==================== block_stream_gen
**Block_stream_gen: clock wires, drivers and flops**

Scale: 6 px per um.
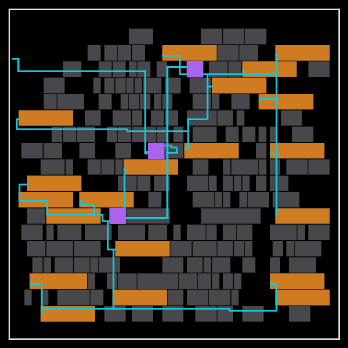

`config.mk`:
```
export PLATFORM = sky130hd
export DESIGN_NAME = block_stream_gen
export DESIGN_NICKNAME = d
export VERILOG_FILES = /design/src/rtl/block_gen_pkg.sv /design/src/rtl/block_word_rom.sv /design/src/rtl/block_stream_gen.sv
export SDC_FILE = /design/constraint.sdc
export NUM_CORES = 1
export LEC_CHECK = 0
export CAP_MARGIN = 20
export CORE_UTILIZATION = 54
export DETAILED_ROUTE_END_ITERATION = 7
export PLACE_DENSITY = 0.79
export SLEW_MARGIN = 5
export SYNTH_ARGS = -nofsm -noshare
export SYNTH_HDL_FRONTEND = slang
export SYNTH_SLANG_ARGS = --single-unit
export TNS_END_PERCENT = 50
```
`constraint.sdc`:
```
create_clock -name clk -period 2.5 [get_ports clk]
set_clock_uncertainty 0.1 [all_clocks]
set_input_delay 0.375 -clock clk [delete_from_list [all_inputs] [get_ports clk]]
set_output_delay 0.375 -clock clk [all_outputs]
set_load 0.005 [all_outputs]
```
`src/rtl/block_gen_pkg.sv`:
```
// block_gen_pkg: shared types and constants for the block stream generator.
//   cmd_e   - command encoding on the cmd input (BEGIN/END/FILLER/FLUSH)
//   state_e - generator FSM states
//   word_e  - word selector for block_word_rom
//   ASCII constants and word lengths, plus a helper giving the last index of a word.
package block_gen_pkg;

  typedef enum logic [1:0] {
    CmdBegin  = 2'd0,
    CmdEnd    = 2'd1,
    CmdFiller = 2'd2,
    CmdFlush  = 2'd3
  } cmd_e;

  typedef enum logic [1:0] {
    StIdle,
    StEmit,
    StFlushEmit
  } state_e;

  typedef enum logic [1:0] {
    WordBegin,
    WordEnd,
    WordFiller
  } word_e;

  localparam logic [7:0] AsciiSpace = 8'h20;
  localparam logic [7:0] CaseOffset = 8'h20;

  localparam int unsigned LenBegin  = 6;
  localparam int unsigned LenEnd    = 4;
  localparam int unsigned LenFiller = 2;

  function automatic logic [2:0] word_last_idx(word_e w);
    case (w)
      WordBegin:  word_last_idx = 3'(LenBegin - 1);
      WordEnd:    word_last_idx = 3'(LenEnd - 1);
      WordFiller: word_last_idx = 3'(LenFiller - 1);
      default:    word_last_idx = 3'd0;
    endcase
  endfunction

endpackage

```
`src/rtl/block_word_rom.sv`:
```
// block_word_rom: combinational lookup of the lowercase text of each word.
//   word_i - word select (begin / end / filler)
//   idx_i  - byte index within the word
//   byte_o - lowercase ASCII byte at idx_i (space outside the word)
//   last_o - high when idx_i is the final (space) byte of the word
module block_word_rom
  import block_gen_pkg::*;
(
  input  word_e      word_i,
  input  logic [2:0] idx_i,
  output logic [7:0] byte_o,
  output logic       last_o
);

  always_comb begin
    byte_o = AsciiSpace;
    case (word_i)
      WordBegin: begin
        case (idx_i)
          3'd0:    byte_o = "b";
          3'd1:    byte_o = "e";
          3'd2:    byte_o = "g";
          3'd3:    byte_o = "i";
          3'd4:    byte_o = "n";
          default: byte_o = AsciiSpace;
        endcase
      end
      WordEnd: begin
        case (idx_i)
          3'd0:    byte_o = "e";
          3'd1:    byte_o = "n";
          3'd2:    byte_o = "d";
          default: byte_o = AsciiSpace;
        endcase
      end
      WordFiller: begin
        if (idx_i == 3'd0) byte_o = "x";
      end
      default: byte_o = AsciiSpace;
    endcase
    last_o = (idx_i == word_last_idx(word_i));
  end

endmodule

```
`src/rtl/block_stream_gen.sv`:
```
// block_stream_gen: turns BEGIN/END/FILLER/FLUSH commands into a space-separated
// "begin"/"end"/"x" ASCII byte stream while tracking block nesting depth.
//   clk, reset          - clock, asynchronous active-high reset
//   cmd_valid/cmd       - command offer; cmd_ready is high only while idle
//   out/out_valid       - registered output byte (8'h00 when not valid)
//   out_ready           - consumer accepts the presented byte
//   depth, balanced     - open-block count; balanced = idle with depth 0
//   err                 - one-cycle pulse after a rejected BEGIN/END
// Optional feature: define BLOCK_GEN_MIXED_CASE_EN to alternate letter case
// on every letter handshake ("bEgIn ").
module block_stream_gen
  import block_gen_pkg::*;
#(
  parameter int unsigned DEPTH_W = 4
) (
  input  logic               clk,
  input  logic               reset,
  input  logic               cmd_valid,
  input  logic [1:0]         cmd,
  output logic               cmd_ready,
  output logic [7:0]         out,
  output logic               out_valid,
  input  logic               out_ready,
  output logic [DEPTH_W-1:0] depth,
  output logic               balanced,
  output logic               err
);

  localparam logic [DEPTH_W-1:0] DepthMax = {DEPTH_W{1'b1}};
  localparam logic [DEPTH_W-1:0] DepthOne = {{(DEPTH_W-1){1'b0}}, 1'b1};

  state_e             state_q, state_d;
  word_e              word_q, word_d;
  logic [2:0]         idx_q, idx_d;
  logic [DEPTH_W-1:0] depth_q, depth_d;
  logic [7:0]         out_q, out_d;
  logic               out_valid_q, out_valid_d;
  logic               last_q, last_d;
  logic               err_q, err_d;
`ifdef BLOCK_GEN_MIXED_CASE_EN
  logic               toggle_q, toggle_d;
`endif

  word_e      rom_word;
  logic [2:0] rom_idx;
  logic [7:0] rom_byte;
  logic       rom_last;
  logic       load;
  logic       hs;

  // The ROM is addressed with the byte to be presented next, so out and last
  // are loaded together from a single lookup.
  block_word_rom u_rom (
    .word_i (rom_word),
    .idx_i  (rom_idx),
    .byte_o (rom_byte),
    .last_o (rom_last)
  );

  assign hs = out_valid_q && out_ready;

  always_comb begin
    state_d     = state_q;
    word_d      = word_q;
    idx_d       = idx_q;
    depth_d     = depth_q;
    out_d       = out_q;
    out_valid_d = out_valid_q;
    last_d      = last_q;
    err_d       = 1'b0;
    rom_word    = word_q;
    rom_idx     = idx_q + 3'd1;
    load        = 1'b0;
`ifdef BLOCK_GEN_MIXED_CASE_EN
    toggle_d = toggle_q;
    if (hs && (out_q != AsciiSpace)) toggle_d = ~toggle_q;
`endif

    case (state_q)
      StIdle: begin
        if (cmd_valid) begin
          case (cmd_e'(cmd))
            CmdBegin: begin
              if (depth_q != DepthMax) begin
                depth_d  = depth_q + DepthOne;
                word_d   = WordBegin;
                state_d  = StEmit;
                load     = 1'b1;
              end else begin
                err_d = 1'b1;
              end
            end
            CmdEnd: begin
              if (depth_q != '0) begin
                depth_d  = depth_q - DepthOne;
                word_d   = WordEnd;
                state_d  = StEmit;
                load     = 1'b1;
              end else begin
                err_d = 1'b1;
              end
            end
            CmdFiller: begin
              word_d  = WordFiller;
              state_d = StEmit;
              load    = 1'b1;
            end
            CmdFlush: begin
              // Flush at depth 0 is silently consumed.
              if (depth_q != '0) begin
                word_d  = WordEnd;
                state_d = StFlushEmit;
                load    = 1'b1;
              end
            end
            default: ;
          endcase
          if (load) begin
            rom_word = word_d;
            rom_idx  = 3'd0;
            idx_d    = 3'd0;
          end
        end
      end

      StEmit: begin
        if (hs) begin
          if (last_q) begin
            state_d     = StIdle;
            out_valid_d = 1'b0;
            out_d       = 8'h00;
            idx_d       = 3'd0;
          end else begin
            idx_d = idx_q + 3'd1;
            load  = 1'b1;
          end
        end
      end

      StFlushEmit: begin
        if (hs) begin
          if (last_q) begin
            depth_d = depth_q - DepthOne;
            if (depth_q == DepthOne) begin
              state_d     = StIdle;
              out_valid_d = 1'b0;
              out_d       = 8'h00;
              idx_d       = 3'd0;
            end else begin
              // Restart "end " for the next still-open block.
              rom_idx = 3'd0;
              idx_d   = 3'd0;
              load    = 1'b1;
            end
          end else begin
            idx_d = idx_q + 3'd1;
            load  = 1'b1;
          end
        end
      end

      default: state_d = StIdle;
    endcase

    if (load) begin
      out_valid_d = 1'b1;
      last_d      = rom_last;
      out_d       = rom_byte;
`ifdef BLOCK_GEN_MIXED_CASE_EN
      // Case follows the toggle value in force while the byte is presented.
      if (toggle_d && (rom_byte != AsciiSpace)) out_d = rom_byte - CaseOffset;
`endif
    end
  end

  always_ff @(posedge clk or posedge reset) begin
    if (reset) begin
      state_q     <= StIdle;
      word_q      <= WordBegin;
      idx_q       <= 3'd0;
      depth_q     <= '0;
      out_q       <= 8'h00;
      out_valid_q <= 1'b0;
      last_q      <= 1'b0;
      err_q       <= 1'b0;
`ifdef BLOCK_GEN_MIXED_CASE_EN
      toggle_q    <= 1'b0;
`endif
    end else begin
      state_q     <= state_d;
      word_q      <= word_d;
      idx_q       <= idx_d;
      depth_q     <= depth_d;
      out_q       <= out_d;
      out_valid_q <= out_valid_d;
      last_q      <= last_d;
      err_q       <= err_d;
`ifdef BLOCK_GEN_MIXED_CASE_EN
      toggle_q    <= toggle_d;
`endif
    end
  end

  assign cmd_ready = (state_q == StIdle);
  assign out       = out_q;
  assign out_valid = out_valid_q;
  assign depth     = depth_q;
  assign balanced  = (state_q == StIdle) && (depth_q == '0);
  assign err       = err_q;

endmodule
```
==================== exe_div_ctrl_flat
[src/rtl/exe_div_ctrl_pkg.sv]
// exe_div_ctrl_pkg: shared widths, op/state encodings and sign helper for the divider
package exe_div_ctrl_pkg;
  localparam int XLEN = 32;
  localparam int CNT_W = 5;
  localparam logic [6:0] INST_DIV_F7 = 7'b0000001;
  typedef enum logic [1:0] {OP_DIV = 2'b00, OP_DIVU = 2'b01, OP_REM = 2'b10, OP_REMU = 2'b11} div_op_e;
  typedef enum logic [1:0] {ST_IDLE = 2'b00, ST_CALC = 2'b01, ST_DONE = 2'b10} div_st_e;
  function automatic logic [XLEN-1:0] neg_if(input logic n, input logic [XLEN-1:0] x);
    return n ? -x : x;
  endfunction
endpackage

[src/rtl/exe_div_ctrl_if.sv]
// exe_div_ctrl_if: exe <-> divider request/result bundle
interface exe_div_ctrl_if;
  import exe_div_ctrl_pkg::*;
  logic start;
  div_op_e op;
  logic [XLEN-1:0] dividend;
  logic [XLEN-1:0] divisor;
  logic [4:0] rd;
  logic flush;
  logic stallreq;
  logic busy;
  logic ready;
  logic [XLEN-1:0] result;
  logic [4:0] reg_waddr;
  modport master (output start, op, dividend, divisor, rd, flush,
                  input stallreq, busy, ready, result, reg_waddr);
  modport slave (input start, op, dividend, divisor, rd, flush,
                 output stallreq, busy, ready, result, reg_waddr);
endinterface

[src/rtl/exe_div_ctrl.sv]
// exe_div_ctrl: multi-cycle radix-2 restoring divider for DIV/DIVU/REM/REMU
module exe_div_ctrl
  import exe_div_ctrl_pkg::*;
(
  input logic clk,
  input logic rst,
  exe_div_ctrl_if.slave div
);
  div_st_e state, state_nxt;
  logic [CNT_W-1:0] cnt;
  div_op_e op_q;
  logic [4:0] rd_q;
  logic [XLEN-1:0] rem, quo, dvs;
  logic qneg, rneg;
  logic go, sgn, sa, sb, dz, ov;
  logic [XLEN-1:0] ma, mb;
  logic [XLEN:0] rsh, diff;
  always_comb begin
    go = (state == ST_IDLE) & div.start & ~div.flush;
    sgn = ~div.op[0];
    sa = sgn & div.dividend[XLEN-1];
    sb = sgn & div.divisor[XLEN-1];
    ma = neg_if(sa, div.dividend);
    mb = neg_if(sb, div.divisor);
    dz = div.divisor == '0;
    ov = sgn & (div.dividend == {1'b1, {(XLEN-1){1'b0}}}) & (&div.divisor);
    rsh = {rem, quo[XLEN-1]};
    diff = rsh - {1'b0, dvs};
    state_nxt = div.flush ? ST_IDLE :
                state == ST_IDLE ? (go ? ((dz | ov) ? ST_DONE : ST_CALC) : ST_IDLE) :
                state == ST_CALC ? ((cnt == CNT_W'(XLEN-1)) ? ST_DONE : ST_CALC) : ST_IDLE;
  end
  // special cases preload the final magnitudes so DONE only needs the sign fix-up
  always_ff @(posedge clk) begin
    if (rst) begin
      state <= ST_IDLE;
      cnt <= '0;
      op_q <= OP_DIV;
      rd_q <= '0;
      rem <= '0;
      quo <= '0;
      dvs <= '0;
      qneg <= 1'b0;
      rneg <= 1'b0;
    end else begin
      state <= state_nxt;
      if (go) begin
        op_q <= div.op;
        rd_q <= div.rd;
        dvs <= mb;
        cnt <= '0;
        rem <= dz ? ma : '0;
        quo <= dz ? '1 : ov ? {1'b1, {(XLEN-1){1'b0}}} : ma;
        qneg <= ~dz & ~ov & (sa ^ sb);
        rneg <= ~ov & sa;
      end else if (state == ST_CALC) begin
        cnt <= cnt + 1'b1;
        rem <= diff[XLEN] ? rsh[XLEN-1:0] : diff[XLEN-1:0];
        quo <= {quo[XLEN-2:0], ~diff[XLEN]};
      end
    end
  end
  assign div.stallreq = go | (state == ST_CALC);
  assign div.busy = state != ST_IDLE;
  assign div.ready = (state == ST_DONE) & ~div.flush;
  assign div.result = div.ready ? (op_q[1] ? neg_if(rneg, rem) : neg_if(qneg, quo)) : '0;
  assign div.reg_waddr = div.ready ? rd_q : '0;
endmodule
[src/flat_wrapper.sv]
// flat-port wrapper written by rule: the top's interface ports become plain ports
module exe_div_ctrl_flat import exe_div_ctrl_pkg::*;
  (clk, rst, div_start, div_op, div_dividend, div_divisor, div_rd, div_flush, div_stallreq, div_busy, div_ready, div_result, div_reg_waddr);
  exe_div_ctrl_if div_i ();
  input logic clk;
  input logic rst;
  input wire logic [$bits(div_i.start)-1:0] div_start;
  input wire logic [$bits(div_i.op)-1:0] div_op;
  input wire logic [$bits(div_i.dividend)-1:0] div_dividend;
  input wire logic [$bits(div_i.divisor)-1:0] div_divisor;
  input wire logic [$bits(div_i.rd)-1:0] div_rd;
  input wire logic [$bits(div_i.flush)-1:0] div_flush;
  output wire logic [$bits(div_i.stallreq)-1:0] div_stallreq;
  output wire logic [$bits(div_i.busy)-1:0] div_busy;
  output wire logic [$bits(div_i.ready)-1:0] div_ready;
  output wire logic [$bits(div_i.result)-1:0] div_result;
  output wire logic [$bits(div_i.reg_waddr)-1:0] div_reg_waddr;
  assign div_i.start = div_start;
  assign div_i.op = div_op;
  assign div_i.dividend = div_dividend;
  assign div_i.divisor = div_divisor;
  assign div_i.rd = div_rd;
  assign div_i.flush = div_flush;
  assign div_stallreq = div_i.stallreq;
  assign div_busy = div_i.busy;
  assign div_ready = div_i.ready;
  assign div_result = div_i.result;
  assign div_reg_waddr = div_i.reg_waddr;
  exe_div_ctrl u_core (.clk(clk), .rst(rst), .div(div_i));
endmodule
[config.mk]
export PLATFORM = sky130hd
export DESIGN_NAME = exe_div_ctrl_flat
export DESIGN_NICKNAME = d
export VERILOG_FILES = /design/src/rtl/exe_div_ctrl_pkg.sv /design/src/rtl/exe_div_ctrl_if.sv /design/src/rtl/exe_div_ctrl.sv /design/src/flat_wrapper.sv
export SDC_FILE = /design/constraint.sdc
export NUM_CORES = 1
export LEC_CHECK = 0
export ABC_AREA = 1
export CAP_MARGIN = 20
export CORE_MARGIN = 8
export CORE_UTILIZATION = 45
export CTS_CLUSTER_DIAMETER = 80
export CTS_CLUSTER_SIZE = 12
export DETAILED_ROUTE_END_ITERATION = 12
export PLACE_DENSITY_LB_ADDON = 0.1
export SLEW_MARGIN = 15
export SYNTH_ARGS = -nofsm -noshare
export SYNTH_HDL_FRONTEND = slang
export SYNTH_SLANG_ARGS = --single-unit
[constraint.sdc]
create_clock -name clk -period 2.3 [get_ports clk]
set_clock_uncertainty 0.05 [all_clocks]
set_input_delay 0.46 -clock clk [delete_from_list [all_inputs] [get_ports clk]]
set_output_delay 0.46 -clock clk [all_outputs]
set_load 0.01 [all_outputs]
**exe_div_ctrl_flat: metal layers overlaid**

Scale: 2 px per um.
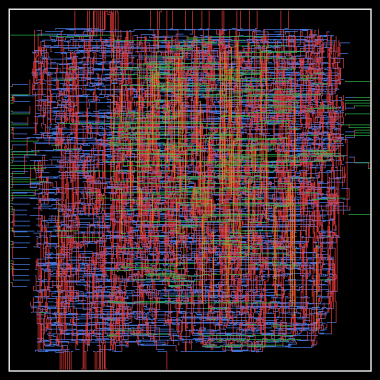
| layer | colour | wire length |
|---|---|---|
| met1 | blue | 22.5 mm |
| met4 | orange | 2480 um |
| met3 | green | 4630 um |
| met2 | red | 24.2 mm |
routed wire length: 53800 um
DR vias: 16.7k

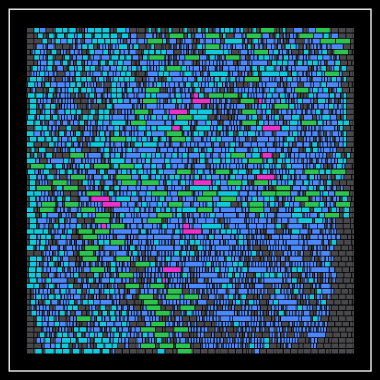
**Above:** exe_div_ctrl_flat (cells coloured by class).
Scale: 2 px per um. Fill, decap, tap and diode cells in grey.
| class | colour | cells |
|---|---|---|
| other buffers and delay cells | cyan | 625 |
| all other logic | blue | 1988 |
| flip-flops | green | 111 |
| clock drivers and dummy loads | magenta | 16 |

==> job_summary.md, exe_div_ctrl_flat <==
### Yosys + OpenROAD results

| Metric | Value |
|---|---|
| Number of core rows | 60 |
| Worst setup path startpoint | u_core.rem[0] |
| Worst r2r src | u_core.rem[0] |
| Number of diodes | 0 |
| Flop area | 2240 sq um |
| Fillers | 2218 |
| Final Max Tran Viols | 0 |
| Yosys warns | 0 |
| Syn nets | 2282 |
| Worst path depth | 12 |
| Logic area | 9810 sq um |
| Hold Crit Endpoint | u_core.rd_q[0] |
| Worst path slowest cell | dfxtp_2 |
| Cts repair resizes | 414 |
| Initial Util | 45.4% |
| Combinational cell fraction of total power | 66.0% |
| Combinational cell power | 0.00748 W |
| Non-clock buffer count | 625 |
| Flops | 111 |
| Clock-cell share of area | 1.46% |
| Synthesized flop and latch total | 111 |
| Clock sink count | 111 |
| WS Path Type | reg2out |
| GRT Resource Usage Total | 30.7% |
| Global route hottest layer | met2 |
| Met3 GRT Util | 5.22% |
| Number of enable flip-flop cells | 0 |
| Peak supply drop | 0.492 mV |
| Fin area | 19400 sq um |
| Dominant register cell | dfxtp_1 |
| Drt wl/cell | 17.5 um |
| RSZ-0062 raised after global routing | true |
| Pin count of the biggest net entering global routing | 63 |
| Clock power frac | 14.4% |
| Crit path max-delay family | buffers and inverters |
| Cells after Synth | 2167 |
| Met1 usage in global routing | 39.3% |
| Leading area contributor after synthesis | nand2_1 |
| Final setup viols | 62 |
| H-tree levels | 3 |
| Routability cong. | 0.960 |
| Reg power frac | 19.5% |
| Cells in synth_stat.txt | 2167 |
| Met1 wire length | 22500 um |
| Fin crit share | 119% |
| Fin worst setup slack | -447 ps |
| Die X | 180 um |
| Failing checks | negative setup slack |
| R2R setup slack | -290 ps |
| Outcome | finished with violations |
| Yosys top cell area share | 18.8% |
| Metal2 WL | 24200 um |
-- exe_div_ctrl_flat: cells in the mapped netlist, types with 3 or more instances --
| cell | instances |
|---|---|
| a21oi_1 | 163 |
| a21oi_2 | 4 |
| a311oi_1 | 5 |
| a31oi_1 | 7 |
| a31oi_2 | 3 |
| and3_1 | 3 |
| buf_1 | 6 |
| buf_2 | 13 |
| buf_4 | 4 |
| buf_6 | 5 |
| clkbuf_1 | 42 |
| clkinv_1 | 4 |
| dfxtp_1 | 111 |
| ha_1 | 39 |
| inv_1 | 341 |
| inv_2 | 31 |
| nand2_1 | 607 |
| nand2_2 | 10 |
| nand2_4 | 5 |
| nand3_1 | 124 |
| nand3_2 | 31 |
| nand3b_1 | 6 |
| nand4_1 | 31 |
| nor2_1 | 220 |
| nor2_2 | 4 |
| nor2_4 | 8 |
| nor3_1 | 42 |
| nor4_1 | 3 |
| o211ai_1 | 14 |
| o211ai_2 | 3 |
| o21a_1 | 4 |
| o21ai_0 | 166 |
| o21ai_1 | 5 |
| o21bai_1 | 3 |
| o221ai_1 | 3 |
| o31ai_1 | 5 |
| or2_1 | 4 |
| or2_2 | 5 |
| xnor2_1 | 19 |
| xor2_1 | 43 |
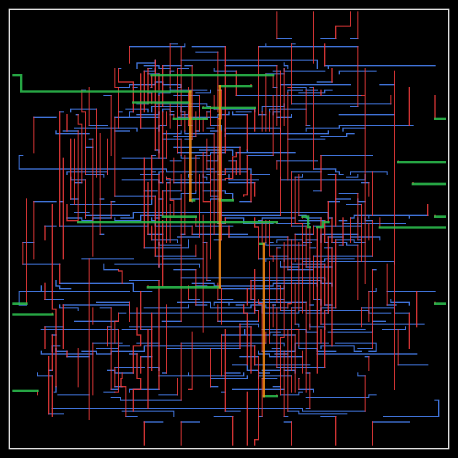
**Above:** block_stream_gen (metal layers overlaid).
Scale: 8 px per um.
| layer | colour | wire length |
|---|---|---|
| met3 | green | 137 um |
| met2 | red | 1490 um |
| met1 | blue | 1490 um |
| met4 | orange | 57.8 um |

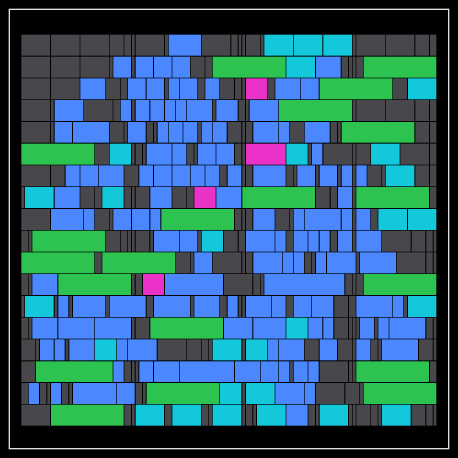
**Above:** block_stream_gen (cells coloured by class).
Scale: 8 px per um. Fill, decap, tap and diode cells in grey.
| class | colour | cells |
|---|---|---|
| other buffers and delay cells | cyan | 28 |
| clock drivers and dummy loads | magenta | 4 |
| all other logic | blue | 134 |
| flip-flops | green | 20 |
fin area: 1790 sq um
Core Area: 2540 sq um

## Picture notes: 'clock wires, drivers and flops' of block_stream_gen
[flip-flops] orange | count: 20
[clock wires] cyan | length: 292 um
[cells driving clock nets] purple | count: 3
flops lie: all over the die
clk pwr: 0.000202 W
clk latency late pin: 320 ps
Clock power frac: 8.4%

==> job_summary.md, block_stream_gen <==
### Yosys + OpenROAD results

| Metric | Value |
|---|---|
| Outcome | finished clean |
| Die X | 54.7 um |
| Synth Seq Share | 33.3% |
| Flops | 20 |
| DR pass1 iterations | 4 |
| H-tree levels | 1 |
| Internal power | 0.00135 W |
| Drt drc | 0 |
| Most common logic cells in the final layout | 20 x clkdlybuf4s50_1, 19 x dfrtp_1, 16 x nand2_1 |
| Clock sink count | 20 |
| Clk buf depth | 2 |
| I/O Buffers | 20 |
| Top cell excl fill/tap | clkdlybuf4s50_1 |
| Met3 GRT Util | 4.44% |
| Reg power frac | 25.9% |
| Synth top cell by count | dfrtp_1 |
| WS Path Type | reg2out |
| Fillers | 208 |
| Met1 usage in global routing | 34.9% |
| Initial Util | 59.0% |
| CTS tree | yes |
| Avg Cell Area, Syn | 9.27 sq um |
| Grt ovf | 0 |
| Top Layer Used | met4 |
| Non-clock buffer count | 28 |
| Share of cells above drive strength 1 | 16.7% |
| Hold WC Path Type | in2async |
| Metal2 WL | 1490 um |
| Leading area contributor after synthesis | dfrtp_1 |
| Biggest consumer | combinational logic |
| Flop area | 502 sq um |
| Cells in synth_stat.txt | 162 |
| Pin count of the biggest net entering global routing | 21 |
| Peak supply drop | 0.898 mV |
| Worst setup path startpoint | depth[0] |
| Fraction of area in registers | 28.0% |
| Final Max Tran Viols | 0 |
| Met1 wire length | 1490 um |
| Yosys warns | 0 |
| CP cell instances | inv_2 > ha_2 > nor3b_4 > and2_1 > clkdlybuf4s50_1 |
| DR vias | 1272 |
| Number of enable flip-flop cells | 0 |
| GRT Resource Usage Total | 25.3% |
| Fin crit share | 95.6% |
| Worst r2r src | depth[1] |
| Yosys top cell area share | 33.3% |
| Number of core rows | 18 |
| Grt met2 use | 39.0% |
block_stream_gen: kinds of logic after synthesis:
logic type / after synthesis / share of synthesized area [%]
muxes: 4 / 2.92
adders and majority gates: 10 / 8.25
and+or+nand+nor: 58 / 21.6
other: 1 / 0.250
AOI/OAI and AO/OA: 45 / 23.5
xor gates and xnor gates: 7 / 4.08
buffers and inverters: 17 / 6.08
DFF: 20 / 33.3
block_stream_gen: worst reg2reg max path: stages, from the launching register on:
cell,delay (ps)
dfrtp_1,440
buf_4,150
ha_1,200
and4b_1,200
a32oi_1,280
o2bb2ai_4,180
maj3_2,330
a211oi_1,230
a221o_1,130
block_stream_gen: through the flow:
step	util [%]	cell area (sq um)	worst slack (ps)	cells	hold slack, ps
floorplan	-	1500	417	162	239
global placement	67.9	1730	124	210	388
detailed placement	67.9	1730	81.5	210	388
CTS	69.6	1770	7.76	214	420
global route	70.4	1790	6.64	216	443
finish	70.4	1790	109	216	406
block_stream_gen: worst paths after layout:
kind | depth (start not counted) | slack (ps) | to
max | 5 | 110 | balanced
min | 2 | 410 | depth[1]
max reg2reg | 8 | 210 | out[6]
min reg2reg | 1 | 420 | out[4]
max in group asynchronous | 2 | 1380 | depth[0]
min in group clk | 1 | 420 | out[4]

==================== serial_logic_unit
===== src/rtl/serial_logic_unit.sv =====
// Multi-cycle AND/OR/XOR/NOR unit: one SLICE-bit slice per clock, LS slice first.
// Optional SERIAL_LOGIC_ZERO_FLAG_EN adds a registered zero flag on the completed result.

module slu_slice #(
  parameter int SLICE = 4
) (
  input  logic [1:0]       op_i,
  input  logic [SLICE-1:0] a_i,
  input  logic [SLICE-1:0] b_i,
  output logic [SLICE-1:0] y_o
);
  always_comb begin
    y_o = '0;
    case (op_i)
      2'b00:   y_o = a_i & b_i;
      2'b01:   y_o = a_i | b_i;
      2'b10:   y_o = a_i ^ b_i;
      default: y_o = ~(a_i | b_i);
    endcase
  end
endmodule

module serial_logic_unit #(
  parameter int WIDTH = 32,
  parameter int SLICE = 4
) (
  input  logic             clk,
  input  logic             reset,
  input  logic             start,
  input  logic [1:0]       op,
  input  logic [WIDTH-1:0] a,
  input  logic [WIDTH-1:0] b,
  output logic             busy,
  output logic             done,
  output logic [WIDTH-1:0] result
`ifdef SERIAL_LOGIC_ZERO_FLAG_EN
  ,
  output logic             zero
`endif
);
  localparam int NSLICE = WIDTH / SLICE;
  localparam int CW     = (NSLICE > 1) ? $clog2(NSLICE) : 1;

  typedef enum logic [1:0] {S_IDLE, S_RUN, S_DONE} state_e;

  state_e           state_q;
  logic [CW-1:0]    cnt_q;
  logic [1:0]       op_q;
  logic [WIDTH-1:0] a_q, b_q, result_q, result_d;
  logic             busy_q, done_q;
  logic [SLICE-1:0] a_sl, b_sl, y_sl;
  logic             last;
  int               sl_lo;

  always_comb begin
    sl_lo = int'(cnt_q) * SLICE;
    a_sl  = a_q[sl_lo +: SLICE];
    b_sl  = b_q[sl_lo +: SLICE];
  end

  slu_slice #(.SLICE(SLICE)) u_slice (
    .op_i (op_q),
    .a_i  (a_sl),
    .b_i  (b_sl),
    .y_o  (y_sl)
  );

  // Only the active slice changes; the rest of result holds.
  always_comb begin
    result_d = result_q;
    result_d[sl_lo +: SLICE] = y_sl;
  end

  assign last = (cnt_q == CW'(NSLICE - 1));

`ifdef SERIAL_LOGIC_ZERO_FLAG_EN
  logic acc_q, zero_q;
  assign zero = zero_q;
`endif

  always_ff @(posedge clk) begin
    if (reset) begin
      state_q  <= S_IDLE;
      cnt_q    <= '0;
      op_q     <= '0;
      a_q      <= '0;
      b_q      <= '0;
      result_q <= '0;
      busy_q   <= 1'b0;
      done_q   <= 1'b0;
`ifdef SERIAL_LOGIC_ZERO_FLAG_EN
      acc_q    <= 1'b0;
      zero_q   <= 1'b0;
`endif
    end else begin
      done_q <= 1'b0;
      case (state_q)
        // DONE accepts a new start exactly like IDLE for back-to-back issue.
        S_IDLE, S_DONE: begin
          if (start) begin
            state_q  <= S_RUN;
            a_q      <= a;
            b_q      <= b;
            op_q     <= op;
            result_q <= '0;
            cnt_q    <= '0;
            busy_q   <= 1'b1;
`ifdef SERIAL_LOGIC_ZERO_FLAG_EN
            acc_q    <= 1'b0;
            zero_q   <= 1'b0;
`endif
          end else begin
            state_q <= S_IDLE;
          end
        end
        S_RUN: begin
          result_q <= result_d;
`ifdef SERIAL_LOGIC_ZERO_FLAG_EN
          acc_q    <= acc_q | (|y_sl);
`endif
          if (last) begin
            state_q <= S_DONE;
            busy_q  <= 1'b0;
            done_q  <= 1'b1;
`ifdef SERIAL_LOGIC_ZERO_FLAG_EN
            zero_q  <= ~(acc_q | (|y_sl));
`endif
          end else begin
            cnt_q <= cnt_q + CW'(1);
          end
        end
        default: begin
          state_q <= S_IDLE;
          busy_q  <= 1'b0;
        end
      endcase
    end
  end

  assign busy   = busy_q;
  assign done   = done_q;
  assign result = result_q;

endmodule


===== config.mk =====
export PLATFORM = sky130hd
export DESIGN_NAME = serial_logic_unit
export DESIGN_NICKNAME = d
export VERILOG_FILES = /design/src/rtl/serial_logic_unit.sv
export SDC_FILE = /design/constraint.sdc
export NUM_CORES = 1
export LEC_CHECK = 0
export CORE_UTILIZATION = 30
export DETAILED_ROUTE_END_ITERATION = 7
export DONT_BUFFER_PORTS = 1
export SLEW_MARGIN = 0
export SYNTH_ARGS = -nofsm -noshare
export SYNTH_HDL_FRONTEND = slang
export SYNTH_SLANG_ARGS = --single-unit

===== constraint.sdc =====
create_clock -name clk -period 2.6 [get_ports clk]
set_input_delay 0.39 -clock clk [delete_from_list [all_inputs] [get_ports clk]]
set_output_delay 0.39 -clock clk [all_outputs]
set_load 0.01 [all_outputs]

==================== cuckoo_lookup_flat
==> src/rtl/cuckoo_lookup_if.sv <==
// cuckoo_lookup_if: request, table read, response and statistics signals of the cuckoo lookup stage
interface cuckoo_lookup_if #(
    parameter int KEY_W  = 32,
    parameter int ADDR_W = 4,
    parameter int CNT_W  = 16
);
    logic              req_valid;
    logic              req_ready;
    logic [KEY_W-1:0]  req_key;
    logic              t1_rd_en;
    logic [ADDR_W-1:0] t1_addr;
    logic [KEY_W-1:0]  t1_rdata;
    logic              t1_occ;
    logic              t2_rd_en;
    logic [ADDR_W-1:0] t2_addr;
    logic [KEY_W-1:0]  t2_rdata;
    logic              t2_occ;
    logic              resp_valid;
    logic              resp_ready;
    logic              resp_hit;
    logic              resp_tbl;
    logic [ADDR_W-1:0] resp_idx;
    logic [CNT_W-1:0]  stat_lookups;
    logic [CNT_W-1:0]  stat_hits;
    modport slave (
        input  req_valid, req_key, t1_rdata, t1_occ, t2_rdata, t2_occ, resp_ready,
        output req_ready, t1_rd_en, t1_addr, t2_rd_en, t2_addr,
               resp_valid, resp_hit, resp_tbl, resp_idx, stat_lookups, stat_hits
    );
    modport master (
        output req_valid, req_key, t1_rdata, t1_occ, t2_rdata, t2_occ, resp_ready,
        input  req_ready, t1_rd_en, t1_addr, t2_rd_en, t2_addr,
               resp_valid, resp_hit, resp_tbl, resp_idx, stat_lookups, stat_hits
    );
endinterface

==> src/rtl/cuckoo_lookup.sv <==
// cuckoo_lookup: one-at-a-time two-table cuckoo key lookup with saturating statistics
module cuckoo_lookup #(
    parameter int KEY_W  = 32,
    parameter int ADDR_W = 4,
    parameter int CNT_W  = 16
) (
    input logic           clk,
    input logic           rst_n,
    cuckoo_lookup_if.slave bus
);
    localparam int NSL = KEY_W / ADDR_W;
    typedef enum logic [1:0] {IDLE, READ, CMP, RESP} state_t;
    state_t            r_state, w_next;
    logic [KEY_W-1:0]  r_key;
    logic [ADDR_W-1:0] w_h1, w_h2, r_idx;
    logic              r_hit, r_tbl, w_m1, w_m2, w_hs;
    logic [CNT_W-1:0]  r_lookups, r_hits;
    // table addresses follow the registered key, so they hold between lookups
    assign w_h1 = r_key[ADDR_W-1:0];
    always_comb begin
        w_h2 = '0;
        for (int i = 1; i < NSL; i++) w_h2 ^= r_key[i*ADDR_W +: ADDR_W];
    end
    assign w_m1 = bus.t1_occ && (bus.t1_rdata == r_key);
    assign w_m2 = bus.t2_occ && (bus.t2_rdata == r_key);
    assign w_hs = (r_state == RESP) && bus.resp_ready;
    always_comb begin
        w_next = r_state;
        case (r_state)
            IDLE: w_next = bus.req_valid ? READ : IDLE;
            READ: w_next = CMP;
            CMP:  w_next = RESP;
            RESP: w_next = bus.resp_ready ? IDLE : RESP;
            default: w_next = IDLE;
        endcase
    end
    always_ff @(posedge clk or negedge rst_n) begin
        if (!rst_n) begin
            r_state   <= IDLE;
            r_key     <= '0;
            r_hit     <= 1'b0;
            r_tbl     <= 1'b0;
            r_idx     <= '0;
            r_lookups <= '0;
            r_hits    <= '0;
        end else begin
            r_state <= w_next;
            if (r_state == IDLE && bus.req_valid) r_key <= bus.req_key;
            if (r_state == CMP) begin
                r_hit <= w_m1 | w_m2;
                r_tbl <= !w_m1 && w_m2;
                r_idx <= w_m1 ? w_h1 : w_m2 ? w_h2 : '0;
            end
            if (w_hs && !(&r_lookups)) r_lookups <= r_lookups + 1'b1;
            if (w_hs && r_hit && !(&r_hits)) r_hits <= r_hits + 1'b1;
        end
    end
    assign bus.req_ready    = r_state == IDLE;
    assign bus.t1_rd_en     = r_state == READ;
    assign bus.t2_rd_en     = r_state == READ;
    assign bus.t1_addr      = w_h1;
    assign bus.t2_addr      = w_h2;
    assign bus.resp_valid   = r_state == RESP;
    assign bus.resp_hit     = r_hit;
    assign bus.resp_tbl     = r_tbl;
    assign bus.resp_idx     = r_idx;
    assign bus.stat_lookups = r_lookups;
    assign bus.stat_hits    = r_hits;
endmodule

==> src/flat_wrapper.sv <==
// flat-port wrapper written by rule: the top's interface ports become plain ports
module cuckoo_lookup_flat 
#(
    parameter int KEY_W  = 32,
    parameter int ADDR_W = 4,
    parameter int CNT_W  = 16
)
  (clk, rst_n, bus_req_valid, bus_req_key, bus_t1_rdata, bus_t1_occ, bus_t2_rdata, bus_t2_occ, bus_resp_ready, bus_req_ready, bus_t1_rd_en, bus_t1_addr, bus_t2_rd_en, bus_t2_addr, bus_resp_valid, bus_resp_hit, bus_resp_tbl, bus_resp_idx, bus_stat_lookups, bus_stat_hits);
  cuckoo_lookup_if #(.KEY_W(KEY_W), .ADDR_W(ADDR_W), .CNT_W(CNT_W)) bus_i ();
  input logic clk;
  input logic rst_n;
  input wire logic [$bits(bus_i.req_valid)-1:0] bus_req_valid;
  input wire logic [$bits(bus_i.req_key)-1:0] bus_req_key;
  input wire logic [$bits(bus_i.t1_rdata)-1:0] bus_t1_rdata;
  input wire logic [$bits(bus_i.t1_occ)-1:0] bus_t1_occ;
  input wire logic [$bits(bus_i.t2_rdata)-1:0] bus_t2_rdata;
  input wire logic [$bits(bus_i.t2_occ)-1:0] bus_t2_occ;
  input wire logic [$bits(bus_i.resp_ready)-1:0] bus_resp_ready;
  output wire logic [$bits(bus_i.req_ready)-1:0] bus_req_ready;
  output wire logic [$bits(bus_i.t1_rd_en)-1:0] bus_t1_rd_en;
  output wire logic [$bits(bus_i.t1_addr)-1:0] bus_t1_addr;
  output wire logic [$bits(bus_i.t2_rd_en)-1:0] bus_t2_rd_en;
  output wire logic [$bits(bus_i.t2_addr)-1:0] bus_t2_addr;
  output wire logic [$bits(bus_i.resp_valid)-1:0] bus_resp_valid;
  output wire logic [$bits(bus_i.resp_hit)-1:0] bus_resp_hit;
  output wire logic [$bits(bus_i.resp_tbl)-1:0] bus_resp_tbl;
  output wire logic [$bits(bus_i.resp_idx)-1:0] bus_resp_idx;
  output wire logic [$bits(bus_i.stat_lookups)-1:0] bus_stat_lookups;
  output wire logic [$bits(bus_i.stat_hits)-1:0] bus_stat_hits;
  assign bus_i.req_valid = bus_req_valid;
  assign bus_i.req_key = bus_req_key;
  assign bus_i.t1_rdata = bus_t1_rdata;
  assign bus_i.t1_occ = bus_t1_occ;
  assign bus_i.t2_rdata = bus_t2_rdata;
  assign bus_i.t2_occ = bus_t2_occ;
  assign bus_i.resp_ready = bus_resp_ready;
  assign bus_req_ready = bus_i.req_ready;
  assign bus_t1_rd_en = bus_i.t1_rd_en;
  assign bus_t1_addr = bus_i.t1_addr;
  assign bus_t2_rd_en = bus_i.t2_rd_en;
  assign bus_t2_addr = bus_i.t2_addr;
  assign bus_resp_valid = bus_i.resp_valid;
  assign bus_resp_hit = bus_i.resp_hit;
  assign bus_resp_tbl = bus_i.resp_tbl;
  assign bus_resp_idx = bus_i.resp_idx;
  assign bus_stat_lookups = bus_i.stat_lookups;
  assign bus_stat_hits = bus_i.stat_hits;
  cuckoo_lookup #(.KEY_W(KEY_W), .ADDR_W(ADDR_W), .CNT_W(CNT_W)) u_core (.clk(clk), .rst_n(rst_n), .bus(bus_i));
endmodule
==> config.mk <==
export PLATFORM = sky130hd
export DESIGN_NAME = cuckoo_lookup_flat
export DESIGN_NICKNAME = d
export VERILOG_FILES = /design/src/rtl/cuckoo_lookup_if.sv /design/src/rtl/cuckoo_lookup.sv /design/src/flat_wrapper.sv
export SDC_FILE = /design/constraint.sdc
export NUM_CORES = 1
export LEC_CHECK = 0
export ABC_CLOCK_PERIOD_IN_PS = 2450
export CAP_MARGIN = 25
export CORE_UTILIZATION = 30
export CTS_CLUSTER_DIAMETER = 30
export DETAILED_ROUTE_END_ITERATION = 6
export PLACE_DENSITY = 0.58
export SYNTH_ARGS = -nofsm -noshare
export SYNTH_HDL_FRONTEND = slang
export SYNTH_SLANG_ARGS = --single-unit
==> constraint.sdc <==
create_clock -name clk -period 2.45 [get_ports clk]
set_input_delay 0.3675 -clock clk [delete_from_list [all_inputs] [get_ports clk]]
set_output_delay 0.3675 -clock clk [all_outputs]
set_load 0.005 [all_outputs]
==================== sequence_memory_module
## config.mk

```make
export PLATFORM = sky130hd
export DESIGN_NAME = sequence_memory_module
export DESIGN_NICKNAME = d
export VERILOG_FILES = /design/src/rtl/simon_pkg.sv /design/src/rtl/pace_timer.sv /design/src/rtl/sequence_memory_module.sv
export SDC_FILE = /design/constraint.sdc
export NUM_CORES = 1
export LEC_CHECK = 0
export ABC_AREA = 1
export CORE_ASPECT_RATIO = 1.25
export CORE_MARGIN = 1.5
export CORE_UTILIZATION = 65
export CTS_CLUSTER_DIAMETER = 150
export CTS_CLUSTER_SIZE = 30
export DETAILED_ROUTE_END_ITERATION = 7
export PLACE_DENSITY = 0.81
export SLEW_MARGIN = 20
export SYNTH_ARGS = -nofsm -noshare
export SYNTH_HDL_FRONTEND = slang
export SYNTH_SLANG_ARGS = --single-unit
```

## constraint.sdc

```tcl
create_clock -name i_clk -period 4.55 [get_ports i_clk]
set_clock_uncertainty 0.05 [all_clocks]
set_input_delay 0.91 -clock i_clk [delete_from_list [all_inputs] [get_ports i_clk]]
set_output_delay 0.91 -clock i_clk [all_outputs]
set_load 0.1 [all_outputs]
```

## src/rtl/simon_pkg.sv

```systemverilog
// Shared types and helpers for the Simon sequence memory.
//   colour_t    : colour code on the generator, guess and playback buses (0 = none)
//   seq_state_t : sequence memory controller states
//   COLOUR_W    : width of a colour code
package simon_pkg;

    localparam int unsigned COLOUR_W = 3;

    typedef enum logic [COLOUR_W-1:0] {
        NONE   = 3'd0,
        GREEN  = 3'd1,
        RED    = 3'd2,
        YELLOW = 3'd3,
        BLUE   = 3'd4
    } colour_t;

    typedef enum logic [2:0] {
        StIdle,
        StRequest,
        StWaitGen,
        StPlayOn,
        StPlayGap
    } seq_state_t;

    function automatic int unsigned max_u(input int unsigned a, input int unsigned b);
        return (a > b) ? a : b;
    endfunction

    // Only 1..4 are real colours.
    function automatic logic colour_valid(input logic [COLOUR_W-1:0] c);
        return (c != '0) && (c <= COLOUR_W'(4));
    endfunction

    // Colours 1..4 are stored as 0..3; BLUE (3'b100) wraps to 2'b11.
    function automatic logic [1:0] colour_to_entry(input logic [COLOUR_W-1:0] c);
        return c[1:0] - 2'd1;
    endfunction

    function automatic logic [COLOUR_W-1:0] entry_to_colour(input logic [1:0] e);
        return {1'b0, e} + COLOUR_W'(1);
    endfunction

endpackage

```

## src/rtl/pace_timer.sv

```systemverilog
// Loadable down-counter used for playback ON/GAP timing and the generator timeout.
//   i_clk, i_rst_n : clock, synchronous active-low reset
//   i_load         : load i_value into the counter
//   i_value        : number of cycles to count (>= 1)
//   o_done         : high during the last counted cycle after a load
module pace_timer #(
    parameter int unsigned Width = 8
) (
    input  logic             i_clk,
    input  logic             i_rst_n,
    input  logic             i_load,
    input  logic [Width-1:0] i_value,
    output logic             o_done
);

    logic [Width-1:0] count_q;
    logic [Width-1:0] count_d;

    always_comb begin
        count_d = count_q;
        if (i_load) begin
            count_d = i_value;
        end else if (count_q != '0) begin
            count_d = count_q - Width'(1);
        end
    end

    always_ff @(posedge i_clk) begin
        if (!i_rst_n) begin
            count_q <= '0;
        end else begin
            count_q <= count_d;
        end
    end

    // A load of N leaves the counter at N in the first cycle, so the count of 1 marks cycle N.
    assign o_done = (count_q == Width'(1));

endmodule

```

## src/rtl/sequence_memory_module.sv

```systemverilog
// Simon colour sequence memory: requests values from the random generator, stores the
// sequence, plays it back as timed colour pulses and checks player guesses.
// Optional feature macro: GEN_TIMEOUT_EN (abandon a generator wait after TIMEOUT_CYCLES).
//   i_clk, i_rst_n       : clock, synchronous active-low reset
//   i_clear              : empty the sequence and return to idle
//   i_extend             : request and append one generator value
//   i_play               : play back the whole sequence
//   i_guess_valid/value  : player guess strobe and colour
//   i_gen_ready/value    : generator response
//   o_gen_request        : one-cycle trigger to the generator
//   o_play_valid/value   : colour currently shown (value 0 when not shown)
//   o_match/o_mismatch   : guess result pulses
//   o_round_done         : whole sequence guessed correctly
//   o_length, o_full     : sequence length and full flag
//   o_busy               : not idle
//   o_gen_error          : bad generator value or timeout
module sequence_memory_module
    import simon_pkg::*;
#(
    parameter int unsigned MAX_LEN        = 32,
    parameter int unsigned ON_CYCLES      = 50_000_000,
    parameter int unsigned GAP_CYCLES     = 25_000_000,
    parameter int unsigned TIMEOUT_CYCLES = 1024
) (
    input  logic                         i_clk,
    input  logic                         i_rst_n,
    input  logic                         i_clear,
    input  logic                         i_extend,
    input  logic                         i_play,
    input  logic                         i_guess_valid,
    input  logic [COLOUR_W-1:0]          i_guess_value,
    input  logic                         i_gen_ready,
    input  logic [COLOUR_W-1:0]          i_gen_value,
    output logic                         o_gen_request,
    output logic                         o_play_valid,
    output logic [COLOUR_W-1:0]          o_play_value,
    output logic                         o_match,
    output logic                         o_mismatch,
    output logic                         o_round_done,
    output logic [$clog2(MAX_LEN+1)-1:0] o_length,
    output logic                         o_full,
    output logic                         o_busy,
    output logic                         o_gen_error
);

    localparam int unsigned LenW      = $clog2(MAX_LEN + 1);
    localparam int unsigned IdxW      = (MAX_LEN > 1) ? $clog2(MAX_LEN) : 1;
    localparam int unsigned MaxCycles = max_u(ON_CYCLES, max_u(GAP_CYCLES, TIMEOUT_CYCLES));
    localparam int unsigned TimerW    = $clog2(MaxCycles + 1);

    seq_state_t state_q, state_d;
    logic [LenW-1:0] length_q, length_d;
    logic [IdxW-1:0] gidx_q, gidx_d;
    logic [IdxW-1:0] pidx_q, pidx_d;
    logic            match_q, match_d;
    logic            mismatch_q, mismatch_d;
    logic            round_done_q, round_done_d;
    logic            gen_error_q, gen_error_d;

    logic [1:0]        mem_q [MAX_LEN];
    logic              mem_we;
    logic [IdxW-1:0]   last_idx;
    logic              full;
    logic              timer_load;
    logic [TimerW-1:0] timer_value;
    logic              timer_done;
    colour_t           play_colour;

    assign full     = (length_q == LenW'(MAX_LEN));
    assign last_idx = IdxW'(length_q - LenW'(1));

    pace_timer #(
        .Width (TimerW)
    ) u_pace_timer (
        .i_clk   (i_clk),
        .i_rst_n (i_rst_n),
        .i_load  (timer_load),
        .i_value (timer_value),
        .o_done  (timer_done)
    );

    always_comb begin
        state_d      = state_q;
        length_d     = length_q;
        gidx_d       = gidx_q;
        pidx_d       = pidx_q;
        match_d      = 1'b0;
        mismatch_d   = 1'b0;
        round_done_d = 1'b0;
        gen_error_d  = 1'b0;
        mem_we       = 1'b0;
        timer_load   = 1'b0;
        timer_value  = '0;

        if (i_clear) begin
            state_d  = StIdle;
            length_d = '0;
            gidx_d   = '0;
            pidx_d   = '0;
        end else begin
            case (state_q)
                StIdle: begin
                    if (i_extend && !full) begin
                        state_d = StRequest;
                        gidx_d  = '0;
                    end else if (i_play && (length_q != '0)) begin
                        state_d     = StPlayOn;
                        pidx_d      = '0;
                        gidx_d      = '0;
                        timer_load  = 1'b1;
                        timer_value = TimerW'(ON_CYCLES);
                    end else if (i_guess_valid) begin
                        if (length_q == '0) begin
                            mismatch_d = 1'b1;
                        end else if (i_guess_value == entry_to_colour(mem_q[gidx_q])) begin
                            match_d = 1'b1;
                            if (gidx_q == last_idx) begin
                                round_done_d = 1'b1;
                                gidx_d       = '0;
                            end else begin
                                gidx_d = gidx_q + IdxW'(1);
                            end
                        end else begin
                            mismatch_d = 1'b1;
                            gidx_d     = '0;
                        end
                    end
                end
                StRequest: begin
                    state_d = StWaitGen;
`ifdef GEN_TIMEOUT_EN
                    timer_load  = 1'b1;
                    timer_value = TimerW'(TIMEOUT_CYCLES);
`endif
                end
                StWaitGen: begin
                    if (i_gen_ready) begin
                        state_d = StIdle;
                        if (colour_valid(i_gen_value)) begin
                            mem_we   = 1'b1;
                            length_d = length_q + LenW'(1);
                        end else begin
                            gen_error_d = 1'b1;
                        end
`ifdef GEN_TIMEOUT_EN
                    end else if (timer_done) begin
                        state_d     = StIdle;
                        gen_error_d = 1'b1;
`endif
                    end
                end
                StPlayOn: begin
                    if (timer_done) begin
                        state_d     = StPlayGap;
                        timer_load  = 1'b1;
                        timer_value = TimerW'(GAP_CYCLES);
                    end
                end
                StPlayGap: begin
                    if (timer_done) begin
                        if (pidx_q == last_idx) begin
                            state_d = StIdle;
                        end else begin
                            state_d     = StPlayOn;
                            pidx_d      = pidx_q + IdxW'(1);
                            timer_load  = 1'b1;
                            timer_value = TimerW'(ON_CYCLES);
                        end
                    end
                end
                default: state_d = StIdle;
            endcase
        end
    end

    always_ff @(posedge i_clk) begin
        if (!i_rst_n) begin
            state_q      <= StIdle;
            length_q     <= '0;
            gidx_q       <= '0;
            pidx_q       <= '0;
            match_q      <= 1'b0;
            mismatch_q   <= 1'b0;
            round_done_q <= 1'b0;
            gen_error_q  <= 1'b0;
        end else begin
            state_q      <= state_d;
            length_q     <= length_d;
            gidx_q       <= gidx_d;
            pidx_q       <= pidx_d;
            match_q      <= match_d;
            mismatch_q   <= mismatch_d;
            round_done_q <= round_done_d;
            gen_error_q  <= gen_error_d;
        end
    end

    // Storage needs no reset: entries at or beyond length are never read.
    always_ff @(posedge i_clk) begin
        if (mem_we) begin
            mem_q[IdxW'(length_q)] <= colour_to_entry(i_gen_value);
        end
    end

    always_comb begin
        play_colour = NONE;
        if (state_q == StPlayOn) begin
            play_colour = colour_t'(entry_to_colour(mem_q[pidx_q]));
        end
    end

    assign o_gen_request = (state_q == StRequest);
    assign o_play_valid  = (state_q == StPlayOn);
    assign o_play_value  = play_colour;
    assign o_match       = match_q;
    assign o_mismatch    = mismatch_q;
    assign o_round_done  = round_done_q;
    assign o_length      = length_q;
    assign o_full        = full;
    assign o_busy        = (state_q != StIdle);
    assign o_gen_error   = gen_error_q;

endmodule
```

==================== cmat2x2_seq_ctrl
==> src/rtl/cmat2x2_seq_ctrl_pkg.sv <==
// Shared constants, FSM state type and 2x2 element-index helpers for the
// cmat2x2_seq_ctrl complex matrix-product sequencer.
package cmat2x2_seq_ctrl_pkg;

  localparam int DATA_W  = 8;
  localparam int PROD_W  = 16;
  localparam int ACC_W   = PROD_W + 1;
  localparam int N_STEPS = 8;
  localparam int STEP_W  = 4;

  typedef enum logic [1:0] {
    ST_IDLE = 2'd0,
    ST_MUL  = 2'd1,
    ST_DONE = 2'd2
  } state_t;

  function automatic logic elem_row(input logic [1:0] e);
    return e[1];
  endfunction

  function automatic logic elem_col(input logic [1:0] e);
    return e[0];
  endfunction

  function automatic logic [1:0] elem_idx(input logic row, input logic col);
    return {row, col};
  endfunction

endpackage

==> src/rtl/cmat2x2_acc_bank.sv <==
// Four complex accumulators (C elements) with clear, load and add controls,
// addressed by element index e = 2*row+col.
module cmat2x2_acc_bank
  import cmat2x2_seq_ctrl_pkg::*;
(
  input  logic                 clk,
  input  logic                 rst,
  input  logic                 clr,
  input  logic                 en,
  input  logic                 add,
  input  logic [1:0]           idx,
  input  logic [PROD_W-1:0]    res_real,
  input  logic [PROD_W-1:0]    res_imag,
  output logic [8*ACC_W-1:0]   c_mat
);

  logic [ACC_W-1:0] re_q [4];
  logic [ACC_W-1:0] im_q [4];
  logic [ACC_W-1:0] re_ext_s;
  logic [ACC_W-1:0] im_ext_s;

  assign re_ext_s = {{(ACC_W-PROD_W){res_real[PROD_W-1]}}, res_real};
  assign im_ext_s = {{(ACC_W-PROD_W){res_imag[PROD_W-1]}}, res_imag};

  // Accumulator update: first product of a pair loads, second adds.
  always_ff @(posedge clk) begin
    if (rst || clr) begin
      for (int e = 0; e < 4; e++) begin
        re_q[e] <= '0;
        im_q[e] <= '0;
      end
    end else if (en) begin
      if (add) begin
        re_q[idx] <= re_q[idx] + re_ext_s;
        im_q[idx] <= im_q[idx] + im_ext_s;
      end else begin
        re_q[idx] <= re_ext_s;
        im_q[idx] <= im_ext_s;
      end
    end
  end

  // Pack the accumulators onto the C output bus, real in the low half.
  always_comb begin
    c_mat = '0;
    for (int e = 0; e < 4; e++) begin
      c_mat[e*2*ACC_W +: ACC_W]         = re_q[e];
      c_mat[e*2*ACC_W + ACC_W +: ACC_W] = im_q[e];
    end
  end

endmodule

==> src/rtl/cmat2x2_seq_ctrl.sv <==
// 2x2 complex matrix product sequencer driving one external complex multiplier.
// Optional MUL_PIPE_EN registers the multiplier result before accumulation.
module cmat2x2_seq_ctrl
  import cmat2x2_seq_ctrl_pkg::*;
(
  input  logic                 clk,
  input  logic                 rst,
  input  logic                 start,
  input  logic [8*DATA_W-1:0]  a_mat,
  input  logic [8*DATA_W-1:0]  b_mat,
  output logic                 busy,
  output logic                 done,
  output logic [8*ACC_W-1:0]   c_mat,
  output logic [DATA_W-1:0]    mul_a_real,
  output logic [DATA_W-1:0]    mul_a_imag,
  output logic [DATA_W-1:0]    mul_b_real,
  output logic [DATA_W-1:0]    mul_b_imag,
  input  logic [PROD_W-1:0]    mul_res_real,
  input  logic [PROD_W-1:0]    mul_res_imag
);

`ifdef MUL_PIPE_EN
  localparam logic [STEP_W-1:0] LAST_STEP = STEP_W'(N_STEPS);
`else
  localparam logic [STEP_W-1:0] LAST_STEP = STEP_W'(N_STEPS - 1);
`endif

  state_t              state_q;
  logic [STEP_W-1:0]   step_q;
  logic [8*DATA_W-1:0] a_q;
  logic [8*DATA_W-1:0] b_q;
  logic                busy_q;
  logic                done_q;

  logic                start_ok_s;
  logic [1:0]          op_e_s;
  logic                op_t_s;
  logic [2*DATA_W-1:0] op_a_s;
  logic [2*DATA_W-1:0] op_b_s;
  logic                acc_en_s;
  logic [2:0]          acc_k_s;
  logic [PROD_W-1:0]   acc_re_s;
  logic [PROD_W-1:0]   acc_im_s;

  assign start_ok_s = (state_q == ST_IDLE) && start;

  // Control FSM with registered busy/done.
  always_ff @(posedge clk) begin
    if (rst) begin
      state_q <= ST_IDLE;
      step_q  <= '0;
      a_q     <= '0;
      b_q     <= '0;
      busy_q  <= 1'b0;
      done_q  <= 1'b0;
    end else begin
      case (state_q)
        ST_IDLE: begin
          done_q <= 1'b0;
          if (start) begin
            a_q     <= a_mat;
            b_q     <= b_mat;
            step_q  <= '0;
            busy_q  <= 1'b1;
            state_q <= ST_MUL;
          end
        end
        ST_MUL: begin
          if (step_q == LAST_STEP) begin
            step_q  <= '0;
            busy_q  <= 1'b0;
            done_q  <= 1'b1;
            state_q <= ST_DONE;
          end else begin
            step_q <= step_q + 4'd1;
          end
        end
        ST_DONE: begin
          done_q  <= 1'b0;
          state_q <= ST_IDLE;
        end
        default: begin
          busy_q  <= 1'b0;
          done_q  <= 1'b0;
          state_q <= ST_IDLE;
        end
      endcase
    end
  end

  // Step k issues A[i][t] x B[t][j] with e=k>>1, i=e>>1, j=e&1, t=k&1; zero when idle.
  always_comb begin
    op_e_s = step_q[2:1];
    op_t_s = step_q[0];
    if ((state_q == ST_MUL) && (step_q < STEP_W'(N_STEPS))) begin
      op_a_s = a_q[int'(elem_idx(elem_row(op_e_s), op_t_s))*2*DATA_W +: 2*DATA_W];
      op_b_s = b_q[int'(elem_idx(op_t_s, elem_col(op_e_s)))*2*DATA_W +: 2*DATA_W];
    end else begin
      op_a_s = '0;
      op_b_s = '0;
    end
  end

  assign mul_a_real = op_a_s[DATA_W-1:0];
  assign mul_a_imag = op_a_s[2*DATA_W-1:DATA_W];
  assign mul_b_real = op_b_s[DATA_W-1:0];
  assign mul_b_imag = op_b_s[2*DATA_W-1:DATA_W];

`ifdef MUL_PIPE_EN
  logic [PROD_W-1:0] res_re_q;
  logic [PROD_W-1:0] res_im_q;

  // Product register; step k's result is accumulated one MUL cycle later.
  always_ff @(posedge clk) begin
    if (rst) begin
      res_re_q <= '0;
      res_im_q <= '0;
    end else begin
      res_re_q <= mul_res_real;
      res_im_q <= mul_res_imag;
    end
  end

  // Accumulate the step issued in the previous cycle.
  always_comb begin
    acc_en_s = (state_q == ST_MUL) && (step_q != 4'd0);
    acc_k_s  = step_q[2:0] - 3'd1;
    acc_re_s = res_re_q;
    acc_im_s = res_im_q;
  end
`else
  // Accumulate the step being issued this cycle.
  always_comb begin
    acc_en_s = (state_q == ST_MUL);
    acc_k_s  = step_q[2:0];
    acc_re_s = mul_res_real;
    acc_im_s = mul_res_imag;
  end
`endif

  cmat2x2_acc_bank u_acc_bank (
    .clk      (clk),
    .rst      (rst),
    .clr      (start_ok_s),
    .en       (acc_en_s),
    .add      (acc_k_s[0]),
    .idx      (acc_k_s[2:1]),
    .res_real (acc_re_s),
    .res_imag (acc_im_s),
    .c_mat    (c_mat)
  );

  assign busy = busy_q;
  assign done = done_q;

endmodule

==> config.mk <==
export PLATFORM = sky130hd
export DESIGN_NAME = cmat2x2_seq_ctrl
export DESIGN_NICKNAME = d
export VERILOG_FILES = /design/src/rtl/cmat2x2_seq_ctrl_pkg.sv /design/src/rtl/cmat2x2_acc_bank.sv /design/src/rtl/cmat2x2_seq_ctrl.sv
export SDC_FILE = /design/constraint.sdc
export NUM_CORES = 1
export LEC_CHECK = 0
export CELL_PAD_IN_SITES_DETAIL_PLACEMENT = 1
export CELL_PAD_IN_SITES_GLOBAL_PLACEMENT = 2
export CORE_ASPECT_RATIO = 1.5
export CORE_MARGIN = 3
export CORE_UTILIZATION = 37
export CTS_CLUSTER_SIZE = 28
export DETAILED_ROUTE_END_ITERATION = 10
export DONT_BUFFER_PORTS = 1
export PLACE_DENSITY_LB_ADDON = 0.15
export SYNTH_ARGS = -nofsm -noshare
export SYNTH_HDL_FRONTEND = slang
export SYNTH_SLANG_ARGS = --single-unit
==> constraint.sdc <==
create_clock -name clk -period 3.15 [get_ports clk]
set_input_delay 0.315 -clock clk [delete_from_list [all_inputs] [get_ports clk]]
set_output_delay 0.315 -clock clk [all_outputs]
set_load 0.05 [all_outputs]
**serial_logic_unit: clock wires, drivers and flops**

Scale: 3 px per um.
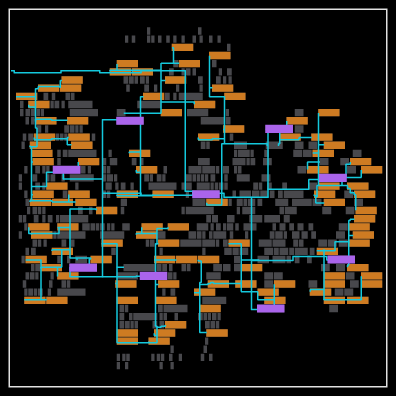
[flip-flops] orange | count: 105
[clock wires] cyan | length: 1220 um
[cells driving clock nets] purple | count: 9
routed clock nets: 10

==> job_summary.md, serial_logic_unit <==
### Yosys + OpenROAD results

| Metric | Value |
|---|---|
| Outcome | finished with violations |
| Failing checks | design-rule violations |
| I/O Buffers | 0 |
| Most common logic cells in the final layout | 160 x nand2_1, 105 x dfxtp_1, 78 x a21oi_1 |
| Final Max Tran Viols | 0 |
| Setup slack at placement | 51.5 ps |
| Xor/xnor share | 0% |
| Syn-to-layout area delta | 11.4% |
| Max cap viols | 0 |
| Drt drc | 7 |
| Met1 usage in global routing | 16.3% |
| R2R setup slack | 110 ps |
| Clock root buffer | clkbuf_16 |
| Hold WC Path Type | in2reg |
| CP cell instances | buf_12 > mux4_2 > nand2_1 > and2_1 > ha_1 > mux2_2 > nand2_1 > o21a_1 > o2bb2ai_1 |
| Top cell by count, worst path | nand2_1 |
| Grt met2 use | 24.6% |
| Number of core rows | 44 |
serial_logic_unit: state kept, by name (all words and copies together) (netlist names):
register,count
busy,1
result,32
op_q,2
cnt_q,3
a_q,32
b_q,32
done,1
state_q,2
serial_logic_unit: synth_stat cells (all sizes together) (6+ instances only):
master	n	area share, %
a21oi	78	8.6
a22o	8	1.5
and2	10	1.4
buf	17	2.3
clkbuf	14	1.2
dfxtp	105	46
ha	15	4.1
inv	10	0.82
mux4	16	8.5
nand2	160	13
nor2	6	0.49
nor3b	6	1.5
o21ai	9	0.99
o2bb2ai	24	4.6
serial_logic_unit: power by group:
part           internal [W]  switching (W)  total (W)  leakage (nW)
Sequential          0.00168      0.0000425    0.00172         0.857
Combinational      0.000155       0.000212   0.000367         0.869
Clock              0.000779       0.000657    0.00144         0.158
serial_logic_unit: repair_timing:
action | 4_1_cts | 5_1_grt
buffers inserted | 0 | 2
gates resized | 0 | 4
setup endpoints to repair | 0 | 21
serial_logic_unit: cell type report:
cell class                      instances  area [sq um]
Sequential cell                       105          2100
Fill cell                            1500          9620
Clock buffer                            9           225
Timing Repair Buffer                    9           105
Tap cell                              184           230
Clock inverter                          7          95.1
Multi-Input combinational cell        361          2280
Inverter                               11          41.3
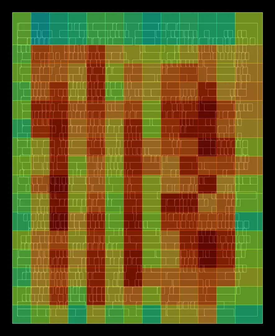
**Above:** sequence_memory_module (congestion heat map).
met3 GRT Util: 6.30%
met1 usage in global routing: 42.4%
drt wl/cell: 18.7 um

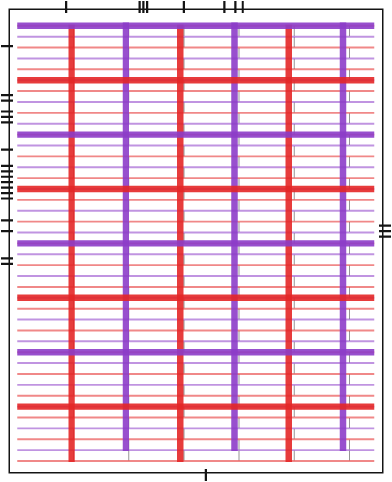
**Above:** sequence_memory_module (power grid).
Scale: 4 px per um. Pins as bars on the die edge. Tap cells in grey.
| net | colour |
|---|---|
| VSS | red |
| VDD | purple |
signal pins: 30
tap cells: 126
rows: 40

==> job_summary.md, sequence_memory_module <==
### Yosys + OpenROAD results

| Metric | Value |
|---|---|
| Worst hold path depth | 2 |
| DR pass1 iterations | 6 |
| Final Max Tran Viols | 0 |
| Leading area contributor after synthesis | edfxtp_1 |
| Yosys Chip Area | 6580 sq um |
| H-tree levels | 4 |
| Flops | 123 |
| Clock buf count | 17 |
| Grt ovf | 0 |
| Crit path capture | o_play_value[2] |
| Clock sink count | 123 |
| Path depth of the worst reg2reg path | 11 |
| Crit. End Element | output pin |
| Most common logic cells in the final layout | 155 x nor2_1, 133 x nand2_1, 75 x nand3_1 |
| Hold buffers post-CTS | 0 |
| Well Taps | 126 |
| Clk buf depth | 2 |
| RSZ-0062 raised after global routing | false |
| Nonclk inv count | 77 |
| Synth top cell by count | nor2_1 |
| Outcome | finished clean |
| CTS buffer count | 17 |
| Lkg Pwr | 2.99 nW |
| Power Total | 0.00384 W |
| Max cap viols | 0 |
| Adder Area Share | 2.28% |
| Hold slack | 472 ps |
| Top comb family, area | simple AND/OR/NAND/NOR gates |
| Met1 wire length | 6870 um |
| Clock root buffer | clkbuf_16 |
| Clk latency late pin | 420 ps |
| Leading cell kind | registers |
| Hold Fails Final Rpt | 0 |
| OpenROAD warnings | 31 |
| Post-CTS Setup Bufs | 0 |
| Xor/xnor share | 4.26% |
| Mux cell area share | 0% |
| Drt drc | 0 |
| Max Fclk | 256 MHz |
| Critical path peak fanout | 32 |
==> sequence_memory_module: cell families (layout without fill, tap and decap cells) <==
| group | after synthesis | in the layout |
|---|---|---|
| buffers and inverters | 100 | 144 |
| adder cells (fa/ha/maj) | 12 | 12 |
| AND-OR/OR-AND | 133 | 133 |
| flip-flops | 123 | 123 |
| XOR/XNOR | 32 | 32 |
| AND/OR/NAND/NOR | 418 | 418 |
==> sequence_memory_module: flip-flops by register name, indices dropped and copies added (netlist names), named ones only <==
register and cells:
pidx_q 5, o_length 6, u_pace_timer.count_q 26, mem_q 64, o_gen_error 1, gidx_q 5, o_round_done 1, state_q 3
o_mismatch 1, o_match 1
==> sequence_memory_module: power breakdown <==
| part | internal [W] | switching (W) | leakage (nW) |
|---|---|---|---|
| Clock | 0.000802 | 0.000506 | 0.261 |
| Combinational | 0.000406 | 0.000744 | 1.68 |
| Sequential | 0.00127 | 0.000104 | 1.05 |
==> sequence_memory_module: worst max-delay path, delay by kind of cell (launching register included) <==
kind,cells,cell delay [ps]
AND-OR/OR-AND,4,890
adder cells (fa/ha/maj),1,180
buffers and inverters,3,1030
flip-flops,1,310
AND/OR/NAND/NOR,1,90
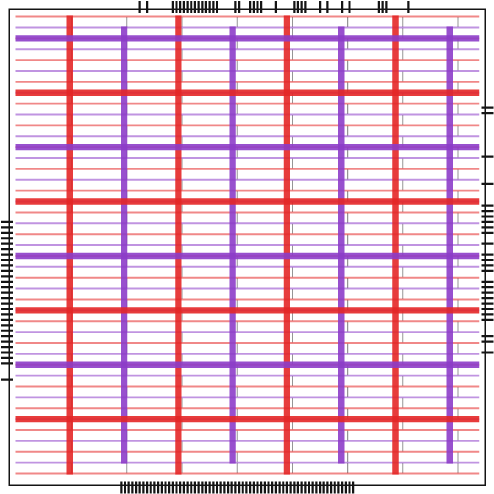
**Above:** cuckoo_lookup_flat (power grid).
Scale: 4 px per um. Pins as bars on the die edge. Tap cells in grey.
| net | colour |
|---|---|
| VSS | red |
| VDD | purple |
signal pins: 152
rows: 42
met5 straps: 8
met1 rails: 43
tap cells: 176

==> job_summary.md, cuckoo_lookup_flat <==
### Yosys + OpenROAD results

| Metric | Value |
|---|---|
| DR pass1 iterations | 4 |
| Fin crit share | 97.4% |
| Global route hottest layer | met2 |
| Worst r2r src | u_core.r_key[30] |
| Yosys Chip Area | 4080 sq um |
| Cell Pwr Density | 1090 nW/um^2 |
| OpenROAD warnings | 26 |
| Outcome | finished clean |
| Post-synthesis cell type count | 42 |
| CTS buffer count | 9 |
| Top post-synthesis cells by count | 72 x dfrtp_1, 68 x xnor2_1, 45 x xor2_1 |
| Clock sink count | 72 |
| Leading cell kind | multi-input combinational cells |
| Flop area | 1800 sq um |
| Metal2 WL | 5500 um |
| Worst hold path depth | 1 |
| Clock root buffer | clkbuf_16 |
| Grt met2 use | 28.4% |
| Worst setup path startpoint | u_core.r_key[24] |
| Cells after Synth | 358 |
| Chip Height | 119 um |
| Vias/cell | 4.56 |
| Fraction of area in registers | 29.3% |
| Cells in synth_stat.txt | 358 |
| Top cell by count, worst path | xnor2_1 |
cuckoo_lookup_flat: through the flow:
| step | utilization, % | setup WS, ps | hold slack [ps] | instances |
|---|---|---|---|---|
| after global placement | 43.9 | 218 | 336 | 680 |
| after CTS | 46.3 | 18.0 | 499 | 697 |
| after floorplan | - | 693 | 71.9 | 358 |
| after detailed placement | 43.9 | 77.1 | 337 | 680 |
| final | 46.4 | 63.2 | 493 | 698 |
| after global routing | 46.4 | 6.35 | 523 | 698 |
cuckoo_lookup_flat: sequential cells by signal, summed over array words and instances (netlist names):
name                     flops
u_core.bus.resp_hit          1
u_core.bus.resp_idx          4
u_core.bus.resp_tbl          1
u_core.bus.stat_hits        16
u_core.bus.stat_lookups     16
u_core.r_key                32
u_core.r_state               2
cuckoo_lookup_flat: layout by cell type (no fill, tap or decap), types with 3 or more instances in the layout:
cell type	n
clkdlybuf4s50_1	150
dfrtp_1	72
xnor2_1	66
xor2_1	45
mux2_2	26
nand2_1	24
nand4_1	17
nor2_1	12
nor4_1	9
clkbuf_16	9
inv_1	8
nand3_1	8
o21ai_0	6
nor3_1	6
mux2_1	6
buf_4	5
a31o_1	4
a21oi_1	3
nand4_4	3
nor3_2	3
nor2b_1	3
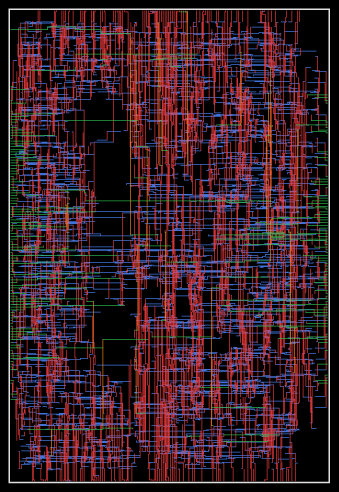
**Above:** cmat2x2_seq_ctrl (metal layers overlaid).
Scale: 2 px per um.
| layer | colour | wire length |
|---|---|---|
| met1 | blue | 16100 um |
| met3 | green | 2500 um |
| met2 | red | 23.8 mm |
| met4 | orange | 1010 um |
routed wire length: 43400 um
DR vias: 10.3k
GRT Resource Usage Total: 22.4%
drt wl/cell: 23.0 um

==> job_summary.md, cmat2x2_seq_ctrl <==
### Yosys + OpenROAD results

| Metric | Value |
|---|---|
| Hold path start | mul_res_imag[10] |
| Worst slew pin tran | 871 ps |
| Leading area contributor after synthesis | edfxtp_1 |
| Top cell excl fill/tap | buf_4 |
| Initial antenna violation count | 0 |
| Failing checks | negative setup slack |
| Cells in synth_stat.txt | 1059 |
| Met3 GRT Util | 4.69% |
| Hold WC Path Type | in2reg |
| Met3 wire len | 2500 um |
| H-tree levels | 1 |
| Reg power frac | 43.5% |
| Number of global-route vias before repair | 11.4k |
| Asr flop ratio synth | 0% |
| Fin area | 17900 sq um |
| Clk buf depth | 3 |
| Fillers | 3571 |
| Lkg Pwr | 7.19 nW |
| Logic area | 6080 sq um |
| Clock sink count | 274 |
| Met1 wire length | 16100 um |
| Worst hold path depth | 2 |
| Internal power | 0.00671 W |
| Yosys Chip Area | 13000 sq um |
| Layout Utilization | 51.8% |
| Chip Height | 236 um |
| Synthesized cell area | 13000 sq um |
| Setup slack at placement | -106 ps |
| Final setup viols | 9 |
| WS Path Type | reg2reg |
| Clock root buffer | clkbuf_16 |
| Share of cells above drive strength 1 | 30.9% |
| Crit path max-delay family | multiplexers |
| DR pass1 iterations | 6 |
| Fin worst setup slack | -37.2 ps |
| Synthesized flop and latch total | 274 |
| Drt drc | 0 |
| Outcome | finished with violations |
| Metal2 WL | 23800 um |
| Cts repair resizes | 17 |
| R2R setup slack | -40 ps |
## cmat2x2_seq_ctrl: power groups by stage
stage	combinational, W	clock (W)	sequential, W
global placement	0.00215	0	0.00431
finish	0.00241	0.00309	0.00424
global route	0.00256	0.00332	0.00428
CTS	0.00235	0.00318	0.00424
detailed placement	0.00217	0	0.00432
floorplan	0.00103	0	0.00471
## cmat2x2_seq_ctrl: kinds of logic (layout without fill, tap and decap cells)
| kind of cell | count (synthesis) | after routing | share of synthesized area (%) |
|---|---|---|---|
| xor+xnor | 16 | 16 | 1.07 |
| mux | 86 | 86 | 13.0 |
| simple gates | 271 | 271 | 10.1 |
| fa+ha+maj | 35 | 35 | 3.47 |
| other cells | 0 | 1 | 0 |
| buf+inv | 105 | 467 | 3.36 |
| flops | 274 | 274 | 52.5 |
| compound gates | 272 | 272 | 16.4 |
## cmat2x2_seq_ctrl: final cells by class
| cell class | count | area share, % |
|---|---|---|
| clock buffers | 37 | 4.29 |
| flip-flops and latches | 274 | 38.4 |
| clock inverters | 15 | 0.399 |
| well taps | 467 | 3.27 |
| multi-input cells | 680 | 34.0 |
| diodes | 1 | 0.0140 |
| repair buffers | 388 | 19.0 |
| inverters | 27 | 0.568 |

==================== hd44780_led_array
`src/rtl/hd44780_led_pkg.sv`:
```
// hd44780_led_pkg
// Shared definitions for the indicator-LED driver: channel mode encodings
// and the default polarity masks for the board's LED groups.
// Optional feature macro used by the block: H4_LED_BREATHE_EN.
package hd44780_led_pkg;

    typedef enum logic [1:0] {
        H4L_MODE_OFF     = 2'd0,
        H4L_MODE_STEADY  = 2'd1,
        H4L_MODE_BLINK   = 2'd2,
        H4L_MODE_ONESHOT = 2'd3
    } h4l_mode_e;

    // up5k RGB driver taps are active high; the external LEDs sink current.
    localparam logic [2:0] H4L_ACTIVE_LOW_RGB = 3'b000;
    localparam logic [3:0] H4L_ACTIVE_LOW_EXT = 4'b1111;

endpackage

```
`src/rtl/hd44780_led_chan.sv`:
```
// hd44780_led_chan
// One LED channel: mode/duty/phase registers, one-shot counter and the
// combinational "lit" decision. The pin register and polarity live in the
// parent.
// Optional feature: H4_LED_BREATHE_EN turns blink mode into a triangle
// breathe capped by the stored duty.
// Ports:
//   clk_i, rst_i          clock, synchronous active-high reset
//   wr_en_i               write strobe already decoded for this channel
//   wr_mode_i/duty_i/phase_i  config loaded on wr_en_i
//   pwm_ctr_i             shared dimming counter
//   blink_top_i           (breathe) top PWM_BITS+1 bits of the blink counter
//   blink_msb_i           (square blink) blink counter MSB
//   lit_o                 channel is lit this cycle (before polarity)
module hd44780_led_chan
    import hd44780_led_pkg::*;
#(
    parameter int PWM_BITS   = 3,
    parameter int BLINK_BITS = 6
) (
    input  logic                clk_i,
    input  logic                rst_i,
    input  logic                wr_en_i,
    input  logic [1:0]          wr_mode_i,
    input  logic [PWM_BITS-1:0] wr_duty_i,
    input  logic                wr_phase_i,
    input  logic [PWM_BITS-1:0] pwm_ctr_i,
`ifdef H4_LED_BREATHE_EN
    input  logic [PWM_BITS:0]   blink_top_i,
`else
    input  logic                blink_msb_i,
`endif
    output logic                lit_o
);

    localparam int SHOT_W = BLINK_BITS - 1;
    localparam logic [SHOT_W-1:0] SHOT_ONE = SHOT_W'(1);

    h4l_mode_e           mode_q,  mode_d;
    logic [PWM_BITS-1:0] duty_q,  duty_d;
    logic                phase_q, phase_d;
    logic [SHOT_W-1:0]   shot_q,  shot_d;

    logic [PWM_BITS-1:0] eff_duty;
    logic                pwm_on;
    logic                blink_ph;

    // A write has priority over the shot countdown, so a write landing on
    // the expiry edge keeps its new mode.
    always_comb begin
        mode_d  = mode_q;
        duty_d  = duty_q;
        phase_d = phase_q;
        shot_d  = shot_q;
        if (wr_en_i) begin
            mode_d  = h4l_mode_e'(wr_mode_i);
            duty_d  = wr_duty_i;
            phase_d = wr_phase_i;
            shot_d  = (h4l_mode_e'(wr_mode_i) == H4L_MODE_ONESHOT) ? '1 : '0;
        end else if (shot_q != '0) begin
            shot_d = shot_q - SHOT_ONE;
            if (shot_q == SHOT_ONE) begin
                mode_d = H4L_MODE_OFF;
            end
        end
    end

    always_ff @(posedge clk_i) begin
        if (rst_i) begin
            mode_q  <= H4L_MODE_OFF;
            duty_q  <= '0;
            phase_q <= 1'b0;
            shot_q  <= '0;
        end else begin
            mode_q  <= mode_d;
            duty_q  <= duty_d;
            phase_q <= phase_d;
            shot_q  <= shot_d;
        end
    end

`ifdef H4_LED_BREATHE_EN
    logic                tri_fall;
    logic [PWM_BITS-1:0] tri_val;

    always_comb begin
        tri_fall = blink_top_i[PWM_BITS] ^ phase_q;
        tri_val  = tri_fall ? ~blink_top_i[PWM_BITS-1:0] : blink_top_i[PWM_BITS-1:0];
        blink_ph = 1'b1;
        eff_duty = (mode_q == H4L_MODE_BLINK) ? (tri_val & duty_q) : duty_q;
    end
`else
    always_comb begin
        blink_ph = blink_msb_i ^ phase_q;
        eff_duty = duty_q;
    end
`endif

    // Full-scale duty must stay on every cycle, which the compare alone misses.
    assign pwm_on = (eff_duty == '1) || (pwm_ctr_i < eff_duty);

    always_comb begin
        lit_o = 1'b0;
        case (mode_q)
            H4L_MODE_OFF:     lit_o = 1'b0;
            H4L_MODE_STEADY:  lit_o = pwm_on;
            H4L_MODE_BLINK:   lit_o = pwm_on & blink_ph;
            H4L_MODE_ONESHOT: lit_o = pwm_on & (shot_q != '0);
            default:          lit_o = 1'b0;
        endcase
    end

endmodule

```
`src/rtl/hd44780_led_array.sv`:
```
// hd44780_led_array
// N-channel indicator-LED driver: shared PWM and blink counters, write
// decode with ack/err pulses, per-channel lit logic and registered,
// polarity-corrected pin outputs.
// Optional feature: H4_LED_BREATHE_EN (blink mode becomes breathe).
// Ports:
//   CLK_I, RST_I      clock, synchronous active-high reset
//   wr_stb            one-cycle channel write strobe
//   wr_chan           target channel
//   wr_mode/duty/phase  channel configuration
//   wr_ack / wr_err   write accepted / rejected, one cycle after wr_stb
//   led_o             pin-level LED drive
//   frame_stb         pulse the cycle after the blink counter wraps
`ifndef H4_TIMER_BITS
`define H4_TIMER_BITS 4
`endif

module hd44780_led_array
    import hd44780_led_pkg::*;
#(
    parameter int                  NUM_LEDS   = 4,
    parameter int                  CHAN_BITS  = 2,
    parameter int                  PWM_BITS   = 3,
    parameter int                  BLINK_BITS = `H4_TIMER_BITS + 2,
    parameter logic [NUM_LEDS-1:0] ACTIVE_LOW = {NUM_LEDS{1'b0}}
) (
    input  logic                 CLK_I,
    input  logic                 RST_I,
    input  logic                 wr_stb,
    input  logic [CHAN_BITS-1:0] wr_chan,
    input  logic [1:0]           wr_mode,
    input  logic [PWM_BITS-1:0]  wr_duty,
    input  logic                 wr_phase,
    output logic                 wr_ack,
    output logic                 wr_err,
    output logic [NUM_LEDS-1:0]  led_o,
    output logic                 frame_stb
);

    localparam logic [CHAN_BITS:0] CHAN_LIMIT = (CHAN_BITS + 1)'(NUM_LEDS);

    logic [PWM_BITS-1:0]   pwm_ctr_q,   pwm_ctr_d;
    logic [BLINK_BITS-1:0] blink_ctr_q, blink_ctr_d;
    logic                  frame_q,     frame_d;
    logic                  ack_q,       ack_d;
    logic                  err_q,       err_d;
    logic [NUM_LEDS-1:0]   led_q,       led_d;
    logic [NUM_LEDS-1:0]   lit;
    logic                  wr_ok;

    // Widen the channel index so the range check also works when
    // 2^CHAN_BITS == NUM_LEDS.
    assign wr_ok = wr_stb && ({1'b0, wr_chan} < CHAN_LIMIT);

    for (genvar i = 0; i < NUM_LEDS; i++) begin : g_chan
        hd44780_led_chan #(
            .PWM_BITS   (PWM_BITS),
            .BLINK_BITS (BLINK_BITS)
        ) u_chan (
            .clk_i       (CLK_I),
            .rst_i       (RST_I),
            .wr_en_i     (wr_ok && (wr_chan == CHAN_BITS'(i))),
            .wr_mode_i   (wr_mode),
            .wr_duty_i   (wr_duty),
            .wr_phase_i  (wr_phase),
            .pwm_ctr_i   (pwm_ctr_q),
`ifdef H4_LED_BREATHE_EN
            .blink_top_i (blink_ctr_q[BLINK_BITS-1 -: PWM_BITS+1]),
`else
            .blink_msb_i (blink_ctr_q[BLINK_BITS-1]),
`endif
            .lit_o       (lit[i])
        );
    end

    always_comb begin
        pwm_ctr_d   = pwm_ctr_q + PWM_BITS'(1);
        blink_ctr_d = blink_ctr_q + BLINK_BITS'(1);
        frame_d     = (blink_ctr_q == '1);
        ack_d       = wr_ok;
        err_d       = wr_stb && !wr_ok;
        led_d       = lit ^ ACTIVE_LOW;
    end

    always_ff @(posedge CLK_I) begin
        if (RST_I) begin
            pwm_ctr_q   <= '0;
            blink_ctr_q <= '0;
            frame_q     <= 1'b0;
            ack_q       <= 1'b0;
            err_q       <= 1'b0;
            led_q       <= ACTIVE_LOW;
        end else begin
            pwm_ctr_q   <= pwm_ctr_d;
            blink_ctr_q <= blink_ctr_d;
            frame_q     <= frame_d;
            ack_q       <= ack_d;
            err_q       <= err_d;
            led_q       <= led_d;
        end
    end

    assign wr_ack    = ack_q;
    assign wr_err    = err_q;
    assign led_o     = led_q;
    assign frame_stb = frame_q;

endmodule

```
`config.mk`:
```
export PLATFORM = sky130hd
export DESIGN_NAME = hd44780_led_array
export DESIGN_NICKNAME = d
export VERILOG_FILES = /design/src/rtl/hd44780_led_pkg.sv /design/src/rtl/hd44780_led_chan.sv /design/src/rtl/hd44780_led_array.sv
export SDC_FILE = /design/constraint.sdc
export NUM_CORES = 1
export LEC_CHECK = 0
export CELL_PAD_IN_SITES_DETAIL_PLACEMENT = 0
export CELL_PAD_IN_SITES_GLOBAL_PLACEMENT = 2
export CORE_MARGIN = 5
export CORE_UTILIZATION = 25
export CTS_CLUSTER_SIZE = 14
export DETAILED_ROUTE_END_ITERATION = 10
export PLACE_DENSITY = 0.57
export SLEW_MARGIN = 20
export SYNTH_ARGS = -nofsm -noshare
export SYNTH_HDL_FRONTEND = slang
export SYNTH_SLANG_ARGS = --single-unit
```
`constraint.sdc`:
```
create_clock -name CLK_I -period 2.4 [get_ports CLK_I]
set_clock_uncertainty 0.1 [all_clocks]
set_input_delay 0.36 -clock CLK_I [delete_from_list [all_inputs] [get_ports CLK_I]]
set_output_delay 0.36 -clock CLK_I [all_outputs]
set_load 0.05 [all_outputs]
```
==================== bit_serial_adder_flat
==> config.mk <==
export PLATFORM = sky130hd
export DESIGN_NAME = bit_serial_adder_flat
export DESIGN_NICKNAME = d
export VERILOG_FILES = /design/src/rtl/bit_serial_adder_if.sv /design/src/rtl/bit_serial_adder.sv /design/src/flat_wrapper.sv
export SDC_FILE = /design/constraint.sdc
export NUM_CORES = 1
export LEC_CHECK = 0
export ABC_AREA = 0
export CORE_AREA = 2 2 62 64
export CTS_CLUSTER_SIZE = 28
export DETAILED_ROUTE_END_ITERATION = 10
export DIE_AREA = 0 0 64 66
export PLACE_DENSITY_LB_ADDON = 0.2
export SLEW_MARGIN = 10
export SYNTH_ARGS = -nofsm -noshare
export SYNTH_HDL_FRONTEND = slang
export SYNTH_SLANG_ARGS = --single-unit
==> constraint.sdc <==
create_clock -name clk -period 1.7 [get_ports clk]
set_input_delay 0.17 -clock clk [delete_from_list [all_inputs] [get_ports clk]]
set_output_delay 0.17 -clock clk [all_outputs]
set_load 0.05 [all_outputs]
==> src/rtl/bit_serial_adder_if.sv <==
// Handshake and operand/result bundle between a controller and the bit-serial adder.
// The master drives the request and operands; the slave (adder) returns the result and status.
interface bit_serial_adder_if #(
  parameter int WIDTH = 8
);
  logic             start_in;
  logic [WIDTH-1:0] a_in;
  logic [WIDTH-1:0] b_in;
  logic             c_in;
  logic [WIDTH-1:0] sum_out;
  logic             carry_out;
  logic             busy_out;
  logic             done_out;

  modport master (
    output start_in, a_in, b_in, c_in,
    input  sum_out, carry_out, busy_out, done_out
  );

  modport slave (
    input  start_in, a_in, b_in, c_in,
    output sum_out, carry_out, busy_out, done_out
  );
endinterface

==> src/rtl/bit_serial_adder.sv <==
// WIDTH-bit adder that uses a single full-adder slice, one bit per clock, LSB first.
// Operands load on start; the result registers update only when the last bit completes.
module bit_serial_adder #(
  parameter int WIDTH = 8
) (
  input  logic                clk,
  input  logic                rst_n,
  bit_serial_adder_if.slave   bus
);

  localparam int CW = $clog2(WIDTH) + 1;
  localparam logic [CW-1:0] LAST = CW'(WIDTH - 1);

  typedef enum logic [1:0] {IDLE, RUN, DONE} state_t;

  state_t           state_reg, state_next;
  logic [WIDTH-1:0] a_sh_reg, b_sh_reg;
  // Partial sum keeps only WIDTH-1 bits: the slot that would shift out is never needed.
  logic [WIDTH-2:0] s_sh_reg;
  logic             cy_reg;
  logic [CW-1:0]    cnt_reg;
  logic [WIDTH-1:0] sum_reg;
  logic             carry_reg;

  logic             fa_sum, fa_carry;
  logic [WIDTH-1:0] a_shr, b_shr, s_full;

  assign fa_sum   = a_sh_reg[0] ^ b_sh_reg[0] ^ cy_reg;
  assign fa_carry = (a_sh_reg[0] & b_sh_reg[0]) | (cy_reg & (a_sh_reg[0] ^ b_sh_reg[0]));

  genvar gi;
  generate
    for (gi = 0; gi < WIDTH - 1; gi++) begin : g_shift
      assign a_shr[gi] = a_sh_reg[gi+1];
      assign b_shr[gi] = b_sh_reg[gi+1];
    end
  endgenerate
  assign a_shr[WIDTH-1] = 1'b0;
  assign b_shr[WIDTH-1] = 1'b0;
  assign s_full         = {fa_sum, s_sh_reg};

  always_ff @(posedge clk or negedge rst_n) begin
    if (!rst_n) begin
      state_reg <= IDLE;
    end else begin
      state_reg <= state_next;
    end
  end

  always_comb begin
    state_next = state_reg;
    case (state_reg)
      IDLE:    if (bus.start_in) state_next = RUN;
      RUN:     if (cnt_reg == LAST) state_next = DONE;
      DONE:    state_next = IDLE;
      default: state_next = IDLE;
    endcase
  end

  always_comb begin
    bus.busy_out = (state_reg == RUN);
    bus.done_out = (state_reg == DONE);
  end

  always_ff @(posedge clk or negedge rst_n) begin
    if (!rst_n) begin
      a_sh_reg  <= '0;
      b_sh_reg  <= '0;
      s_sh_reg  <= '0;
      cy_reg    <= 1'b0;
      cnt_reg   <= '0;
      sum_reg   <= '0;
      carry_reg <= 1'b0;
    end else begin
      case (state_reg)
        IDLE: begin
          if (bus.start_in) begin
            a_sh_reg <= bus.a_in;
            b_sh_reg <= bus.b_in;
            cy_reg   <= bus.c_in;
            cnt_reg  <= '0;
          end
        end
        RUN: begin
          a_sh_reg <= a_shr;
          b_sh_reg <= b_shr;
          s_sh_reg <= s_full[WIDTH-1:1];
          cy_reg   <= fa_carry;
          cnt_reg  <= cnt_reg + 1'b1;
          if (cnt_reg == LAST) begin
            sum_reg   <= s_full;
            carry_reg <= fa_carry;
          end
        end
        default: ;
      endcase
    end
  end

  assign bus.sum_out   = sum_reg;
  assign bus.carry_out = carry_reg;

endmodule

==> src/flat_wrapper.sv <==
// flat-port wrapper written by rule: the top's interface ports become plain ports
module bit_serial_adder_flat 
#(
  parameter int WIDTH = 8
)
  (clk, rst_n, bus_start_in, bus_a_in, bus_b_in, bus_c_in, bus_sum_out, bus_carry_out, bus_busy_out, bus_done_out);
  bit_serial_adder_if #(.WIDTH(WIDTH)) bus_i ();
  input  logic clk;
  input  logic rst_n;
  input wire logic [$bits(bus_i.start_in)-1:0] bus_start_in;
  input wire logic [$bits(bus_i.a_in)-1:0] bus_a_in;
  input wire logic [$bits(bus_i.b_in)-1:0] bus_b_in;
  input wire logic [$bits(bus_i.c_in)-1:0] bus_c_in;
  output wire logic [$bits(bus_i.sum_out)-1:0] bus_sum_out;
  output wire logic [$bits(bus_i.carry_out)-1:0] bus_carry_out;
  output wire logic [$bits(bus_i.busy_out)-1:0] bus_busy_out;
  output wire logic [$bits(bus_i.done_out)-1:0] bus_done_out;
  assign bus_i.start_in = bus_start_in;
  assign bus_i.a_in = bus_a_in;
  assign bus_i.b_in = bus_b_in;
  assign bus_i.c_in = bus_c_in;
  assign bus_sum_out = bus_i.sum_out;
  assign bus_carry_out = bus_i.carry_out;
  assign bus_busy_out = bus_i.busy_out;
  assign bus_done_out = bus_i.done_out;
  bit_serial_adder #(.WIDTH(WIDTH)) u_core (.clk(clk), .rst_n(rst_n), .bus(bus_i));
endmodule
==================== dogx_serial_tx
<file path="src/rtl/dogx_tx_pkg.sv">
// Shared widths, FSM state and frame word layout for the DOGX serial transmitter.
package dogx_tx_pkg;

  localparam int DATA_W    = 11;
  localparam int SEQ_W     = 3;
  localparam int WORD_W    = DATA_W + SEQ_W + 2;
  localparam int FRAME_LEN = WORD_W / 2;
  localparam int CNT_W     = $clog2(FRAME_LEN);

  typedef enum logic [0:0] {
    IDLE  = 1'b0,
    SHIFT = 1'b1
  } tx_state_t;

  typedef struct packed {
    logic              alpha;
    logic [DATA_W-1:0] sample;
    logic [SEQ_W-1:0]  seq;
    logic              parity;
  } frame_word_t;

  // Even parity over the whole word: the parity bit makes the XOR of all bits zero.
  function automatic logic frame_parity(input logic [WORD_W-2:0] body);
    return ^body;
  endfunction

endpackage

</file>
<file path="src/rtl/dogx_tx_shifter.sv">
// Two-lane parallel-load shift register; each lane shifts MSB first and refills with zeros.
module dogx_tx_shifter
  import dogx_tx_pkg::*;
(
  input  logic                 CLK_24M,
  input  logic                 reset,
  input  logic                 load,
  input  logic                 shift,
  input  logic [FRAME_LEN-1:0] load_hi,
  input  logic [FRAME_LEN-1:0] load_lo,
  output logic [1:0]           lane_msb
);

  logic [FRAME_LEN-1:0] hi_r;
  logic [FRAME_LEN-1:0] lo_r;

  // Load has priority; zero fill empties the lanes by the end of every frame.
  always_ff @(posedge CLK_24M) begin
    if (!reset) begin
      hi_r <= '0;
      lo_r <= '0;
    end else if (load) begin
      hi_r <= load_hi;
      lo_r <= load_lo;
    end else if (shift) begin
      hi_r <= {hi_r[FRAME_LEN-2:0], 1'b0};
      lo_r <= {lo_r[FRAME_LEN-2:0], 1'b0};
    end else begin
      hi_r <= hi_r;
      lo_r <= lo_r;
    end
  end

  assign lane_msb = {hi_r[FRAME_LEN-1], lo_r[FRAME_LEN-1]};

endmodule

</file>
<file path="src/rtl/dogx_serial_tx.sv">
// DOGX output transmitter: single-entry hold register, sequence/parity framing and
// a two-lane serial shifter with frame sync, all in the CLK_24M domain.
module dogx_serial_tx
  import dogx_tx_pkg::*;
(
  input  logic                     CLK_24M,
  input  logic                     reset,
  input  logic                     sample_valid,
  input  logic signed [DATA_W-1:0] converter_output,
  input  logic                     alpha_in,
  input  logic                     overflow_clr,
  output logic [1:0]               sdata,
  output logic                     frame_sync,
  output logic                     busy,
  output logic                     overflow
);

  localparam logic [CNT_W-1:0] LAST_BIT = CNT_W'(FRAME_LEN - 1);

  tx_state_t         state_r;
  logic [CNT_W-1:0]  bit_cnt_r;
  logic              frame_sync_r;
  logic              busy_r;
  logic              overflow_r;
  logic              hold_full_r;
  logic              hold_alpha_r;
  logic [DATA_W-1:0] hold_sample_r;
  logic [SEQ_W-1:0]  seq_r;

  logic        frame_end_s;
  logic        load_s;
  logic        shift_s;
  logic        hold_wr_s;
  logic        drop_s;
  frame_word_t word_s;

  assign frame_end_s = (state_r == SHIFT) && (bit_cnt_r == LAST_BIT);
  assign load_s      = hold_full_r && ((state_r == IDLE) || frame_end_s);
  assign shift_s     = (state_r == SHIFT) && !load_s;
  // A loading hold entry frees its slot in the same edge, so a strobe then is accepted.
  assign hold_wr_s   = sample_valid && (!hold_full_r || load_s);
  assign drop_s      = sample_valid && hold_full_r && !load_s;

  assign word_s.alpha  = hold_alpha_r;
  assign word_s.sample = hold_sample_r;
  assign word_s.seq    = seq_r;
  assign word_s.parity = frame_parity({hold_alpha_r, hold_sample_r, seq_r});

  // Frame FSM with registered frame_sync and busy.
  always_ff @(posedge CLK_24M) begin
    if (!reset) begin
      state_r      <= IDLE;
      bit_cnt_r    <= '0;
      frame_sync_r <= 1'b0;
      busy_r       <= 1'b0;
    end else begin
      case (state_r)
        IDLE: begin
          bit_cnt_r <= '0;
          if (hold_full_r) begin
            state_r      <= SHIFT;
            frame_sync_r <= 1'b1;
            busy_r       <= 1'b1;
          end else begin
            state_r      <= IDLE;
            frame_sync_r <= 1'b0;
            busy_r       <= 1'b0;
          end
        end
        SHIFT: begin
          if (bit_cnt_r == LAST_BIT) begin
            bit_cnt_r <= '0;
            if (hold_full_r) begin
              state_r      <= SHIFT;
              frame_sync_r <= 1'b1;
              busy_r       <= 1'b1;
            end else begin
              state_r      <= IDLE;
              frame_sync_r <= 1'b0;
              busy_r       <= 1'b0;
            end
          end else begin
            state_r      <= SHIFT;
            bit_cnt_r    <= bit_cnt_r + CNT_W'(1);
            frame_sync_r <= 1'b0;
            busy_r       <= 1'b1;
          end
        end
        default: begin
          state_r      <= IDLE;
          bit_cnt_r    <= '0;
          frame_sync_r <= 1'b0;
          busy_r       <= 1'b0;
        end
      endcase
    end
  end

  // Single-entry hold register in front of the shifter.
  always_ff @(posedge CLK_24M) begin
    if (!reset) begin
      hold_full_r   <= 1'b0;
      hold_alpha_r  <= 1'b0;
      hold_sample_r <= '0;
    end else if (hold_wr_s) begin
      hold_full_r   <= 1'b1;
      hold_alpha_r  <= alpha_in;
      hold_sample_r <= converter_output;
    end else if (load_s) begin
      hold_full_r   <= 1'b0;
      hold_alpha_r  <= hold_alpha_r;
      hold_sample_r <= hold_sample_r;
    end else begin
      hold_full_r   <= hold_full_r;
      hold_alpha_r  <= hold_alpha_r;
      hold_sample_r <= hold_sample_r;
    end
  end

  // Sequence count advances after each load, so a frame carries the pre-increment value.
  always_ff @(posedge CLK_24M) begin
    if (!reset) begin
      seq_r <= '0;
    end else if (load_s) begin
      seq_r <= seq_r + SEQ_W'(1);
    end else begin
      seq_r <= seq_r;
    end
  end

  // Sticky drop flag; a drop at the clearing edge keeps it set.
  always_ff @(posedge CLK_24M) begin
    if (!reset) begin
      overflow_r <= 1'b0;
    end else if (drop_s) begin
      overflow_r <= 1'b1;
    end else if (overflow_clr) begin
      overflow_r <= 1'b0;
    end else begin
      overflow_r <= overflow_r;
    end
  end

  dogx_tx_shifter u_shifter (
    .CLK_24M  (CLK_24M),
    .reset    (reset),
    .load     (load_s),
    .shift    (shift_s),
    .load_hi  (word_s[WORD_W-1:FRAME_LEN]),
    .load_lo  (word_s[FRAME_LEN-1:0]),
    .lane_msb (sdata)
  );

  assign frame_sync = frame_sync_r;
  assign busy       = busy_r;
  assign overflow   = overflow_r;

endmodule

</file>
<file path="config.mk">
export PLATFORM = sky130hd
export DESIGN_NAME = dogx_serial_tx
export DESIGN_NICKNAME = d
export VERILOG_FILES = /design/src/rtl/dogx_tx_pkg.sv /design/src/rtl/dogx_tx_shifter.sv /design/src/rtl/dogx_serial_tx.sv
export SDC_FILE = /design/constraint.sdc
export NUM_CORES = 1
export LEC_CHECK = 0
export ABC_AREA = 1
export CORE_MARGIN = 4
export CORE_UTILIZATION = 30
export CTS_CLUSTER_DIAMETER = 60
export DETAILED_ROUTE_END_ITERATION = 6
export PLACE_DENSITY = 0.49
export SYNTH_ARGS = -nofsm -noshare
export SYNTH_HDL_FRONTEND = slang
export SYNTH_SLANG_ARGS = --single-unit
</file>
<file path="constraint.sdc">
create_clock -name CLK_24M -period 1.6 [get_ports CLK_24M]
set_input_delay 0.32 -clock CLK_24M [delete_from_list [all_inputs] [get_ports CLK_24M]]
set_output_delay 0.32 -clock CLK_24M [all_outputs]
set_load 0.01 [all_outputs]
</file>
==================== mbist_march_ctrl
[config.mk]
export PLATFORM = sky130hd
export DESIGN_NAME = mbist_march_ctrl
export DESIGN_NICKNAME = d
export VERILOG_FILES = /design/src/rtl/mbist_march_ctrl.sv
export SDC_FILE = /design/constraint.sdc
export NUM_CORES = 1
export LEC_CHECK = 0
export ABC_CLOCK_PERIOD_IN_PS = 6700
export CORE_MARGIN = 2
export CORE_UTILIZATION = 54
export DETAILED_ROUTE_END_ITERATION = 16
export PLACE_DENSITY = 0.86
export SLEW_MARGIN = 25
export SYNTH_ARGS = -nofsm -noshare
export SYNTH_HDL_FRONTEND = slang
export SYNTH_SLANG_ARGS = --single-unit
[constraint.sdc]
create_clock -name clk -period 6.7 [get_ports clk]
set_input_delay 1.34 -clock clk [delete_from_list [all_inputs] [get_ports clk]]
set_output_delay 1.34 -clock clk [all_outputs]
set_load 0.1 [all_outputs]
[src/rtl/mbist_march_ctrl.sv]
// MBIST controller running March C- over one SRAM with one or two data
// backgrounds. Owns the address/op sequencer, the expected-data compare
// pipeline and sticky fail reporting. NbarT hands the SRAM to the test path.
module mbist_march_ctrl #(
  parameter int ADDR_W = 4,
  parameter int DATA_W = 8,
  parameter int RD_LAT = 1,
  parameter int NUM_BG = 2
) (
  input  logic              clk,
  input  logic              rst,
  input  logic              start,
  input  logic              abort,
  input  logic [DATA_W-1:0] mem_rdata,
  output logic              NbarT,
  output logic              ld,
  output logic [ADDR_W-1:0] mem_addr,
  output logic [DATA_W-1:0] mem_wdata,
  output logic              mem_we,
  output logic              mem_re,
  output logic              busy,
  output logic              done,
  output logic              fail,
  output logic [ADDR_W-1:0] fail_addr,
  output logic [7:0]        fail_count
);

  typedef enum logic [2:0] {
    S_IDLE,
    S_SETUP,
    S_RUN,
    S_DRAIN,
    S_DONE
  } state_t;

  state_t state, state_nxt;

  // Sequencer position: background, march element (0..5), op within element, address
  logic              bg;
  logic [2:0]        elem;
  logic              opi;
  logic [ADDR_W-1:0] addr;
  logic [1:0]        drain_cnt;

  logic              is_read;
  logic              two_op;
  logic              elem_last_op;
  logic              is_down;
  logic              addr_last;
  logic              bg_last;
  logic              last_op;
  logic [DATA_W-1:0] bg_pat;
  logic [DATA_W-1:0] exp_data;
  logic [DATA_W-1:0] wr_data;

  // Compare pipeline: one stage per clock of read latency
  logic [RD_LAT-1:0] pv;
  logic [ADDR_W-1:0] pa [RD_LAT];
  logic [DATA_W-1:0] pe [RD_LAT];

  // Decode the current op from the sequencer position
  always_comb begin
    bg_pat = '0;
    for (int unsigned i = 0; i < DATA_W; i++) begin
      bg_pat[i] = bg && (i % 2 == 0);
    end
    two_op       = (elem != 3'd0) && (elem != 3'd5);
    is_read      = (elem == 3'd5) || ((elem != 3'd0) && !opi);
    elem_last_op = !two_op || opi;
    is_down      = (elem >= 3'd3);
    addr_last    = is_down ? (addr == '0) : (addr == '1);
    bg_last      = (NUM_BG == 1) || bg;
    last_op      = elem_last_op && addr_last && (elem == 3'd5) && bg_last;
    // M2/M4 read the inverse background; M1/M3 write it
    exp_data     = ((elem == 3'd2) || (elem == 3'd4)) ? ~bg_pat : bg_pat;
    wr_data      = ((elem == 3'd1) || (elem == 3'd3)) ? ~bg_pat : bg_pat;
  end

  // State register
  always_ff @(posedge clk) begin
    if (rst) state <= S_IDLE;
    else     state <= state_nxt;
  end

  // Next-state logic; abort takes priority over everything else
  always_comb begin
    state_nxt = state;
    case (state)
      S_IDLE:  if (start && !abort) state_nxt = S_SETUP;
      S_SETUP: state_nxt = abort ? S_IDLE : S_RUN;
      S_RUN:   if (abort) state_nxt = S_IDLE;
               else if (last_op) state_nxt = S_DRAIN;
      S_DRAIN: if (abort) state_nxt = S_IDLE;
               else if (drain_cnt == 2'(RD_LAT - 1)) state_nxt = S_DONE;
      S_DONE:  if (abort) state_nxt = S_IDLE;
               else if (start) state_nxt = S_SETUP;
      default: state_nxt = S_IDLE;
    endcase
  end

  // Drain counter: counts the RD_LAT clocks spent in DRAIN
  always_ff @(posedge clk) begin
    if (rst || state != S_DRAIN) drain_cnt <= '0;
    else                         drain_cnt <= drain_cnt + 2'd1;
  end

  // Op/address sequencer: ops at one address first, then step; wrap only at element end
  always_ff @(posedge clk) begin
    if (rst || state == S_SETUP) begin
      bg   <= 1'b0;
      elem <= 3'd0;
      opi  <= 1'b0;
      addr <= '0;
    end else if (state == S_RUN && !abort) begin
      if (!elem_last_op) begin
        opi <= 1'b1;
      end else begin
        opi <= 1'b0;
        if (!addr_last) begin
          addr <= is_down ? addr - 1'b1 : addr + 1'b1;
        end else begin
          // Next element starts at the top for M3..M5, at zero otherwise
          addr <= ((elem == 3'd2) || (elem == 3'd3) || (elem == 3'd4)) ? '1 : '0;
          if (elem == 3'd5) begin
            elem <= 3'd0;
            if (!bg_last) bg <= 1'b1;
          end else begin
            elem <= elem + 3'd1;
          end
        end
      end
    end
  end

  // Compare pipeline valids; cleared by SETUP or abort so stale reads never compare
  always_ff @(posedge clk) begin
    if (rst || abort || state == S_SETUP) begin
      pv <= '0;
    end else begin
      pv[0] <= mem_re;
      for (int unsigned i = 1; i < RD_LAT; i++) pv[i] <= pv[i-1];
    end
  end

  // Compare pipeline payload: address and expected data of each read
  always_ff @(posedge clk) begin
    pa[0] <= addr;
    pe[0] <= exp_data;
    for (int unsigned i = 1; i < RD_LAT; i++) begin
      pa[i] <= pa[i-1];
      pe[i] <= pe[i-1];
    end
  end

  // Sticky fail reporting at the pipeline tap; first failing address is kept
  always_ff @(posedge clk) begin
    if (rst || (state == S_SETUP && !abort)) begin
      fail       <= 1'b0;
      fail_addr  <= '0;
      fail_count <= '0;
    end else if (pv[RD_LAT-1] && !abort && (mem_rdata != pe[RD_LAT-1])) begin
      fail <= 1'b1;
      if (!fail) fail_addr <= pa[RD_LAT-1];
      if (fail_count != 8'hFF) fail_count <= fail_count + 8'd1;
    end
  end

  // Status and SRAM-side outputs; memory strobes only in RUN
  always_comb begin
    busy      = (state == S_SETUP) || (state == S_RUN) || (state == S_DRAIN);
    NbarT     = busy;
    ld        = (state == S_IDLE) || (state == S_SETUP);
    done      = (state == S_DONE);
    mem_we    = (state == S_RUN) && !is_read;
    mem_re    = (state == S_RUN) && is_read;
    mem_addr  = (state == S_RUN) ? addr : '0;
    mem_wdata = mem_we ? wr_data : '0;
  end

endmodule


==> notes/layouts.md <==
Pictures saved along the way, in no particular order.

Clock wires, drivers and flops.
panel A
Scale: 4 px per um.
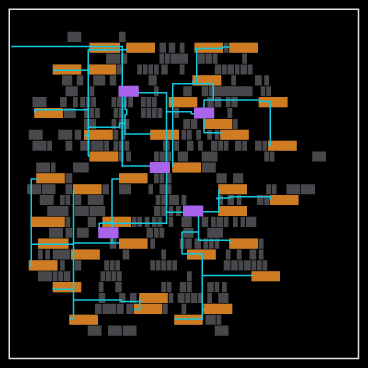
panel B
Scale: 6 px per um.
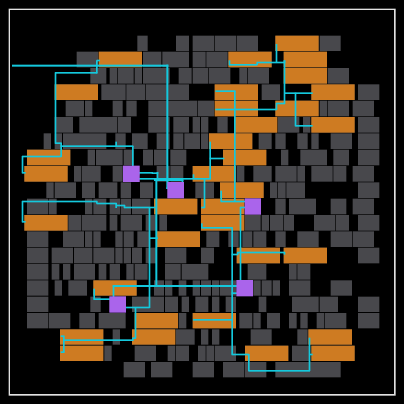
panel C
Scale: 6 px per um.
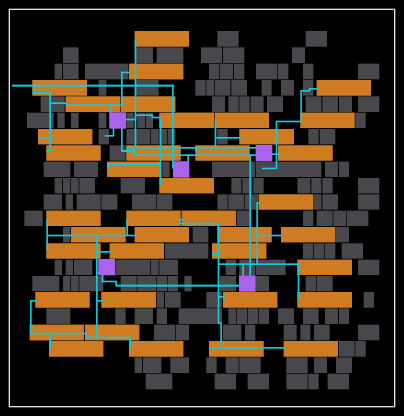
panel D
Scale: 3 px per um.
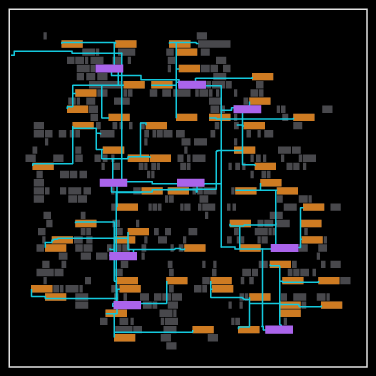
- panel D = hd44780_led_array
- panel C = bit_serial_adder_flat
- panel B = mbist_march_ctrl
- panel A = dogx_serial_tx
Of these, largest die: panel D
Of these, most sequential cells: panel D

Key to panel B:
[cells driving clock nets] purple | count: 5
[flip-flops] orange | count: 34
[clock wires] cyan | length: 410 um
flops lie: all over the die

**dogx_serial_tx: congestion heat map**

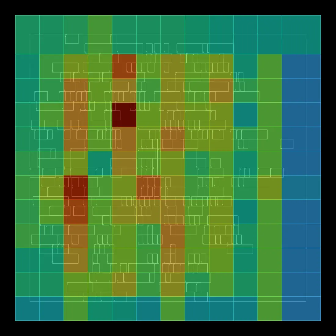
GRT Resource Usage Total: 11.8%
met1 usage in global routing: 15.0%
Layout Utilization: 38.5%

==> job_summary.md, dogx_serial_tx <==
### Yosys + OpenROAD results

| Metric | Value |
|---|---|
| Initial Util | 31.2% |
| Post-DP HPWL | 2920 um |
| Hold Crit Endpoint | bit_cnt_r[0] |
| Metal2 WL | 1710 um |
| Worst hold path depth | 1 |
| CTS buffer count | 5 |
| Vias/cell | 4.35 |
| Placed Area | 2150 sq um |
| Combinational cell fraction of total power | 20.0% |
| P_sw | 0.000694 W |
| Grt ovf | 0 |
| Flops | 38 |
| Leading area contributor after synthesis | dfxtp_1 |
| Reg power frac | 45.0% |
| Outcome | finished clean |
| I/O Buffers | 20 |
| Compound Share, Synth | 18.1% |
| Worst setup SP type | register |
==> dogx_serial_tx: registers in the layout, summed over array words and instances, names as in the netlist <==
register / flops
busy: 1
hold_full_r: 1
seq_r: 3
u_shifter.lo_r: 8
frame_sync: 1
overflow: 1
u_shifter.hi_r: 8
hold_alpha_r: 1
bit_cnt_r: 3
hold_sample_r: 11
==> dogx_serial_tx: stage by stage <==
step | power (W) | util, % | hold WS (ps)
3_3_place_gp | 0.00156 | 36.0 | 405
2_1_floorplan | 0.00144 | - | 399
3_5_place_dp | 0.00157 | 36.0 | 418
6_report | 0.00239 | 38.5 | 404
4_1_cts | 0.00241 | 37.9 | 431
5_1_grt | 0.00255 | 38.5 | 433
==> dogx_serial_tx: Yosys cell counts <==
master,instances
a21oi_1,12
nand2_2,2
buf_4,4
nor2_1,32
dfxtp_1,38
o21ai_1,26
o21ai_2,1
a21oi_2,6
a31oi_1,1
nor2_4,1
ha_1,3
nand2_1,78
buf_6,5
nand3_1,9
clkbuf_2,1
buf_2,1
clkinv_1,1
inv_2,2
a32o_1,1
clkbuf_1,1
nand3_2,1
inv_1,35
o21ai_0,14
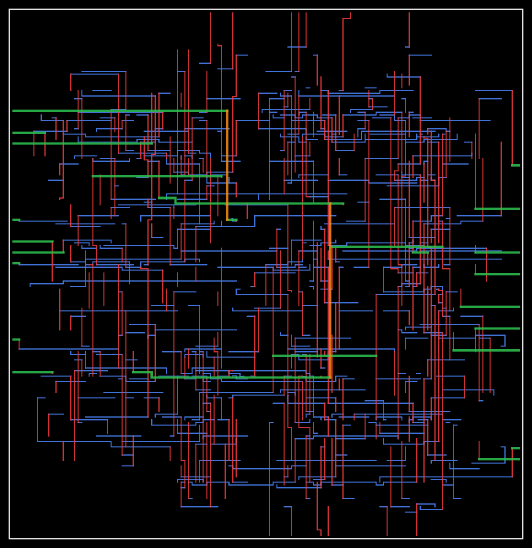
**Above:** bit_serial_adder_flat (metal layers overlaid).
Scale: 8 px per um.
| layer | colour | wire length |
|---|---|---|
| met2 | red | 1870 um |
| met4 | orange | 35.4 um |
| met1 | blue | 1610 um |
| met3 | green | 204 um |
GRT Resource Usage Total: 19.3%
drt wl/cell: 14.5 um
DR vias: 1381

==> job_summary.md, bit_serial_adder_flat <==
### Yosys + OpenROAD results

| Metric | Value |
|---|---|
| Outcome | finished clean |
| Number of DRC markers in iteration 0 | 57 |
| Clk pwr | 0.000642 W |
| Post-synthesis cell type count | 25 |
| CTS tree | yes |
| Layout Utilization | 64.4% |
| Post-DP HPWL | 2540 um |
| Clk latency late pin | 340 ps |
| R2R Path End | u_core.b_sh_reg[1] |
| Dominant register cell | dfrtp_1 |
| Synth Seq Share | 55.6% |
| Number of enable flip-flop cells | 0 |
| Critical path peak fanout | 8 |
| Worst setup SP type | register |
| Hold WC Path Type | in2async |
| Final Max Tran Viols | 0 |
| Clock sink count | 39 |
| Relative slew slack | 66.6% |
| Clock buf count | 6 |
| Pin count of the biggest net entering global routing | 40 |
| Comb_multi_in | 118 |
| Flops | 39 |
| Switching share of power | 40.7% |
| Chip Height | 66 um |
| Syn-to-layout area delta | 30.1% |
bit_serial_adder_flat: layer usage:
layer	part of all wire [%]	track usage, %	vias up
li1	-	-	665
met1	43	23.5	678
met2	50	33.5	34
met3	5.5	4.43	4
met4	0.94	7.34	0
met5	0	0	-
bit_serial_adder_flat: cells in the final DEF, fill, tap and decap left out, drive strengths merged:
cell type	instances
dfrtp	39
nand2	27
a21oi	18
clkdlybuf4s50	18
o21ai	18
nor2b	18
buf	15
a22oi	14
mux2	9
clkbuf	6
dlymetal6s2s	4
dlygate4sd2	4
a22o	2
nand3	2
nand2b	2
clkinvlp	1
nor3	1
nor2	1
o21bai	1
mux2i	1
o311ai	1
and3b	1
fa	1
ha	1
clkinv	1
bufinv	1
dlygate4sd3	1
bit_serial_adder_flat: critical path, cell delays in order (launching register included):
cell	delay, ps
dfrtp_1	410
nand2b_2	120
buf_4	190
clkinvlp_4	110
buf_4	140
buf_12	140
bit_serial_adder_flat: cell families after synthesis:
family	synth area share, %
buf+inv	2.85
mux	6.34
compound gates	18.2
fa+ha+maj	1.85
simple gates	15.2
flops	55.6
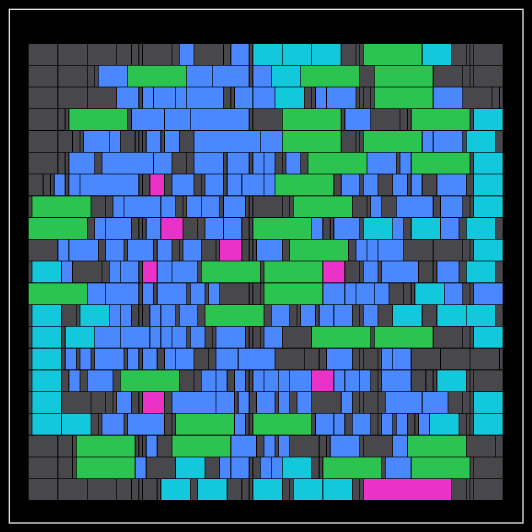
**Above:** mbist_march_ctrl (cells coloured by class).
Scale: 8 px per um. Fill, decap, tap and diode cells in grey.
| class | colour | cells |
|---|---|---|
| clock drivers and dummy loads | magenta | 8 |
| flip-flops | green | 34 |
| other buffers and delay cells | cyan | 42 |
| all other logic | blue | 173 |
fraction of area in registers: 28.6%
Layout Utilization: 70.2%
number of core rows: 21
Core Area: 3390 sq um

==> job_summary.md, mbist_march_ctrl <==
### Yosys + OpenROAD results

| Metric | Value |
|---|---|
| CTS buffer count | 5 |
| Clock sink count | 34 |
| Hold buffers post-CTS | 0 |
| Worst setup path startpoint | elem[2] |
| Top cell by count, worst path | nor2_1 |
| Sum Neg Setup Slack | 0 ps |
| Number of DRC markers in iteration 0 | 60 |
| Share of cells above drive strength 1 | 9.73% |
| Grt ovf | 0 |
| Met1 usage in global routing | 25.2% |
| Adder Area Share | 4.24% |
| Syn nets | 241 |
| Outcome | finished clean |
| Avg Cell Area, Syn | 8.72 sq um |
| DIE AREA | 4100 sq um |
| Chip Height | 64.0 um |
| Top comb family, area | simple AND/OR/NAND/NOR gates |
mbist_march_ctrl: registers in the layout, summed over array words and instances (netlist names), 2 cells and up:
name,count
addr,4
drain_cnt,2
elem,3
fail_addr,4
fail_count,8
pa,4
pe,2
state,3
mbist_march_ctrl: power by group through the flow:
stage                     Clock, W  Sequential (W)  Combinational (W)
after floorplan                  0        0.000209          0.0000355
after global placement           0        0.000210          0.0000451
after detailed placement         0        0.000210          0.0000455
after CTS                 0.000151        0.000206          0.0000457
after global routing      0.000160        0.000206          0.0000487
final                     0.000147        0.000206          0.0000455
mbist_march_ctrl: worst paths after layout:
path / end / slack (ps)
setup / recovery: mem_wdata[2] / 2320
hold / removal: pa[0][3] / 430
setup reg to reg: addr[3] / 3750
hold reg to reg: pa[0][3] / 430
mbist_march_ctrl: final cells by class:
cell class,count,area (sq um),area share (%)
clock inverter,3,40.0,1.68
sequential,34,681,28.6
clock buffer,5,37.5,1.58
timing repair buffer,42,420,17.7
inverter,10,40.0,1.68
tap,46,57.6,2.42
multi-input combinational,163,1100,46.4
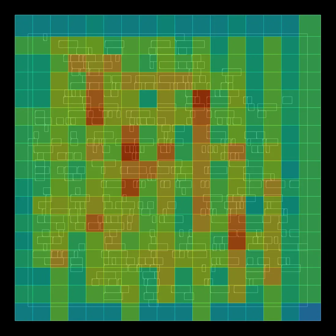
**Above:** hd44780_led_array (congestion heat map).
drt wl/cell: 14.7 um
met1 usage in global routing: 15.1%

==> job_summary.md, hd44780_led_array <==
### Yosys + OpenROAD results

| Metric | Value |
|---|---|
| Chip Height | 119 um |
| Post-route ant nets | 0 |
| Max cap viols | 0 |
| Nets@finish | 383 |
| Leading area contributor after synthesis | dfxtp_1 |
| Hold slack | 346 ps |
| Worst path buffer plus inverter count | 1 |
| Initial antenna violation count | 0 |
| Hold path start | blink_ctr_q[0] |
| Cell area leaders | dfxtp_1 40%, ha_1 9.3%, nand2_1 5.8% |
| Critical path peak fanout | 1 |
| Fin crit period | 1910 ps |
| Cts repair resizes | 0 |
| Number of enable flip-flop cells | 0 |
| Grt ovf | 0 |
| Outcome | finished clean |
| Biggest consumer | clock |
| Internal power | 0.00282 W |
| Dominant register cell | dfxtp_1 |
| Top cell excl fill/tap | dfxtp_1 |
| Power Total | 0.00418 W |
| Met1 wire length | 3770 um |
| Synth Area in Simple Gates | 21.2% |
| Compound Share, Synth | 16.2% |
| Worst r2r src | g_chan[1].u_chan.shot_q[0] |
| Routed wire length | 7300 um |
| Core Area | 11500 sq um |
| Hold Fails Final Rpt | 0 |
| RSZ-0062 raised after global routing | false |
| Global route hottest layer | met2 |
| Hold buffers post-CTS | 0 |
| Cells after Synth | 336 |
| Met3 wire len | 253 um |
| Post-DP HPWL | 5060 um |
| Yosys top cell area share | 39.9% |
hd44780_led_array: area by class of cell:
| class | count | area [sq um] | area share (%) |
|---|---|---|---|
| multi-input combinational | 235 | 1600 | 44.6 |
| inverter | 20 | 75.1 | 2.10 |
| clock inverter | 5 | 75.1 | 2.10 |
| clock buffer | 11 | 253 | 7.06 |
| sequential | 59 | 1180 | 33.0 |
| timing repair buffer | 25 | 223 | 6.22 |
| tap | 143 | 179 | 4.99 |
hd44780_led_array: sequential cells by signal, indices dropped and copies added, names as in the netlist:
register               flops
g_chan.u_chan.duty_q      12
g_chan.u_chan.shot_q      20
blink_ctr_q                6
g_chan.u_chan.phase_q      4
led_o                      4
frame_stb                  1
pwm_ctr_q                  3
wr_ack                     1
g_chan.u_chan.mode_q       8
hd44780_led_array: how the worst max path moves through the flow:
stage	slack, ps	to	cells after the start
after floorplan	700	g_chan[0].u_chan.mode_q[0]	5
final	490	wr_ack	1
after detailed placement	380	g_chan[0].u_chan.shot_q[4]	4
after global routing	440	wr_ack	1
after global placement	410	g_chan[0].u_chan.shot_q[3]	4
after CTS	470	wr_ack	1


==> notes/layouts.md <==
Pictures saved along the way, in no particular order.

Congestion heat map.
(a)
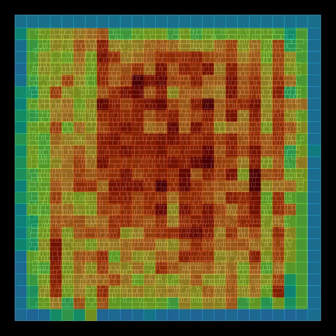
(b)
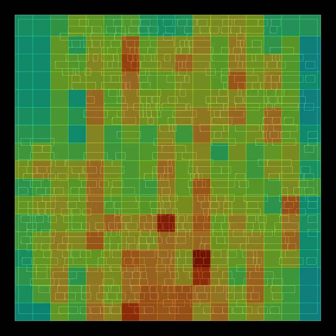
(c)
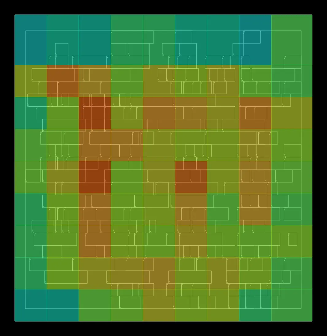
(d)
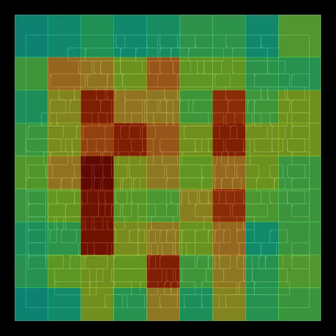
(e)
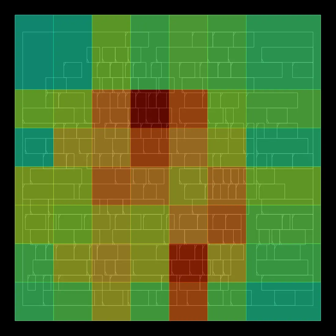
(f)
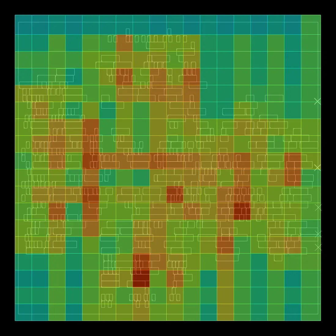
- lowest utilization: (f)
- lowest track usage: (f)
- serial_logic_unit = (f)
- mbist_march_ctrl = (d)
- bit_serial_adder_flat = (c)
- block_stream_gen = (e)
- exe_div_ctrl_flat = (a)
- cuckoo_lookup_flat = (b)


==> gallery <==
Metal layers overlaid.
Plate I
Scale: 4 px per um.
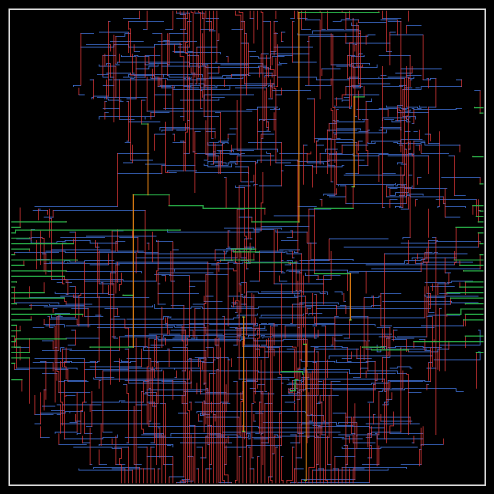
Plate II
Scale: 4 px per um.
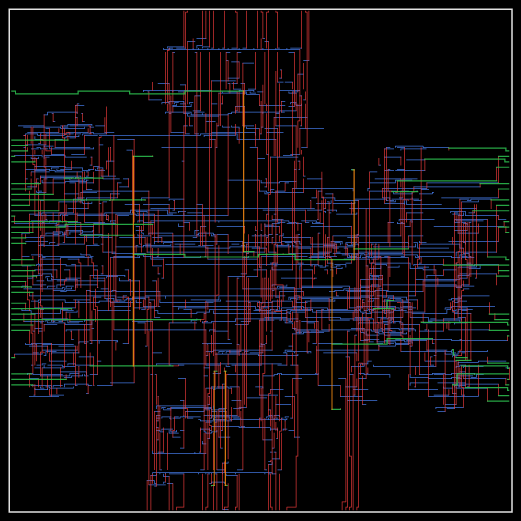
Plate III
Scale: 6 px per um.
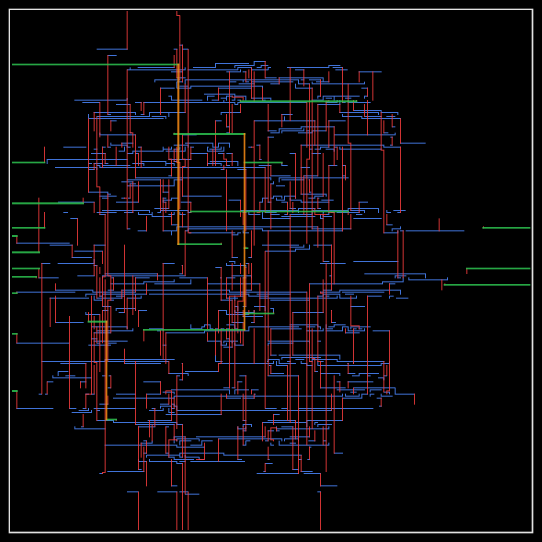
Plate IV
Scale: 4 px per um.
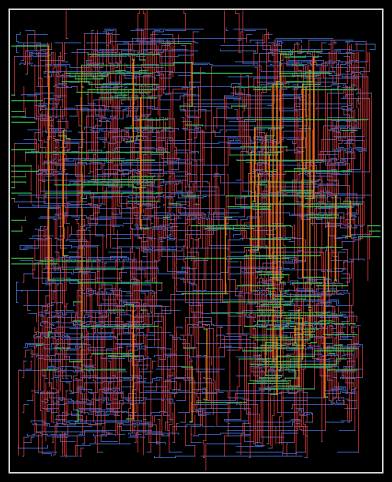
Plate V
Scale: 4 px per um.
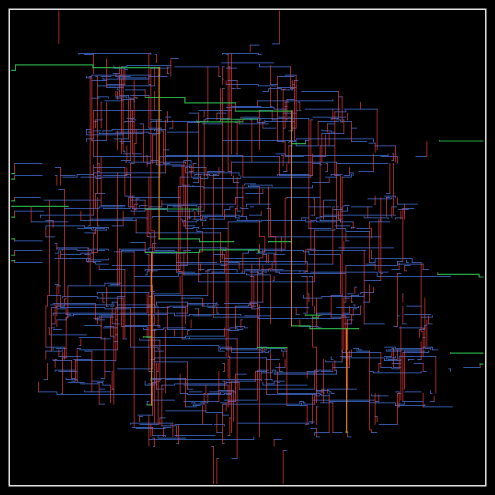
Plate VI
Scale: 8 px per um.
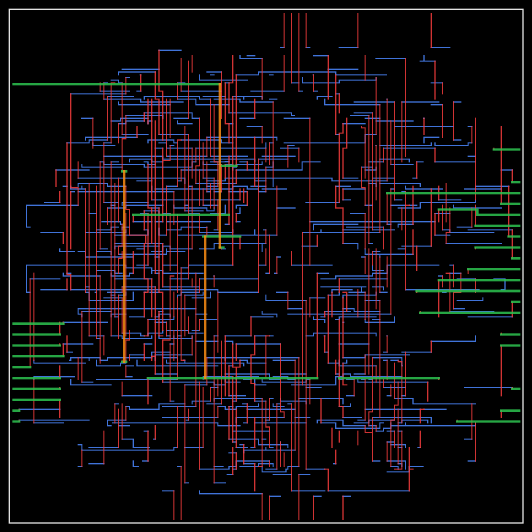
cuckoo_lookup_flat is Plate I.
sequence_memory_module is Plate IV.
hd44780_led_array is Plate V.
mbist_march_ctrl is Plate VI.
dogx_serial_tx is Plate III.
serial_logic_unit is Plate II.
Of these, most wire: Plate IV

Power figures rest on the tool's default switching activity, not on a simulated workload.
